# ---- block 1 ----
`src/rtl/fifo_wr_arbiter.sv`:
```
// fifo_wr_arbiter: round-robin burst arbiter sharing one FIFO write port
module fifo_wr_arbiter #(
  parameter int DSIZE = 8,
  parameter int NREQ = 4,
  parameter int MAX_BURST = 4
) (
  input  logic                  wclk,
  input  logic                  wrst_n,
  input  logic [NREQ-1:0]       req_valid,
  input  logic [NREQ*DSIZE-1:0] req_data,
  input  logic [NREQ-1:0]       req_last,
  output logic [NREQ-1:0]       req_ready,
  input  logic                  wfull,
  output logic                  winc,
  output logic [DSIZE-1:0]      wdata,
  output logic [NREQ-1:0]       grant,
  output logic                  busy
);
  localparam int PW = $clog2(NREQ);
  localparam int BW = MAX_BURST > 1 ? $clog2(MAX_BURST) : 1;
  typedef enum logic {IDLE, GRANT} state_t;
  state_t state;
  logic [PW-1:0] ptr, g, g_next, scan, win;
  logic [BW-1:0] beats;
  logic own_valid, rel, found;
  assign busy = state == GRANT;
  always_comb begin
    g = '0;
    for (int i = 0; i < NREQ; i++) g = grant[i] ? PW'(i) : g;
  end
  assign own_valid = busy & |(req_valid & grant);
  assign winc = own_valid & ~wfull;
  assign req_ready = (busy & ~wfull) ? grant : '0;
  assign wdata = busy ? req_data[int'(g)*DSIZE +: DSIZE] : '0;
  assign rel = busy & (~own_valid | (winc & (req_last[g] | beats == BW'(MAX_BURST-1))));
  assign g_next = (int'(g) == NREQ-1) ? '0 : g + 1'b1;
  assign scan = rel ? g_next : ptr;
  always_comb begin
    win = '0;
    found = 1'b0;
    for (int k = NREQ-1; k >= 0; k--) begin
      win = req_valid[(int'(scan)+k) % NREQ] ? PW'((int'(scan)+k) % NREQ) : win;
      found = found | req_valid[(int'(scan)+k) % NREQ];
    end
  end
  always_ff @(posedge wclk or negedge wrst_n) begin
    if (!wrst_n) begin
      state <= IDLE;
      grant <= '0;
      ptr <= '0;
      beats <= '0;
    end else begin
      if (rel) ptr <= g_next;
      if (!busy || rel) begin
        state <= found ? GRANT : IDLE;
        grant <= found ? NREQ'(1) << win : '0;
        beats <= '0;
      end else if (winc) begin
        beats <= beats + 1'b1;
      end
    end
  end
endmodule

```
`config.mk`:
```
export PLATFORM = sky130hd
export DESIGN_NAME = fifo_wr_arbiter
export DESIGN_NICKNAME = d
export VERILOG_FILES = /design/src/rtl/fifo_wr_arbiter.sv
export SDC_FILE = /design/constraint.sdc
export NUM_CORES = 1
export LEC_CHECK = 0
export CAP_MARGIN = 20
export CELL_PAD_IN_SITES_DETAIL_PLACEMENT = 1
export CELL_PAD_IN_SITES_GLOBAL_PLACEMENT = 2
export CORE_ASPECT_RATIO = 1.4
export CORE_MARGIN = 1.5
export CORE_UTILIZATION = 20
export DETAILED_ROUTE_END_ITERATION = 10
export PLACE_DENSITY_LB_ADDON = 0.1
export SYNTH_ARGS = -nofsm -noshare
export SYNTH_HDL_FRONTEND = slang
export SYNTH_SLANG_ARGS = --single-unit
```
`constraint.sdc`:
```
create_clock -name wclk -period 7 [get_ports wclk]
set_input_delay 0.7 -clock wclk [delete_from_list [all_inputs] [get_ports wclk]]
set_output_delay 0.7 -clock wclk [all_outputs]
set_load 0.01 [all_outputs]
```
# ---- block 2 ----
===== config.mk =====
export PLATFORM = sky130hd
export DESIGN_NAME = usrt_ctrl
export DESIGN_NICKNAME = d
export VERILOG_FILES = /design/src/rtl/usrt_pkg.sv /design/src/rtl/usrt_fifo.sv /design/src/rtl/usrt_ctrl.sv
export SDC_FILE = /design/constraint.sdc
export NUM_CORES = 1
export LEC_CHECK = 0
export CORE_ASPECT_RATIO = 1.5
export CORE_MARGIN = 5
export CORE_UTILIZATION = 52
export DETAILED_ROUTE_END_ITERATION = 8
export GPL_ROUTABILITY_DRIVEN = 1
export PLACE_DENSITY = 0.79
export REMOVE_ABC_BUFFERS = 1
export SLEW_MARGIN = 20
export SYNTH_ARGS = -nofsm -noshare
export SYNTH_HDL_FRONTEND = slang
export SYNTH_SLANG_ARGS = --single-unit
export TNS_END_PERCENT = 20

===== constraint.sdc =====
create_clock -name i_Pclk -period 2.8 [get_ports i_Pclk]
set_input_delay 0.42 -clock i_Pclk [delete_from_list [all_inputs] [get_ports i_Pclk]]
set_output_delay 0.42 -clock i_Pclk [all_outputs]
set_load 0.005 [all_outputs]

===== src/rtl/usrt_pkg.sv =====
// Shared definitions for the USRT line controller: state encodings, status bit
// positions and the data byte width.
package usrt_pkg;

  localparam int unsigned ByteWidth = 8;

  // Bit positions inside the 4-bit status word.
  localparam int unsigned StatRxValid   = 3;
  localparam int unsigned StatRxOverrun = 2;
  localparam int unsigned StatTxFull    = 1;
  localparam int unsigned StatTxEmpty   = 0;

  typedef enum logic [2:0] {
    s_RX      = 3'd0,
    s_TURN_TX = 3'd1,
    s_TX_LOAD = 3'd2,
    s_TX_WAIT = 3'd3,
    s_TURN_RX = 3'd4
  } usrt_state_e;

endpackage


===== src/rtl/usrt_fifo.sv =====
// Small synchronous FIFO. A push into a full FIFO is accepted only when a pop
// happens in the same cycle; otherwise the byte is dropped.
module usrt_fifo #(
  parameter int unsigned WIDTH = 8,
  parameter int unsigned DEPTH = 4
) (
  input  logic             clk,
  input  logic             rst,
  input  logic             push,
  input  logic             pop,
  input  logic [WIDTH-1:0] wdata,
  output logic [WIDTH-1:0] head,
  output logic             full,
  output logic             empty
);

  localparam int unsigned AW = $clog2(DEPTH);
  localparam logic [AW:0] FullCount = (AW + 1)'(DEPTH);

  logic [WIDTH-1:0] mem_q [DEPTH];
  logic [AW-1:0]    rd_q;
  logic [AW-1:0]    wr_q;
  logic [AW:0]      count_q;
  logic             do_pop;
  logic             do_push;

  assign full    = (count_q == FullCount);
  assign empty   = (count_q == '0);
  assign head    = mem_q[rd_q];
  assign do_pop  = pop && !empty;
  // The slot being popped frees up this cycle, so a full FIFO can still take a write.
  assign do_push = push && (!full || do_pop);

  // Storage, pointers and occupancy count.
  always_ff @(posedge clk or posedge rst) begin
    if (rst) begin
      for (int i = 0; i < DEPTH; i++) begin
        mem_q[i] <= '0;
      end
      rd_q    <= '0;
      wr_q    <= '0;
      count_q <= '0;
    end else begin
      if (do_push) begin
        mem_q[wr_q] <= wdata;
        wr_q        <= wr_q + 1'b1;
      end
      if (do_pop) begin
        rd_q <= rd_q + 1'b1;
      end
      case ({do_push, do_pop})
        2'b10:   count_q <= count_q + 1'b1;
        2'b01:   count_q <= count_q - 1'b1;
        default: count_q <= count_q;
      endcase
    end
  end

endmodule


===== src/rtl/usrt_ctrl.sv =====
// Half-duplex USRT line controller: buffers bytes to send, owns the line
// direction, gives receive priority and inserts turnaround gaps on each
// direction change. Holds the last received byte and its status for the CPU.
module usrt_ctrl
  import usrt_pkg::*;
#(
  parameter int unsigned FIFO_DEPTH = 4,
  parameter int unsigned GAP_CYCLES = 2
) (
  input  logic                 i_Pclk,
  input  logic                 i_Rst,
  input  logic                 i_Tx_En,
  input  logic                 i_Rx_En,
  input  logic [ByteWidth-1:0] i_Pwdata,
  output logic [ByteWidth-1:0] o_Prdata,
  output logic [3:0]           o_Status,
  output logic                 o_Tx_Start,
  output logic [ByteWidth-1:0] o_Tx_Byte,
  input  logic                 i_Tx_Busy,
  output logic                 o_Rx_Arm,
  input  logic                 i_Rx_Busy,
  input  logic                 i_Rx_Valid,
  input  logic [ByteWidth-1:0] i_Rx_Byte,
  output logic                 o_Dir
);

  localparam int unsigned GapW = $clog2(GAP_CYCLES + 1);
  localparam logic [GapW-1:0] GapLoad = GapW'(GAP_CYCLES);
  localparam logic [GapW-1:0] GapLast = GapW'(1);

  usrt_state_e          state_q;
  usrt_state_e          state_d;
  logic [GapW-1:0]      gap_q;
  logic [GapW-1:0]      gap_d;
  logic                 fifo_full;
  logic                 fifo_empty;
  logic                 fifo_pop;
  logic                 rx_take;
  logic                 rx_valid_q;
  logic                 rx_overrun_q;
  logic [ByteWidth-1:0] rx_data_q;
  logic                 tx_start_q;
  logic                 dir_q;
  logic                 rx_arm_q;

  // The head is handed to the transmitter in TX_LOAD and retired at the end of it.
  assign fifo_pop = (state_q == s_TX_LOAD);

  usrt_fifo #(
    .WIDTH (ByteWidth),
    .DEPTH (FIFO_DEPTH)
  ) u_fifo (
    .clk   (i_Pclk),
    .rst   (i_Rst),
    .push  (i_Tx_En),
    .pop   (fifo_pop),
    .wdata (i_Pwdata),
    .head  (o_Tx_Byte),
    .full  (fifo_full),
    .empty (fifo_empty)
  );

  // Next-state logic; the gap counter is loaded on entry to each turnaround state.
  always_comb begin
    state_d = state_q;
    gap_d   = gap_q;
    case (state_q)
      s_RX: begin
        if (!fifo_empty && !i_Rx_Busy) begin
          state_d = s_TURN_TX;
          gap_d   = GapLoad;
        end
      end
      s_TURN_TX: begin
        if (gap_q <= GapLast) begin
          state_d = s_TX_LOAD;
        end else begin
          gap_d = gap_q - 1'b1;
        end
      end
      s_TX_LOAD: begin
        state_d = s_TX_WAIT;
      end
      s_TX_WAIT: begin
        if (!i_Tx_Busy) begin
          if (fifo_empty) begin
            state_d = s_TURN_RX;
            gap_d   = GapLoad;
          end else begin
            state_d = s_TX_LOAD;
          end
        end
      end
      s_TURN_RX: begin
        if (gap_q <= GapLast) begin
          state_d = s_RX;
        end else begin
          gap_d = gap_q - 1'b1;
        end
      end
      default: begin
        state_d = s_RX;
      end
    endcase
  end

  // State register with line outputs registered from the next state, so they
  // always match the state they belong to and drop immediately on reset.
  always_ff @(posedge i_Pclk or posedge i_Rst) begin
    if (i_Rst) begin
      state_q    <= s_RX;
      gap_q      <= '0;
      rx_arm_q   <= 1'b1;
      dir_q      <= 1'b0;
      tx_start_q <= 1'b0;
    end else begin
      state_q    <= state_d;
      gap_q      <= gap_d;
      rx_arm_q   <= (state_d == s_RX);
      dir_q      <= (state_d == s_TX_LOAD) || (state_d == s_TX_WAIT);
      tx_start_q <= (state_d == s_TX_LOAD);
    end
  end

  // Received bytes only count while the line is actually listening.
  assign rx_take = i_Rx_Valid && (state_q == s_RX);

  // Receive holding register and its status; a read in the same cycle as a new
  // byte leaves the new byte valid without flagging an overrun.
  always_ff @(posedge i_Pclk or posedge i_Rst) begin
    if (i_Rst) begin
      rx_data_q    <= '0;
      rx_valid_q   <= 1'b0;
      rx_overrun_q <= 1'b0;
    end else if (rx_take) begin
      rx_data_q    <= i_Rx_Byte;
      rx_valid_q   <= 1'b1;
      rx_overrun_q <= i_Rx_En ? 1'b0 : (rx_overrun_q || rx_valid_q);
    end else if (i_Rx_En) begin
      rx_valid_q   <= 1'b0;
      rx_overrun_q <= 1'b0;
    end
  end

  // Status word assembly.
  always_comb begin
    o_Status                = '0;
    o_Status[StatRxValid]   = rx_valid_q;
    o_Status[StatRxOverrun] = rx_overrun_q;
    o_Status[StatTxFull]    = fifo_full;
    o_Status[StatTxEmpty]   = fifo_empty;
  end

  assign o_Prdata   = rx_data_q;
  assign o_Tx_Start = tx_start_q;
  assign o_Dir      = dir_q;
  assign o_Rx_Arm   = rx_arm_q;

endmodule


# ---- block 3 ----
**config.mk**
```make
export PLATFORM = sky130hd
export DESIGN_NAME = pipeline_hazard_ctrl
export DESIGN_NICKNAME = d
export VERILOG_FILES = /design/src/rtl/pipeline_hazard_ctrl.sv
export SDC_FILE = /design/constraint.sdc
export NUM_CORES = 1
export LEC_CHECK = 0
export CAP_MARGIN = 0
export CORE_MARGIN = 2
export CORE_UTILIZATION = 28
export DETAILED_ROUTE_END_ITERATION = 6
export MAX_ROUTING_LAYER = met4
export PLACE_DENSITY_LB_ADDON = 0.2
export SYNTH_ARGS = -nofsm -noshare
export SYNTH_HDL_FRONTEND = slang
export SYNTH_SLANG_ARGS = --single-unit
```
**constraint.sdc**
```tcl
create_clock -name CLK -period 1.8 [get_ports CLK]
set_input_delay 0.36 -clock CLK [delete_from_list [all_inputs] [get_ports CLK]]
set_output_delay 0.36 -clock CLK [all_outputs]
set_load 0.05 [all_outputs]
```
**src/rtl/pipeline_hazard_ctrl.sv**
```systemverilog
// Stall/flush sequencer for the 5-stage pipeline: latch enables/flushes, PC enable, halt-drain FSM.
// Latency: control outputs are combinational from inputs and state; halt rises DRAIN_CYCLES+1 edges after halt_MEM.
// Backpressure: a pending dcache access freezes PC..EX/MEM and bubbles WB. Perf counters need HAZARD_PERF_EN.
module pipeline_hazard_ctrl #(
    parameter int DRAIN_CYCLES = 2,
    parameter int CNT_W        = 16
) (
    input  logic             CLK,
    input  logic             RST,
    input  logic             ihit,
    input  logic             dhit,
    input  logic             dmem_req_MEM,
    input  logic             memtoReg_EX,
    input  logic [4:0]       final_wsel_EX,
    input  logic [4:0]       rs_ID,
    input  logic [4:0]       rt_ID,
    input  logic             redirect_MEM,
    input  logic             halt_MEM,
    output logic             pc_en,
    output logic             ifid_en,
    output logic             ifid_flush,
    output logic             idex_en,
    output logic             idex_flush,
    output logic             exmem_en,
    output logic             exmem_flush,
    output logic             memwb_en,
    output logic             memwb_flush,
    output logic             halt,
    output logic [CNT_W-1:0] stall_cnt,
    output logic [CNT_W-1:0] flush_cnt
);

    localparam logic [1:0] RUN    = 2'd0;
    localparam logic [1:0] DRAIN  = 2'd1;
    localparam logic [1:0] HALTED = 2'd2;

    // Drain counter holds values 0..DRAIN_CYCLES-1.
    localparam int DCW = (DRAIN_CYCLES > 2) ? $clog2(DRAIN_CYCLES) : 1;

    logic [1:0]     state;
    logic [DCW-1:0] drain_cnt;
    logic           dwait;
    logic           lduse;

    assign dwait = dmem_req_MEM & ~dhit;
    assign lduse = memtoReg_EX & (final_wsel_EX != 5'd0) &
                   ((final_wsel_EX == rs_ID) | (final_wsel_EX == rt_ID));

    assign halt = (state == HALTED);

    // Latch control: reset and HALTED flush everything, RUN applies hazard priority, DRAIN retires MEM/WB only.
    always_comb begin
        pc_en       = 1'b0;
        ifid_en     = 1'b0;
        ifid_flush  = 1'b0;
        idex_en     = 1'b0;
        idex_flush  = 1'b0;
        exmem_en    = 1'b0;
        exmem_flush = 1'b0;
        memwb_en    = 1'b0;
        memwb_flush = 1'b0;
        if (RST || state == HALTED || state == 2'd3) begin
            ifid_flush  = 1'b1;
            idex_flush  = 1'b1;
            exmem_flush = 1'b1;
            memwb_flush = 1'b1;
        end else if (state == DRAIN || (!dwait && halt_MEM)) begin
            // Drain (and its entry cycle): front end held in flush while MEM/WB retires.
            ifid_en     = 1'b1;
            ifid_flush  = 1'b1;
            idex_en     = 1'b1;
            idex_flush  = 1'b1;
            exmem_en    = 1'b1;
            exmem_flush = 1'b1;
            memwb_en    = 1'b1;
        end else if (dwait) begin
            // Freeze everything upstream of WB; redirect stays held in EX/MEM until dhit.
            memwb_en    = 1'b1;
            memwb_flush = 1'b1;
        end else if (redirect_MEM) begin
            pc_en       = 1'b1;
            ifid_en     = 1'b1;
            ifid_flush  = 1'b1;
            idex_en     = 1'b1;
            idex_flush  = 1'b1;
            exmem_en    = 1'b1;
            exmem_flush = 1'b1;
            memwb_en    = 1'b1;
        end else if (lduse) begin
            // IF/ID frozen (not flushed) even when ihit is low, so the fetched word survives.
            idex_en     = 1'b1;
            idex_flush  = 1'b1;
            exmem_en    = 1'b1;
            memwb_en    = 1'b1;
        end else if (!ihit) begin
            ifid_en     = 1'b1;
            ifid_flush  = 1'b1;
            idex_en     = 1'b1;
            exmem_en    = 1'b1;
            memwb_en    = 1'b1;
        end else begin
            pc_en       = 1'b1;
            ifid_en     = 1'b1;
            idex_en     = 1'b1;
            exmem_en    = 1'b1;
            memwb_en    = 1'b1;
        end
    end

    // Halt-drain FSM: enter DRAIN once MEM is not waiting, count down, then stick in HALTED until reset.
    always_ff @(posedge CLK) begin
        if (RST) begin
            state     <= RUN;
            drain_cnt <= '0;
        end else begin
            case (state)
                RUN: begin
                    if (halt_MEM && !dwait) begin
                        state     <= DRAIN;
                        drain_cnt <= DCW'(DRAIN_CYCLES - 1);
                    end
                end
                DRAIN: begin
                    if (drain_cnt == '0) begin
                        state <= HALTED;
                    end else begin
                        drain_cnt <= drain_cnt - 1'b1;
                    end
                end
                default: state <= HALTED;
            endcase
        end
    end

`ifdef HAZARD_PERF_EN
    logic [CNT_W-1:0] stall_q;
    logic [CNT_W-1:0] flush_q;
    logic             stall_evt;
    logic             flush_evt;

    assign stall_evt = (state == RUN) && !pc_en && !redirect_MEM;
    assign flush_evt = (state == RUN) && redirect_MEM && !dwait;

    // Saturating perf counters; only RUN cycles can raise an event, so they hold in DRAIN/HALTED.
    always_ff @(posedge CLK) begin
        if (RST) begin
            stall_q <= '0;
            flush_q <= '0;
        end else begin
            if (stall_evt && stall_q != {CNT_W{1'b1}}) stall_q <= stall_q + 1'b1;
            if (flush_evt && flush_q != {CNT_W{1'b1}}) flush_q <= flush_q + 1'b1;
        end
    end

    assign stall_cnt = stall_q;
    assign flush_cnt = flush_q;
`else
    assign stall_cnt = '0;
    assign flush_cnt = '0;
`endif

endmodule

```
# ---- block 4 ----
### src/rtl/fetch_unit.sv
// PC / instruction-register stage of the 8-bit multicycle datapath: byte-serial
// instruction assembly, MDR capture, memory address mux and field decode.

module fetch_ir_lane (
  input  logic       clk,
  input  logic       reset,
  input  logic       we,
  input  logic       clr,
  input  logic [7:0] din,
  output logic [7:0] byte_q,
  output logic       vld_q
);
  always_ff @(posedge clk or negedge reset) begin
    if (!reset) begin
      byte_q <= '0;
      vld_q  <= 1'b0;
    end else begin
      if (we) byte_q <= din;
      // clear by a PC update first, then mark the lane written this cycle
      vld_q <= (clr ? 1'b0 : vld_q) | we;
    end
  end
endmodule

module fetch_unit #(
  parameter int               WIDTH    = 8,
  parameter logic [WIDTH-1:0] RESET_PC = '0
) (
  input  logic             clk,
  input  logic             reset,
  input  logic             pcen,
  input  logic [1:0]       pcsource,
  input  logic             iord,
  input  logic [3:0]       iwrite,
  input  logic [WIDTH-1:0] memdata,
  input  logic [WIDTH-1:0] aluresult,
  input  logic [WIDTH-1:0] aluout,
  output logic [WIDTH-1:0] adr,
  output logic [WIDTH-1:0] pc,
  output logic [31:0]      instr,
  output logic [5:0]       op,
  output logic [4:0]       rs,
  output logic [4:0]       rt,
  output logic [4:0]       rd,
  output logic [15:0]      imm,
  output logic [WIDTH-1:0] mdr,
  output logic             instr_valid
);
  localparam int NUM_LANES = 4;
  localparam int VEC_W     = 8;

  logic [NUM_LANES-1:0][VEC_W-1:0] ir_q;
  logic [NUM_LANES-1:0]            mask;
  logic [WIDTH-1:0]                pc_nxt;
  logic [WIDTH-1:0]                jmp_tgt;

  genvar g;
  generate
    for (g = 0; g < NUM_LANES; g++) begin : g_lane
      fetch_ir_lane u_lane (
        .clk    (clk),
        .reset  (reset),
        .we     (iwrite[g]),
        .clr    (pcen),
        .din    (memdata[VEC_W-1:0]),
        .byte_q (ir_q[g]),
        .vld_q  (mask[g])
      );
    end
  endgenerate

  assign jmp_tgt = {instr[WIDTH-3:0], 2'b00};

  always_comb begin
    pc_nxt = pc;
    case (pcsource)
      2'b00:   pc_nxt = aluresult;
      2'b01:   pc_nxt = aluout;
      2'b10:   pc_nxt = jmp_tgt;
      default: pc_nxt = pc;
    endcase
  end

  always_ff @(posedge clk or negedge reset) begin
    if (!reset) begin
      pc  <= RESET_PC;
      mdr <= '0;
    end else begin
      if (pcen) pc <= pc_nxt;
      mdr <= memdata;
    end
  end

  assign adr         = iord ? aluout : pc;
  assign instr       = ir_q;
  assign instr_valid = &mask;
  assign op          = instr[31:26];
  assign rs          = instr[25:21];
  assign rt          = instr[20:16];
  assign rd          = instr[15:11];
  assign imm         = instr[15:0];
endmodule

### config.mk
export PLATFORM = sky130hd
export DESIGN_NAME = fetch_unit
export DESIGN_NICKNAME = d
export VERILOG_FILES = /design/src/rtl/fetch_unit.sv
export SDC_FILE = /design/constraint.sdc
export NUM_CORES = 1
export LEC_CHECK = 0
export CORE_MARGIN = 5
export CORE_UTILIZATION = 42
export CTS_CLUSTER_DIAMETER = 50
export DETAILED_ROUTE_END_ITERATION = 10
export HOLD_SLACK_MARGIN = 0.12
export PLACE_DENSITY = 0.95
export RECOVER_POWER = 25
export SYNTH_ARGS = -nofsm -noshare
export SYNTH_HDL_FRONTEND = slang
export SYNTH_SLANG_ARGS = --single-unit
### constraint.sdc
create_clock -name clk -period 1.81 [get_ports clk]
set_input_delay 0.362 -clock clk [delete_from_list [all_inputs] [get_ports clk]]
set_output_delay 0.362 -clock clk [all_outputs]
set_load 0.03 [all_outputs]
# ---- block 5 ----
## src/rtl/demux_l1_pkg.sv

```systemverilog
// rtl/demux_l1_pkg.sv - shared widths, lane counts and slot phase type for demux_l1
package demux_l1_pkg;

    localparam int BUS_W     = 8;
    localparam int LANES_IN  = 2;
    localparam int LANES_OUT = 4;

    localparam logic PHASE_EVEN = 1'b0;
    localparam logic PHASE_ODD  = 1'b1;

    typedef enum logic {
        PH_EVEN = PHASE_EVEN,
        PH_ODD  = PHASE_ODD
    } phase_e;

    function automatic phase_e next_phase(input phase_e p);
        return (p == PH_EVEN) ? PH_ODD : PH_EVEN;
    endfunction

endpackage

```

## src/rtl/demux_l1_if.sv

```systemverilog
// rtl/demux_l1_if.sv - lane inputs and demultiplexed outputs of demux_l1
interface demux_l1_if;
    import demux_l1_pkg::*;

    logic [BUS_W-1:0] Entrada0;
    logic [BUS_W-1:0] Entrada1;
    logic             validEntrada0;
    logic             validEntrada1;
    logic [BUS_W-1:0] Salida0;
    logic [BUS_W-1:0] Salida1;
    logic [BUS_W-1:0] Salida2;
    logic [BUS_W-1:0] Salida3;
    logic             validsalida0;
    logic             validsalida1;
    logic             validsalida2;
    logic             validsalida3;

    modport master (
        output Entrada0, Entrada1, validEntrada0, validEntrada1,
        input  Salida0, Salida1, Salida2, Salida3,
        input  validsalida0, validsalida1, validsalida2, validsalida3
    );

    modport slave (
        input  Entrada0, Entrada1, validEntrada0, validEntrada1,
        output Salida0, Salida1, Salida2, Salida3,
        output validsalida0, validsalida1, validsalida2, validsalida3
    );

endinterface

```

## src/rtl/demux_l1_demux1x2.sv

```systemverilog
// rtl/demux_l1_demux1x2.sv - one interleaved lane split into even/odd byte outputs
// DEMUXL1_ZERO_INVALID_EN: invalid slots write 0x00 instead of holding the old byte.
module demux1x2
    import demux_l1_pkg::*;
(
    input  logic             clk_2f,
    input  logic             reset,
    input  logic [BUS_W-1:0] lane_d,
    input  logic             lane_v,
    output logic [BUS_W-1:0] even_d,
    output logic             even_v,
    output logic [BUS_W-1:0] odd_d,
    output logic             odd_v
);

    phase_e           phase_q;
    phase_e           phase_d;
    logic [BUS_W-1:0] hold_d;
    logic             hold_v;

    always_ff @(posedge clk_2f or posedge reset) begin
        if (reset) begin
            phase_q <= PH_EVEN;
        end else begin
            phase_q <= phase_d;
        end
    end

    // The phase free-runs regardless of valid; every slot is consumed.
    always_comb begin
        phase_d = PH_EVEN;
        phase_d = next_phase(phase_q);
    end

    always_ff @(posedge clk_2f or posedge reset) begin
        if (reset) begin
            hold_d <= '0;
            hold_v <= 1'b0;
            even_d <= '0;
            even_v <= 1'b0;
            odd_d  <= '0;
            odd_v  <= 1'b0;
        end else if (phase_q == PH_EVEN) begin
            hold_d <= lane_d;
            hold_v <= lane_v;
        end else begin
            // Both outputs of the lane change together on the odd edge.
            even_v <= hold_v;
            odd_v  <= lane_v;
`ifdef DEMUXL1_ZERO_INVALID_EN
            even_d <= hold_v ? hold_d : '0;
            odd_d  <= lane_v ? lane_d : '0;
`else
            if (hold_v) begin
                even_d <= hold_d;
            end
            if (lane_v) begin
                odd_d <= lane_d;
            end
`endif
        end
    end

endmodule

```

## src/rtl/demux_l1.sv

```systemverilog
// rtl/demux_l1.sv - receive-side L1 demux: two interleaved lanes to four byte streams
// DEMUXL1_ZERO_INVALID_EN selects zeroing of invalid slots inside demux1x2.
module demux_l1
    import demux_l1_pkg::*;
(
    input  logic       clk_2f,
    input  logic       reset,
    demux_l1_if.slave  bus
);

    demux1x2 u_lane0 (
        .clk_2f (clk_2f),
        .reset  (reset),
        .lane_d (bus.Entrada0),
        .lane_v (bus.validEntrada0),
        .even_d (bus.Salida0),
        .even_v (bus.validsalida0),
        .odd_d  (bus.Salida1),
        .odd_v  (bus.validsalida1)
    );

    demux1x2 u_lane1 (
        .clk_2f (clk_2f),
        .reset  (reset),
        .lane_d (bus.Entrada1),
        .lane_v (bus.validEntrada1),
        .even_d (bus.Salida2),
        .even_v (bus.validsalida2),
        .odd_d  (bus.Salida3),
        .odd_v  (bus.validsalida3)
    );

endmodule

```

## src/flat_wrapper.sv

```systemverilog
// flat-port wrapper written by rule: the top's interface ports become plain ports
module demux_l1_flat import demux_l1_pkg::*;
  (clk_2f, reset, bus_Entrada0, bus_Entrada1, bus_validEntrada0, bus_validEntrada1, bus_Salida0, bus_Salida1, bus_Salida2, bus_Salida3, bus_validsalida0, bus_validsalida1, bus_validsalida2, bus_validsalida3);
  demux_l1_if bus_i ();
  input  logic clk_2f;
  input  logic reset;
  input wire logic [$bits(bus_i.Entrada0)-1:0] bus_Entrada0;
  input wire logic [$bits(bus_i.Entrada1)-1:0] bus_Entrada1;
  input wire logic [$bits(bus_i.validEntrada0)-1:0] bus_validEntrada0;
  input wire logic [$bits(bus_i.validEntrada1)-1:0] bus_validEntrada1;
  output wire logic [$bits(bus_i.Salida0)-1:0] bus_Salida0;
  output wire logic [$bits(bus_i.Salida1)-1:0] bus_Salida1;
  output wire logic [$bits(bus_i.Salida2)-1:0] bus_Salida2;
  output wire logic [$bits(bus_i.Salida3)-1:0] bus_Salida3;
  output wire logic [$bits(bus_i.validsalida0)-1:0] bus_validsalida0;
  output wire logic [$bits(bus_i.validsalida1)-1:0] bus_validsalida1;
  output wire logic [$bits(bus_i.validsalida2)-1:0] bus_validsalida2;
  output wire logic [$bits(bus_i.validsalida3)-1:0] bus_validsalida3;
  assign bus_i.Entrada0 = bus_Entrada0;
  assign bus_i.Entrada1 = bus_Entrada1;
  assign bus_i.validEntrada0 = bus_validEntrada0;
  assign bus_i.validEntrada1 = bus_validEntrada1;
  assign bus_Salida0 = bus_i.Salida0;
  assign bus_Salida1 = bus_i.Salida1;
  assign bus_Salida2 = bus_i.Salida2;
  assign bus_Salida3 = bus_i.Salida3;
  assign bus_validsalida0 = bus_i.validsalida0;
  assign bus_validsalida1 = bus_i.validsalida1;
  assign bus_validsalida2 = bus_i.validsalida2;
  assign bus_validsalida3 = bus_i.validsalida3;
  demux_l1 u_core (.clk_2f(clk_2f), .reset(reset), .bus(bus_i));
endmodule
```

## config.mk

```make
export PLATFORM = sky130hd
export DESIGN_NAME = demux_l1_flat
export DESIGN_NICKNAME = d
export VERILOG_FILES = /design/src/rtl/demux_l1_pkg.sv /design/src/rtl/demux_l1_if.sv /design/src/rtl/demux_l1_demux1x2.sv /design/src/rtl/demux_l1.sv /design/src/flat_wrapper.sv
export SDC_FILE = /design/constraint.sdc
export NUM_CORES = 1
export LEC_CHECK = 0
export CAP_MARGIN = 20
export CORE_UTILIZATION = 50
export CTS_BUF_LIST = sky130_fd_sc_hd__clkbuf_4
export CTS_CLUSTER_DIAMETER = 100
export DETAILED_ROUTE_END_ITERATION = 10
export PLACE_DENSITY = 0.81
export SYNTH_ARGS = -nofsm -noshare
export SYNTH_HDL_FRONTEND = slang
export SYNTH_SLANG_ARGS = --single-unit
```

## constraint.sdc

```tcl
create_clock -name clk_2f -period 1.7 [get_ports clk_2f]
set_input_delay 0.17 -clock clk_2f [delete_from_list [all_inputs] [get_ports clk_2f]]
set_output_delay 0.17 -clock clk_2f [all_outputs]
set_load 0.02 [all_outputs]
```


==> notes/layouts.md <==
Pictures saved along the way, in no particular order.

Placement view.
picture 1
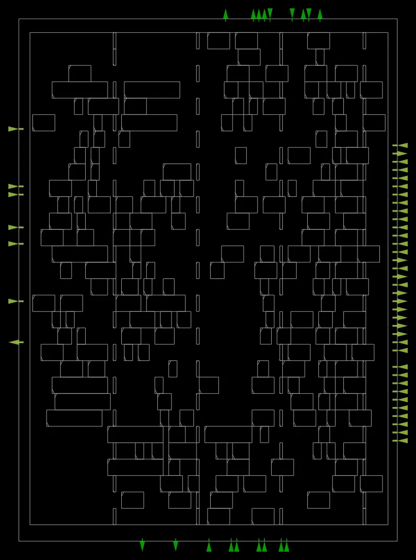
picture 2
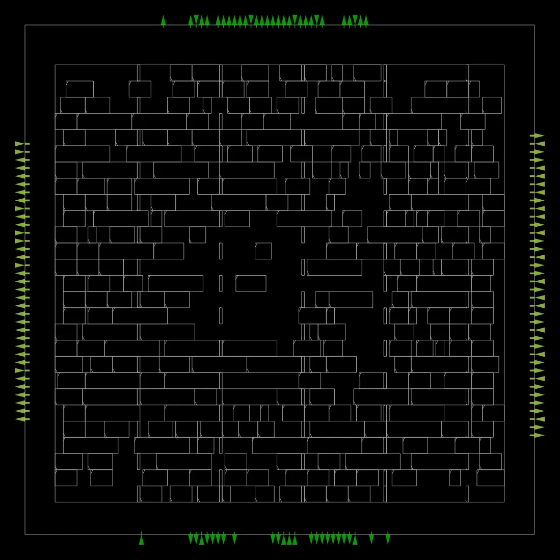
picture 3
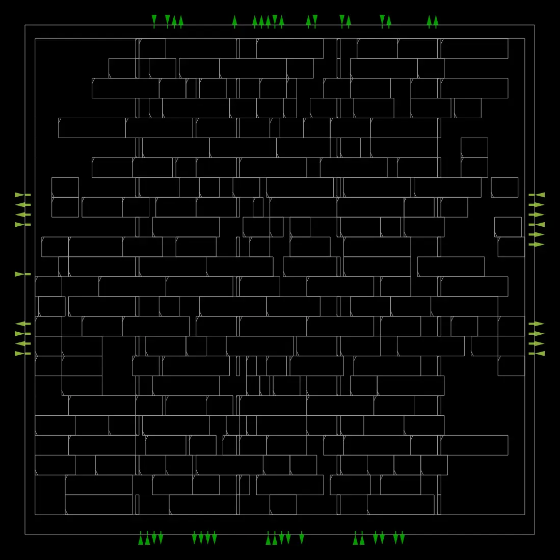
picture 4
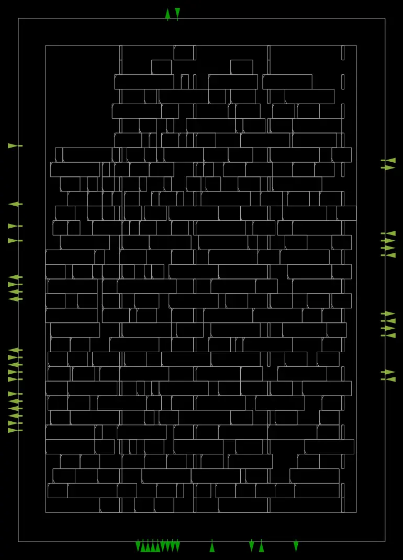
picture 5
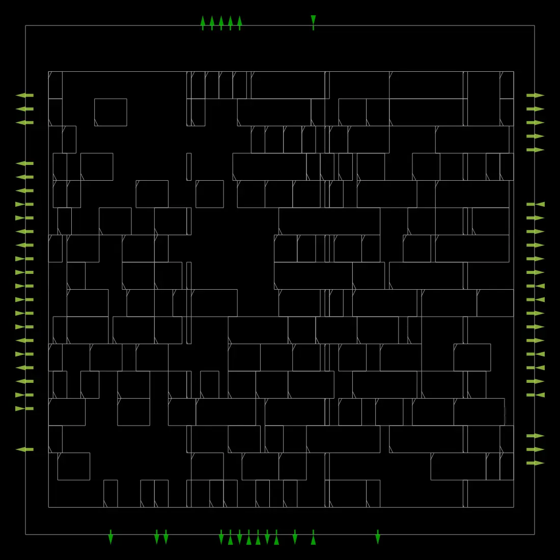
- fewest sequential cells: picture 5
- lowest utilization: picture 1
Block 1 is picture 1.
Block 4 is picture 2.
Block 2 is picture 4.
Block 5 is picture 3.
Block 3 is picture 5.

**Block 4: zoomed window**

Window x 18 to 68, y 35 to 85 microns. Cells in grey, sequential cells in the stronger grey; small squares are vias.
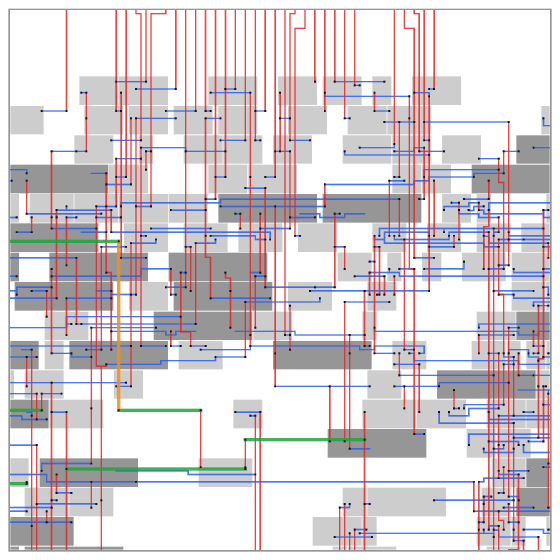
| colour | layer |
|---|---|
| red | metal 2 |
| green | metal 3 |
| orange | metal 4 |
| blue | metal 1 |
netlist names of flops here include: `g_lane.u_lane.byte_q` (10), `mdr` (3), `pc` (3)
most frequent: clkdlybuf4s50_1 (24), dfrtp_1 (16), mux2_1 (12)
cells with their middle in the window: 100
sequential cells in the window: 16

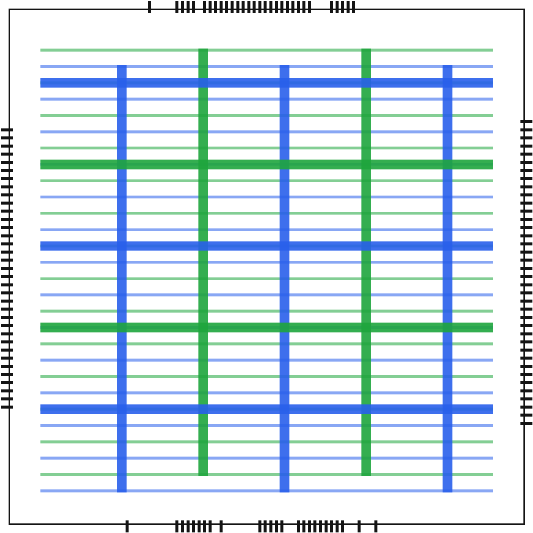
**Above:** block 4 (PDN straps and rails).
Drawn at 6 px/micron. Pins as bars on the die edge.
| colour | net |
|---|---|
| green | VDD |
| blue | VSS |
rows: 27
met4 straps: 5
signal pins: 128
met1 rails: 28
VDD IR max: 0.619 mV
standard cell core area: 5540 sq um
die height: 85.6 microns
Die Span X: 85.6 microns

==> commit_impl_results.txt, block 4 <==
Update PnR metrics after Yosys + OpenROAD run

- Final tally of setup violations: 0
- The run finished with clean final reports.
- Register area share after synthesis: between 50% and 60%
* Placed insts: about 350
- Setup slack of the worst register-to-register path: 790 ps
* Max cap viols: 0
* Gates resized, CTS repair: 46
- Via density per instance: 4.78
* Data arrival time of the critical path: about 1400 ps
* First-pass DRT Iterations: 4
- Detailed placement ended at an HPWL of roughly 4.9 mm.
- TritonCTS created 5 clock buffers.
* Number of buffers on the longest clock path: 2
- For reference, the post-synthesis area per instance comes to approximately 13 sq um.
==> block 4: placed cells by master (no fill, tap or decap), drive strengths merged <==
cell type / netlist / final
o21ai: 2 / 2
mux2: 40 / 40
inv: 3 / 4
dlygate4sd2: 0 / 4
nor2b: 6 / 6
and4: 1 / 1
nand2: 8 / 8
and3b: 2 / 2
buf: 45 / 21
dlymetal6s2s: 0 / 16
dlygate4sd3: 0 / 14
nand2b: 1 / 1
a21o: 4 / 4
dfrtp: 52 / 52
a21oi: 2 / 2
clkbuf: 0 / 9
a221oi: 6 / 6
o31ai: 6 / 6
clkdlybuf4s50: 0 / 85
ha: 3 / 3
clkinv: 0 / 2
==> block 4: routing by layer <==
metal / part of all wire, % / GRT usage, %
met2: 52 / 30.6
met1: 41 / 21.2
met3: 7.5 / 4.90
met4: 0.24 / 3.17
met5: 0 / 0
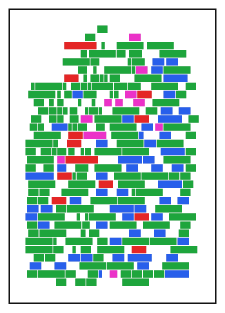
**Above:** block 2 (drive-strength map).
Drawn at 3 px/micron.
| colour | size | cells |
|---|---|---|
| magenta | _3 and _4 cells | 11 |
| blue | _2 cells | 54 |
| green | _0 and _1 cells | 166 |
| red | _6 and larger | 12 |

==> commit_impl_results.txt, block 2 <==
Update PnR metrics after Yosys + OpenROAD run

- Final tally of setup violations: 0
- Result of the run: finished clean
- The design draws roughly 4 mW.
* Clock buffer count: 12
- The worst setup path is launched from a flip-flop.
* Data arrival time of the critical path: about 2100 ps
- Per the detail_route report, vias per standard cell equal ~5.3.
* Share of synthesized registers carrying an async set or reset: 100%
- Utilization of the core after routing: between 60% and 70%
- Per the run report, area growth between synthesis and finish was 27.3%.
- Top logic cells by instance count in the layout: 56 x dfrtp_1, 45 x clkdlybuf4s50_1, 40 x mux2_2, 11 x inv_1, 10 x clkbuf_8
* Remaining design rule violation count: 0
- Measured along the x axis, the die boundary spans 68.4 microns.
- The placed instances occupy a cell area of between 3000 and 4000 sq um.
* Residual antenna-violating net count after detailed routing: 0
* Class of the tightest hold or removal check: in -> async
- The number of cells reported by Yosys stat comes to around 190.
- After clock tree synthesis, the flow added hold-fix buffers numbering 0.
* Most numerous logic cell after layout: dfrtp_1
* Setup skew after layout: around 6.5 ps
## block 2: registers in the layout (all words and copies together) (netlist names)
name and cells:
o_Rx_Arm 1, o_Tx_Start 1, u_fifo.rd_q 2, u_fifo.wr_q 2, u_fifo.count_q 3, o_Prdata 8, rx_valid_q 1, u_fifo.mem_q 32
state_q 3, o_Dir 1, rx_overrun_q 1, gap_q 2
## block 2: layer usage
metal	track usage (%)	share of wire, %	vias to the layer above
met5	0	0	-
met4	8.73	2.1	0
met3	4.40	4.9	8
met2	29.2	55	40
met1	18.6	38	844
li1	-	-	759
## block 2: synthesized netlist by cell type (2+ instances only)
cell	n	area share, %
dfrtp_1	56	53
mux2_2	40	17
inv_1	12	1.7
mux4_2	8	6.8
nor2_1	8	1.1
ha_1	6	2.8
buf_4	4	1.1
nand2_4	4	1.7
o21ai_0	4	0.75
xor2_1	4	1.3
a21oi_1	3	0.57
nand2_1	3	0.42
nand2b_1	3	0.71
xnor2_1	3	0.99
and2_1	2	0.47
clkbuf_1	2	0.28
mux2i_1	2	0.75
## block 2: worst max-delay path, cell delays in order (launching register included)
cell and delay, ps:
dfrtp_1 530, buf_4 240, mux4_2 520, clkdlybuf4s50_1 460
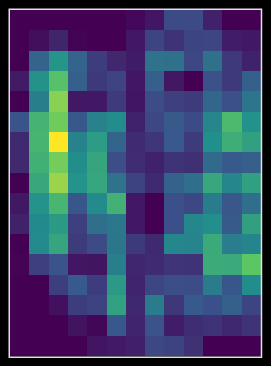
**Above:** block 1 (signal metal coverage by tile).
Drawn at 4 px/micron. 13 x 17 tiles, from dark purple (low) to yellow (high), scaled to the fullest tile. Values are wire area over tile area, all layers added.
nearly empty tiles: 16%
emptiest ninth of the die: bottom left
tiles over half the peak: 15%
fullest tile: 0.44

==> commit_impl_results.txt, block 1 <==
Update PnR metrics after Yosys + OpenROAD run

* Result of the run: finished clean
* Internal: roughly 330 uW
* CTS tree: done
- Global-route usage over all layers: between 10% and 20%
- Per report_power, the sequential group accounts for about a fifth of the total.
* Max cap viols: 0
- Total power normalized to cell area comes to roughly 350 nW/um^2.
- Looking at the global route congestion table, the highest-usage layer is met2.
- Maximum cell stage delay along the critical path: about 550 ps
- Postcts setup bufs: 0
* Utilization of the core after routing: between 30% and 40%
- Combinational logic burns about 69% of the power.
* Depth of the critical timing path with buffers and inverters included: 4
- Dominant synthesized flop cell: dfrtp_1
* Count of yosys warnings during synthesis: 0
- Final instance area: around 1700 sq um
- Number of sinks on the clock net: 9
* Post-route clock period utilization: a little over two fifths
- The report puts the hold buffer count at CTS at 0.
- Entering global routing, the biggest net connects 27 pins.
- Before CTS, the worst setup slack after placement is 3890 ps.
* Layout clock area frac: 2.65%
- Xor-xnor portion of the synthesized cell area: 0%
- The first global-routing pass estimated 6.41 mm of wire.
- Layout area overhead: 70.2%
* Number of buffers on the longest clock path: 2
block 1: registers in the layout, summed over array words and instances (netlist names):
register and flops:
busy 1, ptr 2, grant 4, beats 2
block 1: power groups by stage:
stage	Sequential, mW	Clock (mW)	Combinational [mW]
after CTS	0.127	0.0640	0.421
after detailed placement	0.128	0	0.419
final	0.123	0.0627	0.413
after global routing	0.132	0.0666	0.457
after global placement	0.126	0	0.411
after floorplan	0.0926	0	0.279
block 1: cells in the final DEF, fill, tap and decap left out, drive strengths merged:
cell type,netlist,routed
a2111o,1,1
a21o,1,1
o211ai,1,1
and2,14,14
clkdlybuf4s50,0,60
a211oi,3,3
nor2,16,16
ha,2,2
mux2,2,2
nand3,2,2
nor3,3,3
clkbuf,3,4
or2,2,2
nand3b,2,2
nor3b,1,1
o21ai,12,12
a22oi,2,2
nand2,13,13
a21oi,13,13
a31oi,1,1
inv,6,6
a22o,1,1
or3,1,1
nand4,1,1
nor2b,3,3
dfrtp,9,9
mux2i,13,13
a41oi,1,1
a32o,2,2
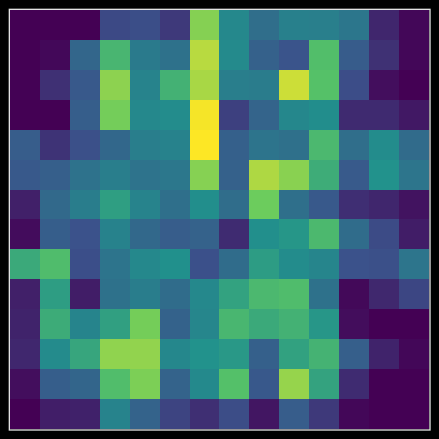
**Above:** block 5 (signal metal coverage by tile).
Drawn at 6 px/micron. 14 x 14 tiles, from dark purple (low) to yellow (high), scaled to the fullest tile. Values are wire area over tile area, all layers added.
tiles over half the peak: 25%
nearly empty tiles: 9.7%
mean over tiles: 0.13
fullest tile: 0.36
Via Count: 1219
total detailed-routing wirelength: 4.13 mm
average detailed-routed wire length per instance: 17.0 microns

==> commit_impl_results.txt, block 5 <==
Update PnR metrics after Yosys + OpenROAD run

* Met2 routed WL: around 2.0 mm
- Timing analysis after detailed placement gives a worst setup slack of approximately 330 ps.
* Most numerous logic cell after layout: dfrtp_1
- Via density per instance: 5.04
- According to the CTS report, the clock sink count is 56.
- The run finished with clean final reports.
* Most frequent cell after synthesis: dfrtp_1
- Final hold analysis gives a worst-case slack of between 100 and 150 ps.
- Simple-gate share of the synthesized area: under 10%
* Fin Setup TNS: 0 ps
- Summed over its instances, the top area cell type makes up 60.8% of the synthesized netlist area.
- Dpl hpwl: roughly 3.0 mm
* Number of violations reported at the end of detailed-routing iteration 0: approximately 85
- Data arrival time of the critical path: ~1400 ps
* Postcts setup bufs: 0
- Fill cell instance count of the final layout: between 300 and 400
- Post-synthesis, Yosys gives the total cell area as roughly 2300 sq um.
- The layout report lists the combined flip-flop and latch area as 1400 sq um.
block 5: state kept, by name, summed over array words and instances, names as in the netlist:
| signal | count |
|---|---|
| u_core.u_lane0.even_d | 8 |
| u_core.u_lane0.hold_d | 8 |
| u_core.u_lane0.odd_d | 8 |
| u_core.u_lane1.even_d | 8 |
| u_core.u_lane1.hold_d | 8 |
| u_core.u_lane1.odd_d | 8 |
| u_core.u_lane0.even_v | 1 |
| u_core.u_lane0.hold_v | 1 |
| u_core.u_lane0.odd_v | 1 |
| u_core.u_lane0.phase_q | 1 |
| u_core.u_lane1.even_v | 1 |
| u_core.u_lane1.hold_v | 1 |
| u_core.u_lane1.odd_v | 1 |
| u_core.u_lane1.phase_q | 1 |
block 5: power by group through the flow:
| stage | clock [mW] | combinational (mW) | sequential (mW) |
|---|---|---|---|
| after floorplan | 0 | 0.199 | 1.61 |
| after global placement | 0 | 0.544 | 1.52 |
| after detailed placement | 0 | 0.560 | 1.52 |
| after CTS | 0.622 | 0.561 | 1.50 |
| after global routing | 0.682 | 0.584 | 1.51 |
| final | 0.602 | 0.553 | 1.50 |
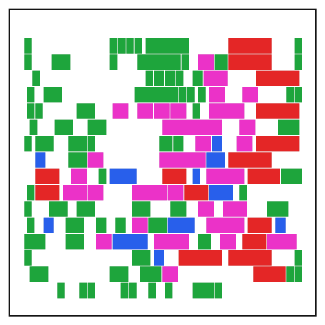
**Above:** block 3 (drive-strength map).
Drawn at 6 px/micron.
| colour | size | cells |
|---|---|---|
| green | _0 and _1 cells | 78 |
| red | _6 and larger | 16 |
| magenta | _3 and _4 cells | 30 |
| blue | _2 cells | 11 |

==> commit_impl_results.txt, block 3 <==
Update PnR metrics after Yosys + OpenROAD run

- Result of the run: complete, but fails checks
- Violations in the final reports: negative setup slack
- Capturing point of the worst reg2reg path: drain_cnt
- In this run, placement finished with an instance count of 158.
- Setup slack on the critical path of the routed design comes to -207 ps.
- For this configuration, the core starts out at a cell density of a little under a third.
- The critical path starts at final_wsel_EX[1].
- STA lists the startpoint of the worst register-to-register path as state[0].
* Standard cell core area: 2020 sq um
- The power report lists cell-internal power as ~330 uW.
- Summed over all cells, the static leakage comes to between 0.5 and 0.6 nW.
- Seq cells post-synth: 3
* Max FO, Critical Path: 2
- By area, the combinational part of the netlist is dominated by buffers and inverters.
- Power density normalized to cell area: between 500 and 600 nW/um^2
- Remaining global-route overflow: 0
- Dominant synthesized flop cell: dfxtp_1
* Class of the tightest hold or removal check: reg -> reg
- The clock net in this run drives a total of 3 sinks.
- The later pin in the worst-skew pair is clocked with a latency of around 220 ps.
* Top cell type's share of synthesized area: about two fifths
* Pin count of the biggest net entering global routing: 7
* Count of cell types in the netlist: 25
- In this run, the number of DRC markers left after iteration 0 of detailed routing was 2.
- Hold buffer count at CTS: 0
* Type of the worst setup path: in -> out
- In the final report, the number of endpoints failing setup comes to 5.
- On the worst setup and hold paths after CTS, the clock-pin slew comes to ~40 ps.
- Setup repair after global routing could not meet its margin everywhere.
## block 3: stage by stage
step                area (sq um)  util (%)  power, mW  setup TNS, ps
global route                1190      58.7      0.717          -1040
finish                      1190      58.7      0.674           -749
detailed placement          1140      56.3      0.560          -3090
global placement            1140      56.3      0.555          -3020
CTS                         1160      57.4      0.672           -866
floorplan                    825         -      0.436           -419
## block 3: sequential cells by signal, indices dropped and copies added, names as in the netlist
name / flops
drain_cnt: 1
state: 2
## block 3: critical path, cell delays in order
cell and delay [ps]:
buf_6 90, or4_4 530, o21ai_4 160, inv_2 60
a21boi_2 130, o211a_4 170, buf_8 140
## block 3: how the worst min path moves through the flow
stage / endpoint
floorplan: state[1]
global placement: drain_cnt
detailed placement: drain_cnt
CTS: drain_cnt
global route: drain_cnt
finish: drain_cnt
## block 3: metal layers
metal / track usage, % / vias to the layer above
li1: - / 313
met1: 12.8 / 272
met2: 24.8 / 48
met3: 2.63 / 0
met4: 2.70 / 0
met5: - / -
## block 3: area by class of cell
type | instances | area (sq um)
sequential | 3 | 60.1
tap | 27 | 33.8
inverter | 3 | 15.0
timing repair buffer | 50 | 526
fill | 200 | 835
clock buffer | 4 | 26.3
multi-input combinational | 75 | 527

# ---- block 6 ----
**src/rtl/sh4a_decode_q.sv**
```systemverilog
// SH-4A decode stage: combinational decode of a supported opcode subset into a
// flushable FIFO of decoded entries. Privileged ops are enabled by SH4A_DECODE_PRIV_EN.
module sh4a_decode_q #(
    parameter int DEPTH = 4,
    parameter int PC_W  = 32,
    parameter int IMM_W = 32
) (
    input  logic                       clk,
    input  logic                       rst,
    input  logic                       flush,
    input  logic                       md,
    input  logic                       in_valid,
    output logic                       in_ready,
    input  logic [15:0]                insn,
    input  logic [PC_W-1:0]            in_pc,
    output logic                       out_valid,
    input  logic                       out_ready,
    output logic                       insn_valid,
    output logic                       insn_privileged,
    output logic                       src1_valid,
    output logic                       src2_valid,
    output logic                       dest_valid,
    output logic                       imm_valid,
    output logic [3:0]                 src1_reg,
    output logic [3:0]                 src2_reg,
    output logic [3:0]                 dest_reg,
    output logic [IMM_W-1:0]           imm,
    output logic [5:0]                 op,
    output logic [PC_W-1:0]            out_pc,
    output logic [$clog2(DEPTH):0]     level
);

    localparam int AW = $clog2(DEPTH);
    localparam int LW = AW + 1;

    localparam logic [5:0] OP_NO_OP   = 6'd0;
    localparam logic [5:0] OP_MULTIPLY = 6'd1;
    localparam logic [5:0] OP_ADD     = 6'd2;
    localparam logic [5:0] OP_MOV     = 6'd3;
    localparam logic [5:0] OP_ILLEGAL = 6'd63;
`ifdef SH4A_DECODE_PRIV_EN
    localparam logic [5:0] OP_LDC_SR  = 6'd4;
    localparam logic [5:0] OP_STC_SR  = 6'd5;
    localparam logic [5:0] OP_RTE     = 6'd6;
`endif

    typedef struct packed {
        logic [PC_W-1:0]  pc;
        logic [5:0]       op;
        logic [IMM_W-1:0] imm;
        logic [3:0]       src1_reg;
        logic [3:0]       src2_reg;
        logic [3:0]       dest_reg;
        logic             insn_valid;
        logic             insn_privileged;
        logic             src1_valid;
        logic             src2_valid;
        logic             dest_valid;
        logic             imm_valid;
    } entry_t;

    entry_t          dec;
    entry_t          head;
    entry_t          mem_q [DEPTH];
    logic [AW-1:0]   wr_ptr_q, wr_ptr_d;
    logic [AW-1:0]   rd_ptr_q, rd_ptr_d;
    logic [LW-1:0]   level_q, level_d;
    logic            push, pop;

    wire [3:0]       rn        = insn[11:8];
    wire [3:0]       rm        = insn[7:4];
    wire [IMM_W-1:0] imm_sext  = {{(IMM_W-8){insn[7]}}, insn[7:0]};

`ifndef SH4A_DECODE_PRIV_EN
    logic unused_md;
    assign unused_md = md;
`endif

    // NOTE: combinational blocks use blocking '=' and assign every output a
    // default first, so no latch is inferred on paths that skip an assignment.
    always_comb begin
        dec    = '0;
        dec.pc = in_pc;
        dec.op = OP_ILLEGAL;
        if (insn == 16'h0009) begin
            dec.op         = OP_NO_OP;
            dec.insn_valid = 1'b1;
        end else if (insn[15:12] == 4'h0 && insn[3:0] == 4'h7) begin
            dec.op = OP_MULTIPLY;
            dec.insn_valid = 1'b1;
            dec.src1_valid = 1'b1; dec.src1_reg = rn;
            dec.src2_valid = 1'b1; dec.src2_reg = rm;
        end else if (insn[15:12] == 4'h3 && insn[3:0] == 4'hC) begin
            dec.op = OP_ADD;
            dec.insn_valid = 1'b1;
            dec.src1_valid = 1'b1; dec.src1_reg = rn;
            dec.src2_valid = 1'b1; dec.src2_reg = rm;
            dec.dest_valid = 1'b1; dec.dest_reg = rn;
        end else if (insn[15:12] == 4'h7) begin
            dec.op = OP_ADD;
            dec.insn_valid = 1'b1;
            dec.src1_valid = 1'b1; dec.src1_reg = rn;
            dec.dest_valid = 1'b1; dec.dest_reg = rn;
            dec.imm_valid  = 1'b1; dec.imm      = imm_sext;
        end else if (insn[15:12] == 4'h6 && insn[3:0] == 4'h3) begin
            dec.op = OP_MOV;
            dec.insn_valid = 1'b1;
            dec.src1_valid = 1'b1; dec.src1_reg = rm;
            dec.dest_valid = 1'b1; dec.dest_reg = rn;
        end else if (insn[15:12] == 4'hE) begin
            dec.op = OP_MOV;
            dec.insn_valid = 1'b1;
            dec.dest_valid = 1'b1; dec.dest_reg = rn;
            dec.imm_valid  = 1'b1; dec.imm      = imm_sext;
`ifdef SH4A_DECODE_PRIV_EN
        // In user mode a privileged word stays ILLEGAL but keeps the privileged flag.
        end else if (insn[15:12] == 4'h4 && insn[7:0] == 8'h0E) begin
            dec.insn_privileged = 1'b1;
            if (md) begin
                dec.op = OP_LDC_SR;
                dec.insn_valid = 1'b1;
                dec.src1_valid = 1'b1; dec.src1_reg = rn;
            end
        end else if (insn[15:12] == 4'h0 && insn[7:0] == 8'h02) begin
            dec.insn_privileged = 1'b1;
            if (md) begin
                dec.op = OP_STC_SR;
                dec.insn_valid = 1'b1;
                dec.dest_valid = 1'b1; dec.dest_reg = rn;
            end
        end else if (insn == 16'h002B) begin
            dec.insn_privileged = 1'b1;
            if (md) begin
                dec.op = OP_RTE;
                dec.insn_valid = 1'b1;
            end
`endif
        end
    end

    assign in_ready  = (level_q < LW'(DEPTH));
    assign out_valid = (level_q != '0);
    assign push      = in_valid & in_ready;
    assign pop       = out_valid & out_ready;

    always_comb begin
        wr_ptr_d = wr_ptr_q;
        rd_ptr_d = rd_ptr_q;
        level_d  = level_q;
        if (flush) begin
            wr_ptr_d = '0;
            rd_ptr_d = '0;
            level_d  = '0;
        end else begin
            if (push) wr_ptr_d = wr_ptr_q + 1'b1;
            if (pop)  rd_ptr_d = rd_ptr_q + 1'b1;
            case ({push, pop})
                2'b10:   level_d = level_q + 1'b1;
                2'b01:   level_d = level_q - 1'b1;
                default: level_d = level_q;
            endcase
        end
    end

    // NOTE: sequential state uses non-blocking '<=' so every register samples
    // the pre-edge values regardless of block ordering.
    always_ff @(posedge clk) begin
        if (rst) begin
            wr_ptr_q <= '0;
            rd_ptr_q <= '0;
            level_q  <= '0;
        end else begin
            wr_ptr_q <= wr_ptr_d;
            rd_ptr_q <= rd_ptr_d;
            level_q  <= level_d;
        end
    end

    // NOTE: the entry storage is deliberately not reset; stale contents are
    // never visible because the head is masked whenever the queue is empty.
    always_ff @(posedge clk) begin
        if (push && !flush && !rst) mem_q[wr_ptr_q] <= dec;
    end

    assign head = out_valid ? mem_q[rd_ptr_q] : '0;

    assign insn_valid      = head.insn_valid;
    assign insn_privileged = head.insn_privileged;
    assign src1_valid      = head.src1_valid;
    assign src2_valid      = head.src2_valid;
    assign dest_valid      = head.dest_valid;
    assign imm_valid       = head.imm_valid;
    assign src1_reg        = head.src1_reg;
    assign src2_reg        = head.src2_reg;
    assign dest_reg        = head.dest_reg;
    assign imm             = head.imm;
    assign op              = head.op;
    assign out_pc          = head.pc;
    assign level           = level_q;

endmodule

```
**config.mk**
```make
export PLATFORM = sky130hd
export DESIGN_NAME = sh4a_decode_q
export DESIGN_NICKNAME = d
export VERILOG_FILES = /design/src/rtl/sh4a_decode_q.sv
export SDC_FILE = /design/constraint.sdc
export NUM_CORES = 1
export LEC_CHECK = 0
export CORE_ASPECT_RATIO = 1.1
export CORE_UTILIZATION = 54
export DETAILED_ROUTE_END_ITERATION = 10
export GPL_ROUTABILITY_DRIVEN = 0
export PLACE_DENSITY = 0.86
export SLEW_MARGIN = 20
export SYNTH_ARGS = -nofsm -noshare
export SYNTH_HDL_FRONTEND = slang
export SYNTH_SLANG_ARGS = --single-unit
export TNS_END_PERCENT = 50
```
**constraint.sdc**
```tcl
create_clock -name clk -period 3.2 [get_ports clk]
set_input_delay 0.64 -clock clk [delete_from_list [all_inputs] [get_ports clk]]
set_output_delay 0.64 -clock clk [all_outputs]
set_load 0.05 [all_outputs]
```
# ---- block 7 ----
**src/rtl/pgm_pkg.sv**
```systemverilog
// Shared constants and types for the pgm receive monitor: beat types, FSM encodings, field widths.
`timescale 1ns/1ps
package pgm_pkg;

  localparam logic [1:0] BEAT_HEAD = 2'b01;
  localparam logic [1:0] BEAT_BODY = 2'b11;
  localparam logic [1:0] BEAT_TAIL = 2'b10;

  localparam int DATA_W = 134;
  localparam int PHV_W  = 1024;
  localparam int INV_W  = 4;
  localparam int BEAT_W = 16;
  localparam int LEN_W  = BEAT_W + 5;

  typedef enum logic [2:0] {
    RUN_IDLE  = 3'd0,
    RUN_ARMED = 3'd1,
    RUN_RUN   = 3'd2,
    RUN_DRAIN = 3'd3,
    RUN_DONE  = 3'd4
  } run_state_t;

  typedef enum logic {
    PARSE_WAIT_HEAD = 1'b0,
    PARSE_IN_PKT    = 1'b1
  } parse_state_t;

  function automatic logic [15:0] sat_add16(input logic [15:0] a, input logic [1:0] inc);
    logic [16:0] s;
    s = {1'b0, a} + {15'b0, inc};
    return s[16] ? 16'hFFFF : s[15:0];
  endfunction

endpackage

```
**src/rtl/pgm_rx_parse.sv**
```systemverilog
// Beat framing checker: tracks head/body/tail sequencing and emits a registered
// one-cycle pkt_end pulse with keep flag and byte length, plus framing error count.
`timescale 1ns/1ps
module pgm_rx_parse
  import pgm_pkg::*;
(
  input  logic             clk,
  input  logic             rst_n,
  input  logic             data_wr,
  input  logic [1:0]       beat_type,
  input  logic [INV_W-1:0] inv,
  input  logic             valid_wr,
  input  logic             valid,
  output logic             pkt_end,
  output logic             pkt_keep,
  output logic [LEN_W-1:0] pkt_len,
  output logic [1:0]       err_num,
  output logic             idle
);

  parse_state_t      state_reg, state_next;
  logic [BEAT_W-1:0] beats_reg, beats_next;
  logic              end_reg, end_next;
  logic              keep_reg, keep_next;
  logic [LEN_W-1:0]  len_reg, len_next;
  logic [LEN_W-1:0]  tail_len;
  logic [1:0]        err_reg, err_next;
  logic              is_tail;
  logic              frame_err;
  logic              vwr_err;

  assign is_tail  = data_wr && (beat_type == BEAT_TAIL);
  // beats counts everything before the tail, so the tail adds one more 16-byte beat
  assign tail_len = {({1'b0, beats_reg} + (BEAT_W+1)'(1)), 4'b0000} - LEN_W'(inv);

  always_comb begin
    state_next = state_reg;
    beats_next = beats_reg;
    end_next   = 1'b0;
    keep_next  = 1'b0;
    len_next   = '0;
    frame_err  = 1'b0;
    vwr_err    = 1'b0;
    if (data_wr) begin
      case (beat_type)
        BEAT_HEAD: begin
          frame_err  = (state_reg == PARSE_IN_PKT);
          state_next = PARSE_IN_PKT;
          beats_next = BEAT_W'(1);
        end
        BEAT_BODY: begin
          if (state_reg == PARSE_WAIT_HEAD) begin
            frame_err = 1'b1;
          end else if (beats_reg != '1) begin
            beats_next = beats_reg + BEAT_W'(1);
          end
        end
        BEAT_TAIL: begin
          if (state_reg == PARSE_WAIT_HEAD) begin
            frame_err = 1'b1;
          end else begin
            state_next = PARSE_WAIT_HEAD;
            if (valid_wr) begin
              end_next  = 1'b1;
              keep_next = valid;
              len_next  = valid ? tail_len : '0;
            end else begin
              frame_err = 1'b1;
            end
          end
        end
        default: frame_err = 1'b1;
      endcase
    end
    if (valid_wr && !is_tail) begin
      vwr_err = 1'b1;
    end
    err_next = {1'b0, frame_err} + {1'b0, vwr_err};
  end

  always_ff @(posedge clk or negedge rst_n) begin
    if (!rst_n) begin
      state_reg <= PARSE_WAIT_HEAD;
      beats_reg <= '0;
      end_reg   <= 1'b0;
      keep_reg  <= 1'b0;
      len_reg   <= '0;
      err_reg   <= '0;
    end else begin
      state_reg <= state_next;
      beats_reg <= beats_next;
      end_reg   <= end_next;
      keep_reg  <= keep_next;
      len_reg   <= len_next;
      err_reg   <= err_next;
    end
  end

  assign pkt_end  = end_reg;
  assign pkt_keep = keep_reg;
  assign pkt_len  = len_reg;
  assign err_num  = err_reg;
  assign idle     = (state_reg == PARSE_WAIT_HEAD);

endmodule

```
**src/rtl/pgm_rx_mon.sv**
```systemverilog
// Terminal receiver for pgm traffic: framing/sequence checks, statistics, run tracking.
// Define PGM_RX_LAT_EN to build the PHV timestamp latency measurement.
`timescale 1ns/1ps
module pgm_rx_mon
  import pgm_pkg::*;
#(
  parameter logic [7:0] LMID    = 8'd7,
  parameter int         SEQ_LSB = 32
) (
  input  logic              clk,
  input  logic              rst_n,
  input  logic              in_rx_data_wr,
  input  logic [DATA_W-1:0] in_rx_data,
  input  logic              in_rx_valid_wr,
  input  logic              in_rx_valid,
  output logic              out_rx_alf,
  input  logic [PHV_W-1:0]  in_rx_phv,
  input  logic              in_rx_phv_wr,
  output logic              out_rx_phv_alf,
  input  logic              in_rx_start_flag,
  input  logic              in_rx_finish_flag,
  input  logic              cfg_rx_clear,
  input  logic              cfg_rx_pause,
  output logic [31:0]       out_rx_pkt_cnt,
  output logic [31:0]       out_rx_drop_cnt,
  output logic [47:0]       out_rx_byte_cnt,
  output logic [15:0]       out_rx_err_cnt,
  output logic              out_rx_err,
  output logic              out_rx_busy,
  output logic              out_rx_done,
  output logic [31:0]       out_rx_lat_last,
  output logic [31:0]       out_rx_lat_max,
  output logic [7:0]        out_rx_mid
);

  logic             parse_end;
  logic             parse_keep;
  logic [LEN_W-1:0] parse_len;
  logic [1:0]       parse_err;
  logic             parse_idle;

  pgm_rx_parse u_parse (
    .clk      (clk),
    .rst_n    (rst_n),
    .data_wr  (in_rx_data_wr),
    .beat_type(in_rx_data[133:132]),
    .inv      (in_rx_data[131:128]),
    .valid_wr (in_rx_valid_wr),
    .valid    (in_rx_valid),
    .pkt_end  (parse_end),
    .pkt_keep (parse_keep),
    .pkt_len  (parse_len),
    .err_num  (parse_err),
    .idle     (parse_idle)
  );

  logic data_unused;
  logic phv_unused;
  assign data_unused = ^in_rx_data[127:0];
  assign phv_unused  = ^in_rx_phv;

  logic [1:0] alf_reg;
  always_ff @(posedge clk or negedge rst_n) begin
    if (!rst_n) alf_reg <= 2'b00;
    else        alf_reg <= {2{cfg_rx_pause}};
  end
  assign out_rx_alf     = alf_reg[0];
  assign out_rx_phv_alf = alf_reg[1];

  // Expected seq after any PHV is always seq+1, whether it matched or resynced.
  logic [31:0] exp_seq_reg, exp_seq_next, exp_seq_eff, seq_in;
  logic        seq_err;
  assign seq_in      = in_rx_phv[SEQ_LSB +: 32];
  assign exp_seq_eff = (in_rx_start_flag || cfg_rx_clear) ? 32'd0 : exp_seq_reg;
  assign seq_err     = in_rx_phv_wr && (seq_in != exp_seq_eff);
  assign exp_seq_next = in_rx_phv_wr ? (seq_in + 32'd1) : exp_seq_eff;

  always_ff @(posedge clk or negedge rst_n) begin
    if (!rst_n) exp_seq_reg <= '0;
    else        exp_seq_reg <= exp_seq_next;
  end

  // At most two framing errors plus one sequence error, so the sum already caps at 3.
  logic [1:0]  err_inc;
  logic [31:0] pkt_cnt_reg, drop_cnt_reg;
  logic [47:0] byte_cnt_reg;
  logic [15:0] err_cnt_reg;
  logic        err_reg;
  assign err_inc = parse_err + {1'b0, seq_err};

  always_ff @(posedge clk or negedge rst_n) begin
    if (!rst_n) begin
      pkt_cnt_reg  <= '0;
      drop_cnt_reg <= '0;
      byte_cnt_reg <= '0;
      err_cnt_reg  <= '0;
      err_reg      <= 1'b0;
    end else if (cfg_rx_clear) begin
      pkt_cnt_reg  <= '0;
      drop_cnt_reg <= '0;
      byte_cnt_reg <= '0;
      err_cnt_reg  <= '0;
      err_reg      <= 1'b0;
    end else begin
      if (parse_end && parse_keep) begin
        pkt_cnt_reg  <= pkt_cnt_reg + 32'd1;
        byte_cnt_reg <= byte_cnt_reg + 48'(parse_len);
      end
      if (parse_end && !parse_keep) begin
        drop_cnt_reg <= drop_cnt_reg + 32'd1;
      end
      if (err_inc != 2'd0) begin
        err_cnt_reg <= sat_add16(err_cnt_reg, err_inc);
        err_reg     <= 1'b1;
      end
    end
  end

  assign out_rx_pkt_cnt  = pkt_cnt_reg;
  assign out_rx_drop_cnt = drop_cnt_reg;
  assign out_rx_byte_cnt = byte_cnt_reg;
  assign out_rx_err_cnt  = err_cnt_reg;
  assign out_rx_err      = err_reg;

  // Per-run PHV and pkt-end tallies decide when a drained run is complete.
  logic [31:0] run_phv_cnt_reg, run_end_cnt_reg;
  always_ff @(posedge clk or negedge rst_n) begin
    if (!rst_n) begin
      run_phv_cnt_reg <= '0;
      run_end_cnt_reg <= '0;
    end else if (in_rx_start_flag) begin
      run_phv_cnt_reg <= {31'b0, in_rx_phv_wr};
      run_end_cnt_reg <= '0;
    end else begin
      run_phv_cnt_reg <= run_phv_cnt_reg + {31'b0, in_rx_phv_wr};
      run_end_cnt_reg <= run_end_cnt_reg + {31'b0, parse_end};
    end
  end

  run_state_t run_reg, run_next;
  logic       head_in, drained;
  assign head_in = in_rx_data_wr && (in_rx_data[133:132] == BEAT_HEAD);
  assign drained = parse_idle && !parse_end && (run_phv_cnt_reg == run_end_cnt_reg);

  always_ff @(posedge clk or negedge rst_n) begin
    if (!rst_n) run_reg <= RUN_IDLE;
    else        run_reg <= run_next;
  end

  always_comb begin
    run_next = run_reg;
    if (in_rx_start_flag) begin
      run_next = RUN_ARMED;
    end else begin
      case (run_reg)
        RUN_ARMED: begin
          if (in_rx_finish_flag) run_next = RUN_DONE;
          else if (head_in)      run_next = RUN_RUN;
        end
        RUN_RUN:   if (in_rx_finish_flag) run_next = RUN_DRAIN;
        RUN_DRAIN: if (drained)           run_next = RUN_DONE;
        default:   run_next = run_reg;
      endcase
    end
    out_rx_busy = (run_reg == RUN_ARMED) || (run_reg == RUN_RUN) || (run_reg == RUN_DRAIN);
    out_rx_done = (run_reg == RUN_DONE);
  end

`ifdef PGM_RX_LAT_EN
  logic [31:0] now_reg, lat_last_reg, lat_max_reg, lat_cur;
  assign lat_cur = now_reg - in_rx_phv[31:0];

  always_ff @(posedge clk or negedge rst_n) begin
    if (!rst_n) begin
      now_reg      <= '0;
      lat_last_reg <= '0;
      lat_max_reg  <= '0;
    end else begin
      now_reg <= now_reg + 32'd1;
      if (cfg_rx_clear) begin
        lat_last_reg <= '0;
        lat_max_reg  <= '0;
      end else if (in_rx_phv_wr) begin
        lat_last_reg <= lat_cur;
        if (lat_cur > lat_max_reg) lat_max_reg <= lat_cur;
      end
    end
  end
  assign out_rx_lat_last = lat_last_reg;
  assign out_rx_lat_max  = lat_max_reg;
`else
  assign out_rx_lat_last = 32'd0;
  assign out_rx_lat_max  = 32'd0;
`endif

  assign out_rx_mid = LMID;

endmodule

```
**config.mk**
```make
export PLATFORM = sky130hd
export DESIGN_NAME = pgm_rx_mon
export DESIGN_NICKNAME = d
export VERILOG_FILES = /design/src/rtl/pgm_pkg.sv /design/src/rtl/pgm_rx_parse.sv /design/src/rtl/pgm_rx_mon.sv
export SDC_FILE = /design/constraint.sdc
export NUM_CORES = 1
export LEC_CHECK = 0
export ABC_AREA = 1
export CELL_PAD_IN_SITES_DETAIL_PLACEMENT = 2
export CELL_PAD_IN_SITES_GLOBAL_PLACEMENT = 2
export CORE_AREA = 3 3 532 534
export CTS_CLUSTER_DIAMETER = 40
export DETAILED_ROUTE_END_ITERATION = 7
export DIE_AREA = 0 0 535 537
export PLACE_DENSITY = 0.46
export SKIP_LAST_GASP = 1
export SYNTH_ARGS = -nofsm -noshare
export SYNTH_HDL_FRONTEND = slang
export SYNTH_SLANG_ARGS = --single-unit
```
**constraint.sdc**
```tcl
create_clock -name clk -period 3.5 [get_ports clk]
set_clock_uncertainty 0.15 [all_clocks]
set_input_delay 0.525 -clock clk [delete_from_list [all_inputs] [get_ports clk]]
set_output_delay 0.525 -clock clk [all_outputs]
set_load 0.02 [all_outputs]
```
# ---- block 8 ----
--- src/rtl/store_unit_pkg.sv ---
// store_unit_pkg: store op codes, FSM states and the alignment rule shared by the store path.
package store_unit_pkg;
  typedef enum logic [1:0] {STOP_SB = 2'b00, STOP_SH = 2'b01, STOP_SW = 2'b10, STOP_RSV = 2'b11} st_op_e;
  typedef enum logic [2:0] {S_IDLE, S_RD, S_WR, S_DONE, S_FLT} state_e;
  function automatic logic bad_store(st_op_e op, logic [1:0] a);
    return op == STOP_RSV || (op == STOP_SH && a[0]) || (op == STOP_SW && a != 2'b00);
  endfunction
endpackage

--- src/rtl/store_unit_if.sv ---
// store_if: CPU request side and word-addressed data memory side of the store unit.
interface store_if #(parameter int ADDR_W = 32) ();
  logic              start;
  logic [1:0]        st_op;
  logic [ADDR_W-1:0] addr;
  logic [31:0]       wdata;
  logic              busy;
  logic              done;
  logic              fault;
  logic              mem_req;
  logic              mem_we;
  logic [ADDR_W-1:0] mem_addr;
  logic [31:0]       mem_wdata;
  logic [31:0]       mem_rdata;
  logic              mem_ack;
  modport slave (input start, st_op, addr, wdata, mem_rdata, mem_ack,
                 output busy, done, fault, mem_req, mem_we, mem_addr, mem_wdata);
  modport master (output start, st_op, addr, wdata, mem_rdata, mem_ack,
                  input busy, done, fault, mem_req, mem_we, mem_addr, mem_wdata);
endinterface

--- src/rtl/store_unit_merge.sv ---
// store_merge: splices the byte/halfword of wd_i into the little-endian lanes of old_i.
import store_unit_pkg::*;
module store_merge (
  input  st_op_e      op_i,
  input  logic [1:0]  a_i,
  input  logic [31:0] wd_i,
  input  logic [31:0] old_i,
  output logic [31:0] new_o
);
  for (genvar k = 0; k < 4; k++) begin : g_lane
    localparam logic [1:0] L = k[1:0];
    assign new_o[8*k+:8] = op_i == STOP_SW ? wd_i[8*k+:8] :
                           (op_i == STOP_SB && a_i == L) ? wd_i[7:0] :
                           (op_i == STOP_SH && a_i[1] == L[1]) ? wd_i[8*(k%2)+:8] :
                           old_i[8*k+:8];
  end
endmodule

--- src/rtl/store_unit.sv ---
// store_unit: Moore FSM doing single-write word stores and read-modify-write sub-word stores.
import store_unit_pkg::*;
module store_unit #(parameter int ADDR_W = 32) (
  input logic    clk,
  input logic    rst,
  store_if.slave bus
);
  state_e            state_q, state_d;
  st_op_e            op_q, op_d;
  logic [ADDR_W-1:0] addr_q, addr_d;
  logic [31:0]       wdata_q, wdata_d, rdata_q, rdata_d;
  always_ff @(posedge clk or posedge rst) begin
    if (rst) begin
      state_q <= S_IDLE;
      op_q    <= STOP_SB;
      addr_q  <= '0;
      wdata_q <= '0;
      rdata_q <= '0;
    end else begin
      state_q <= state_d;
      op_q    <= op_d;
      addr_q  <= addr_d;
      wdata_q <= wdata_d;
      rdata_q <= rdata_d;
    end
  end
  always_comb begin
    state_d = state_q;
    op_d    = op_q;
    addr_d  = addr_q;
    wdata_d = wdata_q;
    rdata_d = rdata_q;
    unique case (state_q)
      S_IDLE: if (bus.start) begin
        op_d    = st_op_e'(bus.st_op);
        addr_d  = bus.addr;
        wdata_d = bus.wdata;
        state_d = bad_store(op_d, bus.addr[1:0]) ? S_FLT : op_d == STOP_SW ? S_WR : S_RD;
      end
      S_RD: if (bus.mem_ack) begin
        rdata_d = bus.mem_rdata;
        state_d = S_WR;
      end
      S_WR:    state_d = bus.mem_ack ? S_DONE : S_WR;
      default: state_d = S_IDLE;
    endcase
  end
  // reset clears state_q asynchronously, so the request drops without a clock edge
  assign bus.busy     = state_q != S_IDLE;
  assign bus.done     = state_q == S_DONE || state_q == S_FLT;
  assign bus.fault    = state_q == S_FLT;
  assign bus.mem_req  = state_q == S_RD || state_q == S_WR;
  assign bus.mem_we   = state_q == S_WR;
  assign bus.mem_addr = {addr_q[ADDR_W-1:2], 2'b00};
  store_merge u_merge (
    .op_i  (op_q),
    .a_i   (addr_q[1:0]),
    .wd_i  (wdata_q),
    .old_i (rdata_q),
    .new_o (bus.mem_wdata)
  );
endmodule

--- src/flat_wrapper.sv ---
// flat-port wrapper written by rule: the top's interface ports become plain ports
module store_unit_flat 
#(parameter int ADDR_W = 32)
  (clk, rst, bus_start, bus_st_op, bus_addr, bus_wdata, bus_mem_rdata, bus_mem_ack, bus_busy, bus_done, bus_fault, bus_mem_req, bus_mem_we, bus_mem_addr, bus_mem_wdata);
  store_if #(.ADDR_W(ADDR_W)) bus_i ();
  input logic clk;
  input logic rst;
  input wire logic [$bits(bus_i.start)-1:0] bus_start;
  input wire logic [$bits(bus_i.st_op)-1:0] bus_st_op;
  input wire logic [$bits(bus_i.addr)-1:0] bus_addr;
  input wire logic [$bits(bus_i.wdata)-1:0] bus_wdata;
  input wire logic [$bits(bus_i.mem_rdata)-1:0] bus_mem_rdata;
  input wire logic [$bits(bus_i.mem_ack)-1:0] bus_mem_ack;
  output wire logic [$bits(bus_i.busy)-1:0] bus_busy;
  output wire logic [$bits(bus_i.done)-1:0] bus_done;
  output wire logic [$bits(bus_i.fault)-1:0] bus_fault;
  output wire logic [$bits(bus_i.mem_req)-1:0] bus_mem_req;
  output wire logic [$bits(bus_i.mem_we)-1:0] bus_mem_we;
  output wire logic [$bits(bus_i.mem_addr)-1:0] bus_mem_addr;
  output wire logic [$bits(bus_i.mem_wdata)-1:0] bus_mem_wdata;
  assign bus_i.start = bus_start;
  assign bus_i.st_op = bus_st_op;
  assign bus_i.addr = bus_addr;
  assign bus_i.wdata = bus_wdata;
  assign bus_i.mem_rdata = bus_mem_rdata;
  assign bus_i.mem_ack = bus_mem_ack;
  assign bus_busy = bus_i.busy;
  assign bus_done = bus_i.done;
  assign bus_fault = bus_i.fault;
  assign bus_mem_req = bus_i.mem_req;
  assign bus_mem_we = bus_i.mem_we;
  assign bus_mem_addr = bus_i.mem_addr;
  assign bus_mem_wdata = bus_i.mem_wdata;
  store_unit #(.ADDR_W(ADDR_W)) u_core (.clk(clk), .rst(rst), .bus(bus_i));
endmodule
--- config.mk ---
export PLATFORM = sky130hd
export DESIGN_NAME = store_unit_flat
export DESIGN_NICKNAME = d
export VERILOG_FILES = /design/src/rtl/store_unit_pkg.sv /design/src/rtl/store_unit_if.sv /design/src/rtl/store_unit_merge.sv /design/src/rtl/store_unit.sv /design/src/flat_wrapper.sv
export SDC_FILE = /design/constraint.sdc
export NUM_CORES = 1
export LEC_CHECK = 0
export ABC_AREA = 1
export CAP_MARGIN = 30
export CORE_MARGIN = 3
export CORE_UTILIZATION = 35
export CTS_BUF_LIST = sky130_fd_sc_hd__clkbuf_8 sky130_fd_sc_hd__clkbuf_16
export CTS_CLUSTER_SIZE = 16
export DETAILED_ROUTE_END_ITERATION = 7
export MAX_ROUTING_LAYER = met4
export PLACE_DENSITY = 0.69
export SLEW_MARGIN = 5
export SYNTH_ARGS = -nofsm -noshare
export SYNTH_HDL_FRONTEND = slang
export SYNTH_SLANG_ARGS = --single-unit
--- constraint.sdc ---
create_clock -name clk -period 4.1 [get_ports clk]
set_clock_uncertainty 0.15 [all_clocks]
set_input_delay 0.615 -clock clk [delete_from_list [all_inputs] [get_ports clk]]
set_output_delay 0.615 -clock clk [all_outputs]
set_load 0.1 [all_outputs]
# ---- block 9 ----
[src/rtl/async_oneway_transmitter.sv]
// rtl/async_oneway_transmitter.sv - chunked one-way message transmitter with pulse/commit strobes
// Optional one-deep pending request buffer enabled by ASYNC_TX_PENDING_REQ_EN.
module async_oneway_transmitter #(
    parameter int HOLD_CYCLES  = 16,
    parameter int MESSAGE_SIZE = 100
) (
    input  logic                    clk_send,
    input  logic                    rst,
    input  logic                    send_req,
    input  logic [MESSAGE_SIZE-1:0] message,
    output logic                    busy,
    output logic                    done,
    output logic [5:0]              dout,
    output logic                    packet_pulse,
    output logic                    transmit_ctrl
);

    localparam int         NCHUNK      = (MESSAGE_SIZE + 5) / 6;
    localparam int         SHIFT_W     = 6 * NCHUNK;
    localparam int         CNT_W       = $clog2(NCHUNK + 1);
    localparam logic [7:0] HOLD_RELOAD = 8'(HOLD_CYCLES - 1);

    typedef enum logic [2:0] {
        IDLE,
        SETUP,
        STROBE,
        SETTLE,
        COMMIT,
        RELEASE
    } state_t;

    state_t             r_state;
    state_t             w_state_nxt;
    logic [7:0]         r_hold;
    logic [SHIFT_W-1:0] r_shift;
    logic [CNT_W-1:0]   r_chunk;
    logic               r_busy;
    logic               r_done;
    logic [5:0]         r_dout;
    logic               r_pp;
    logic               r_tc;

    logic               w_hold_zero;
    logic               w_last_chunk;
    logic               w_enter;
    logic               w_pend_any;
    logic [SHIFT_W-1:0] w_shifted;

`ifdef ASYNC_TX_PENDING_REQ_EN
    logic                    r_pend_vld;
    logic [MESSAGE_SIZE-1:0] r_pend_msg;
    logic [MESSAGE_SIZE-1:0] w_pend_msg;

    // A request arriving in the final RELEASE cycle is newer than the stored one.
    assign w_pend_any = r_pend_vld | send_req;
    assign w_pend_msg = send_req ? message : r_pend_msg;
`else
    assign w_pend_any = 1'b0;
`endif

    assign w_hold_zero  = (r_hold == 8'd0);
    assign w_last_chunk = (r_chunk == CNT_W'(NCHUNK - 1));
    assign w_shifted    = r_shift >> 6;
    assign w_enter      = (w_state_nxt != r_state);

    always_comb begin
        w_state_nxt = r_state;
        case (r_state)
            IDLE:    if (send_req)    w_state_nxt = SETUP;
            SETUP:   if (w_hold_zero) w_state_nxt = STROBE;
            STROBE:  if (w_hold_zero) w_state_nxt = w_last_chunk ? SETTLE : SETUP;
            SETTLE:  if (w_hold_zero) w_state_nxt = COMMIT;
            COMMIT:  if (w_hold_zero) w_state_nxt = RELEASE;
            RELEASE: if (w_hold_zero) w_state_nxt = w_pend_any ? SETUP : IDLE;
            default:                  w_state_nxt = IDLE;
        endcase
    end

    always_ff @(posedge clk_send) begin
        if (rst) r_state <= IDLE;
        else     r_state <= w_state_nxt;
    end

    always_ff @(posedge clk_send) begin
        if (rst) begin
            r_hold  <= 8'd0;
            r_shift <= '0;
            r_chunk <= '0;
            r_busy  <= 1'b0;
            r_done  <= 1'b0;
            r_dout  <= 6'd0;
            r_pp    <= 1'b0;
            r_tc    <= 1'b0;
`ifdef ASYNC_TX_PENDING_REQ_EN
            r_pend_vld <= 1'b0;
            r_pend_msg <= '0;
`endif
        end else begin
            r_done <= 1'b0;
            if (w_enter)          r_hold <= HOLD_RELOAD;
            else if (!w_hold_zero) r_hold <= r_hold - 8'd1;
`ifdef ASYNC_TX_PENDING_REQ_EN
            if (r_busy && send_req) begin
                r_pend_vld <= 1'b1;
                r_pend_msg <= message;
            end
`endif
            case (r_state)
                IDLE: if (send_req) begin
                    r_shift <= SHIFT_W'(message);
                    r_chunk <= '0;
                    r_dout  <= message[5:0];
                    r_busy  <= 1'b1;
                end
                SETUP:  if (w_hold_zero) r_pp <= 1'b1;
                STROBE: if (w_hold_zero) begin
                    r_pp    <= 1'b0;
                    r_shift <= w_shifted;
                    r_chunk <= r_chunk + 1'b1;
                    if (!w_last_chunk) r_dout <= w_shifted[5:0];
                end
                SETTLE: if (w_hold_zero) r_tc <= 1'b1;
                COMMIT: if (w_hold_zero) r_tc <= 1'b0;
                RELEASE: if (w_hold_zero) begin
                    r_done <= 1'b1;
`ifdef ASYNC_TX_PENDING_REQ_EN
                    if (w_pend_any) begin
                        r_shift    <= SHIFT_W'(w_pend_msg);
                        r_chunk    <= '0;
                        r_dout     <= w_pend_msg[5:0];
                        r_pend_vld <= 1'b0;
                    end else begin
                        r_busy <= 1'b0;
                    end
`else
                    r_busy <= 1'b0;
`endif
                end
                default: ;
            endcase
        end
    end

    assign busy          = r_busy;
    assign done          = r_done;
    assign dout          = r_dout;
    assign packet_pulse  = r_pp;
    assign transmit_ctrl = r_tc;

endmodule

[config.mk]
export PLATFORM = sky130hd
export DESIGN_NAME = async_oneway_transmitter
export DESIGN_NICKNAME = d
export VERILOG_FILES = /design/src/rtl/async_oneway_transmitter.sv
export SDC_FILE = /design/constraint.sdc
export NUM_CORES = 1
export LEC_CHECK = 0
export ABC_AREA = 1
export CORE_UTILIZATION = 54
export DETAILED_ROUTE_END_ITERATION = 12
export HOLD_SLACK_MARGIN = 0.08
export PLACE_DENSITY = 0.88
export SYNTH_ARGS = -nofsm -noshare
export SYNTH_HDL_FRONTEND = slang
export SYNTH_SLANG_ARGS = --single-unit
[constraint.sdc]
create_clock -name clk_send -period 3.2 [get_ports clk_send]
set_input_delay 0.48 -clock clk_send [delete_from_list [all_inputs] [get_ports clk_send]]
set_output_delay 0.48 -clock clk_send [all_outputs]
set_load 0.005 [all_outputs]
**Block 8: drive-strength map**

Drawn at 2 px/micron.
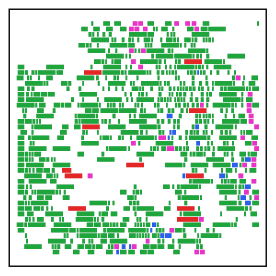
| colour | size | cells |
|---|---|---|
| magenta | _3 and _4 cells | 42 |
| red | _6 and larger | 11 |
| green | _0 and _1 cells | 730 |
| blue | _2 cells | 21 |

==> commit_impl_results.txt, block 8 <==
Update PnR metrics after Yosys + OpenROAD run

- The run finished with clean final reports.
- The first detailed-routing pass took 5 iterations.
* Dominant synthesized flop cell: dfrtp_1
* Count of endpoints failing hold in the final timing report: 0
- After detailed routing, the number of vias per cell comes to around 4.6.
* Data arrival time of the critical path: around 2400 ps
- Counting the fill cells in the layout gives about 1400.
- Remaining design rule violation count: 0
* Warning total across the stage logs: 26
- Insertion delay of the later-clocked pin in the worst-skew pair: ~340 ps
- Unrepaired setup endpoints after global routing: no
* Total detailed-routing wirelength: about 14 mm
* Final Critical Period: between 3000 and 4000 ps
* Hold worst-path end: u_core.addr_q[7]
* Worst setup path end: bus_mem_wdata[5]
block 8: metal layers:
metal / track usage, % / vias to the layer above / part of all wire, %
met3: 3.92 / 14 / 6.9
met4: 5.93 / 0 / 1.6
met1: 24.4 / 2004 / 47
met2: 26.4 / 139 / 44
met5: - / - / 0
li1: - / 2350 / -
block 8: final cells by class:
type	instances	area (sq um)	share of cell area, %
inverter	63	241	3.49
sequential	101	2530	36.6
multi-input combinational	452	1990	28.9
tap	180	225	3.26
clock inverter	4	42.5	0.615
clock buffer	10	239	3.46
timing repair buffer	174	1640	23.8
block 8: worst min-delay path: stages (launching register included):
cell and delay (ps):
dfrtp_1 340, nand2_1 50, nand2_1 50
block 8: flip-flops by register name, indices dropped and copies added (netlist names):
name / flops
u_core.addr_q: 32
u_core.state_q: 3
u_core.op_q: 2
u_core.wdata_q: 32
u_core.rdata_q: 32
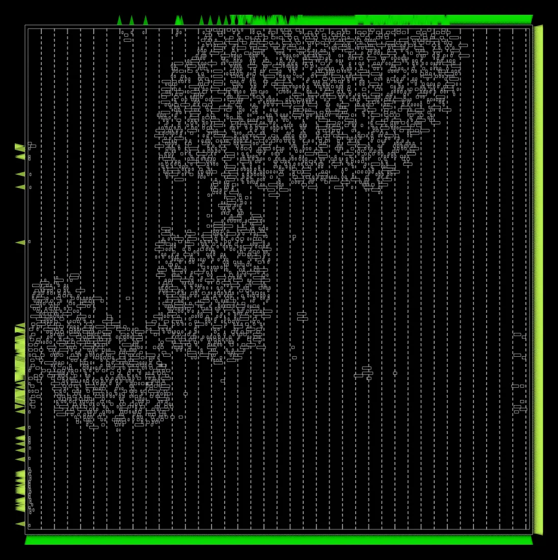
**Above:** block 7 (placement view).
Row Count: 194
register share of the cell area: 23.6%
fill cell instance count of the final layout: 33000
final cell count without fillers: 6794
n_taps: 3724

==> commit_impl_results.txt, block 7 <==
Update PnR metrics after Yosys + OpenROAD run

* Gates resized, CTS repair: 1
* Clk root buf: clkbuf_16
- In the final layout, excluding clock buffers the buffer count is about 320.
- Across the run, the number of max-cap violations was 0.
- In the final design database the tool counted 4198 nets.
* Antenna violations before repair: 18
- Insertion delay of the later-clocked pin in the worst-skew pair: ~680 ps
- Remaining design rule violation count: 0
- The layout summary lists the proportion of cells stronger than drive strength 1 as between 10% and 20%.
* Global placer's final weighted congestion: about 0.74
- Result of the run: finished clean
- The data arrival time reported for the critical path is 3740 ps.
- Buffers added to address setup during post-CTS repair amount to 0.
- Crit path launch type: input pin
- Between the synthesized netlist and the finished layout, the area growth was recorded as 56.8%.
- Average detailed-routed wire length per instance: 14.0 microns
* # Cells Yosys: between 2000 and 3000
- Logged for this run, the post-placement worst setup slack is -793 ps.
* Final Critical Period: 3320 ps
- STA classifies the critical path endpoint as a flip-flop.
* Post-Syn Instances: 2624
* Final worst hold slack: about 150 ps
- In the post-synthesis netlist, the biggest area contributors are dfrtp_1 37%, nand2_1 14%, nor2_1 6.9%.
- Type of the worst setup path: in -> reg
* Crit-path slowest cell: fa_2
## block 7: worst paths after layout
path | to | slack [ps] | startpoint
min in group asynchronous | out_rx_err_cnt[15] | 310 | rst_n
worst min register to register | out_rx_err | 360 | out_rx_err
max in group asynchronous | run_end_cnt_reg[26] | 2030 | rst_n
worst min-delay path | run_phv_cnt_reg[0] | 150 | in_rx_phv_wr
worst max-delay path | out_rx_err_cnt[5] | 180 | in_rx_start_flag
worst max register to register | out_rx_err_cnt[5] | 240 | exp_seq_reg[11]
## block 7: layer usage
layer | global-route usage, % | part of all wire, %
met5 | 0 | 0.028
met4 | 2.30 | 3.4
met3 | 1.67 | 3.8
met2 | 10.7 | 47
met1 | 8.29 | 46
## block 7: cells by family after synthesis
group / Yosys count / share of synthesized area [%]
DFF: 271 / 37.0
other: 2 / 0.0410
xor gates and xnor gates: 105 / 5.02
and+or+nand+nor: 1455 / 35.1
buffers and inverters: 424 / 10.5
AOI/OAI and AO/OA: 326 / 9.44
adders and majority gates: 41 / 2.88
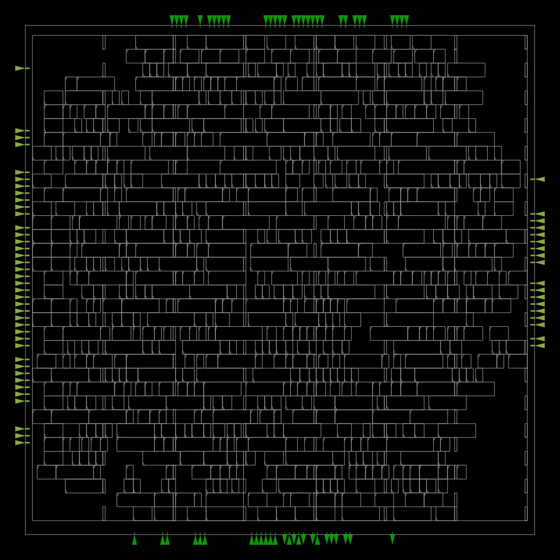
**Above:** block 9 (placement view).
utilization of the core after routing: 74.2%
final cell count without fillers: 938
register share of the cell area: 35.0%
fill cell instance count of the final layout: 647

==> commit_impl_results.txt, block 9 <==
Update PnR metrics after Yosys + OpenROAD run

- Entering global routing, the biggest net connects 96 pins.
* Post-synth tally of flip-flops with integrated enable: 0
* Number of buffers on the longest clock path: 2
* Synth Area in Compound Gates: 22.7%
- The chip occupies 9970 sq um.
* Min setup slack post-route: around 680 ps
- In the detailed route, the total length drawn on met2 is around 6.3 mm.
* Global Route met1 Usage: 33.6%
- Ranked by total cell area, the synthesized netlist is headed by dfxtp_1 46%, nand2_1 17%, a31oi_1 11%.
- I/O pin count: 113
- The clock period could shrink to 2520 ps.
- The flow ran to the end, and the final reports show no timing, DRC or antenna violations.
- The detailed router used layers up to and including met4.
- Critical Path Sink Type: flip-flop
* Xor-xnor portion of the synthesized cell area: less than 1%
* Relative slew margins: 39.9%
* Fraction of standard cell area in multi-input logic: about a third
- The worst setup path is launched from a flip-flop.
* Simple-gate share of the synthesized area: 22.7%
- Dominant synthesized flop cell: dfxtp_1
- Diode insertion count for antenna repair: 0
- Post-route clock period utilization: slightly below 80%
- Main kind of combinational logic by area: AND-OR/OR-AND gates
* Standard cell core area: just over 9000 sq um
- Setup slack of the worst register-to-register path: between 600 and 700 ps
[block 9: flip-flops by register name, summed over array words and instances (netlist names)]
register / cells
r_shift: 94
r_hold: 8
dout: 6
r_chunk: 5
r_state: 3
busy: 1
done: 1
packet_pulse: 1
transmit_ctrl: 1
[block 9: per-stage QoR]
stage	util, %	cells	hold slack, ps
2_1_floorplan	-	711	439
3_3_place_gp	68.0	906	452
3_5_place_dp	68.0	906	460
4_1_cts	74.2	938	468
5_1_grt	74.2	938	492
6_report	74.2	938	464
[block 9: critical path, cell delays in order, from the launching register on]
cell and delay [ps]:
dfxtp_1 340, inv_1 100, ha_1 170, nand2_1 80
nor2_2 460, nand2_4 130, nand2_4 400, buf_12 340
o21ai_0 160, a31oi_1 210
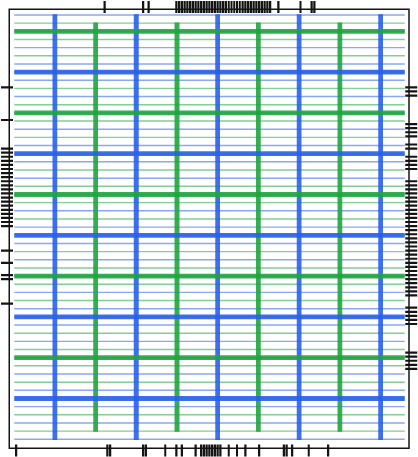
**Above:** block 6 (PDN straps and rails).
Drawn at 3 px/micron. Pins as bars on the die edge.
| colour | net |
|---|---|
| blue | VSS |
| green | VDD |
signal pins: 147
met5 straps: 10
met4 straps: 9
rows: 52
Die Span X: 133 microns
die height: 146 microns
standard cell core area: 18400 sq um

==> commit_impl_results.txt, block 6 <==
Update PnR metrics after Yosys + OpenROAD run

- Final instance area: 12500 sq um
- N_taps: between 200 and 250
* Max FO, Critical Path: 25
* Final worst hold slack: between 500 and 600 ps
* Via count of the first global-routing pass: 5377
- Dominant synthesized flop cell: edfxtp_1
* Total nets after synthesis: ~570
- Capturing point of the worst reg2reg path: level[2]
- For the final routed database, the setup TNS stands at 0 ps.
- Share of synthesized registers carrying an async set or reset: 0%
- Result of the run: finished clean
- Metal-1 WL: about 7.5 mm
- After clock tree synthesis, the repair step resized 18 gates.
* Fill cell instance count of the final layout: roughly 1200
- In this run, post-CTS hold repair placed 0 buffers.
- The post-synth register bit count is 249.
- The layout contains a multi-input combinational cell count of between 200 and 250.
- The die covers around 19000 sq um.
- The script logs the mean routed wire length per placed instance as roughly 21 microns.
- Cell seen most often among critical-path stages: buf_12
- Global-route usage over all layers: approximately a fifth
* Final Critical Period: ~3100 ps
- 0 antenna diodes ended up in the layout.
- Number of sinks on the clock net: 249
- Global-route track usage on met3: ~3.5%
## block 6: cells in the final DEF (no fill, tap or decap), drive strengths merged, types with 5 or more instances in the layout
cell type,instances
ha,5
dlygate4sd2,16
clkdlybuf4s50,60
inv,9
edfxtp,240
dfxtp,9
buf,83
mux4,60
nor2,13
and2,75
nor2b,6
clkbuf,28
clkinv,10
## block 6: critical path, delay by kind of cell, from the launching register on
kind	cells	cell delay [ps]
buffers and inverters	3	780
multiplexers	1	520
flip-flops	1	450
AND/OR/NAND/NOR	1	170
## block 6: flip-flops by register name (all words and copies together), names as in the netlist, named ones only
signal    cells
mem_q       240
wr_ptr_q      2
level         3
rd_ptr_q      2
## block 6: logic make-up (layout without fill, tap and decap cells)
family | count (synthesis) | count (layout) | synth area share [%]
AOI/OAI and AO/OA | 10 | 10 | 0.715
xor gates and xnor gates | 6 | 6 | 0.592
adders and majority gates | 6 | 6 | 0.813
buffers and inverters | 60 | 209 | 4.37
DFF | 249 | 249 | 72.8
muxes | 60 | 60 | 13.3
other | 1 | 1 | 0.0369
and+or+nand+nor | 118 | 118 | 7.41


## Gallery

Drive-strength map.
image #1
Drawn at 2 px/micron.
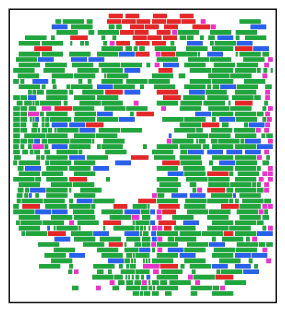
image #2
Drawn at 3 px/micron.
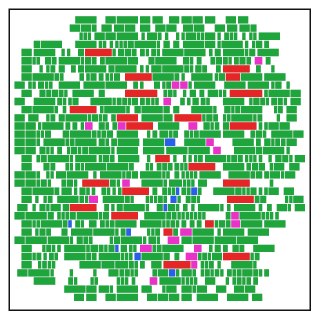
image #3
Drawn at 3 px/micron.
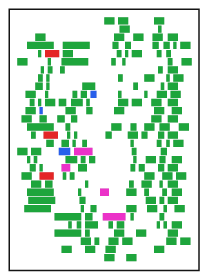
image #4
Drawn at 4 px/micron.
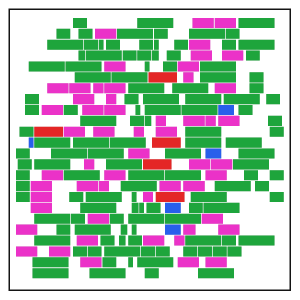
image #5
Drawn at 3 px/micron.
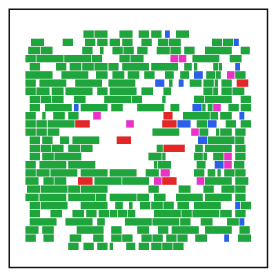
- block 6 = image #1
- block 9 = image #2
- block 1 = image #3
- block 5 = image #4
- block 4 = image #5

Key to image #3:
| colour | size | cells |
|---|---|---|
| red | _6 and larger | 3 |
| magenta | _3 and _4 cells | 4 |
| blue | _2 cells | 3 |
| green | _0 and _1 cells | 182 |


==> gallery <==
Zoomed window.
shot_01.png
Window x 39 to 89, y 64 to 114 microns. Cells in grey, sequential cells in the stronger grey; small squares are vias.
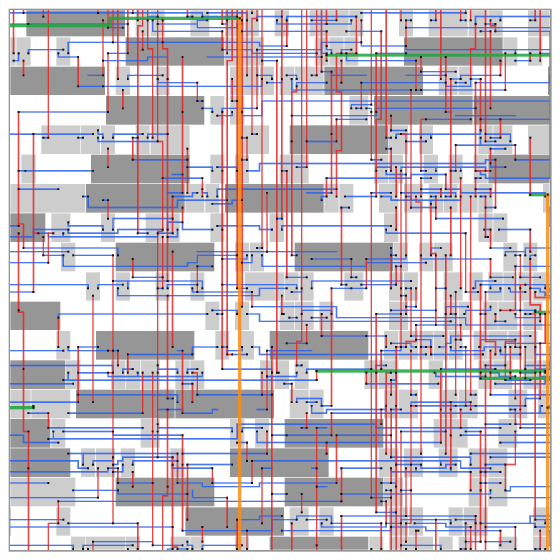
shot_02.png
Window x 25 to 75, y 45 to 95 microns. Cells in grey, sequential cells in the stronger grey; small squares are vias.
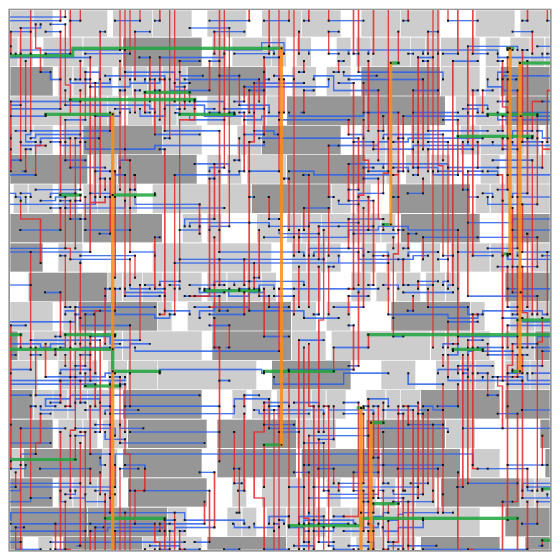
shot_03.png
Window x 242 to 292, y 351 to 401 microns. Cells in grey, sequential cells in the stronger grey; small squares are vias.
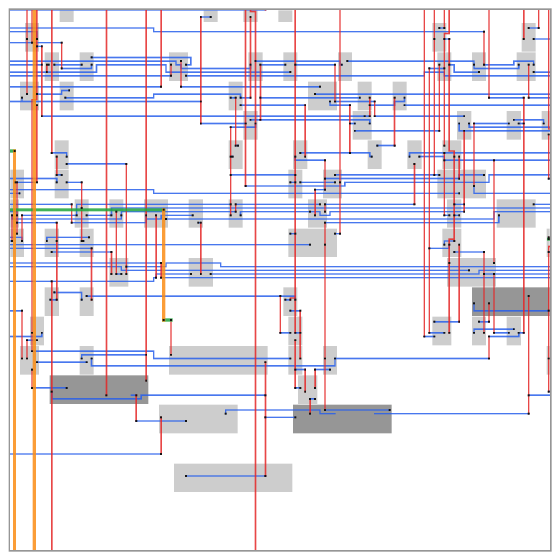
shot_04.png
Window x 41 to 91, y 77 to 127 microns. Cells in grey, sequential cells in the stronger grey; small squares are vias.
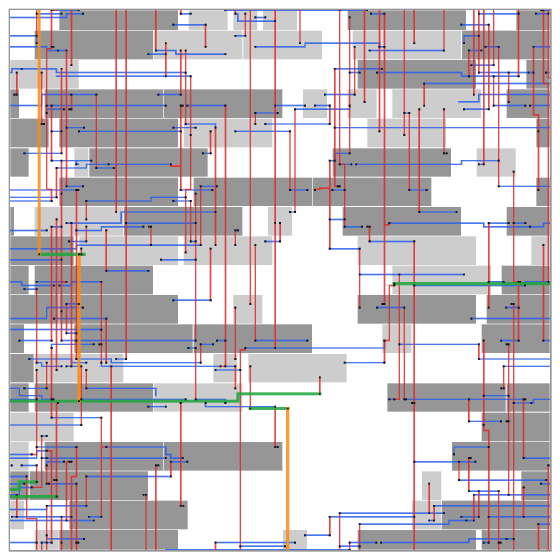
| picture | from |
|---|---|
| shot_04.png | block 6 |
| shot_02.png | block 9 |
| shot_01.png | block 8 |
| shot_03.png | block 7 |

No activity file was given, so power comes from the tool's default toggle rates.
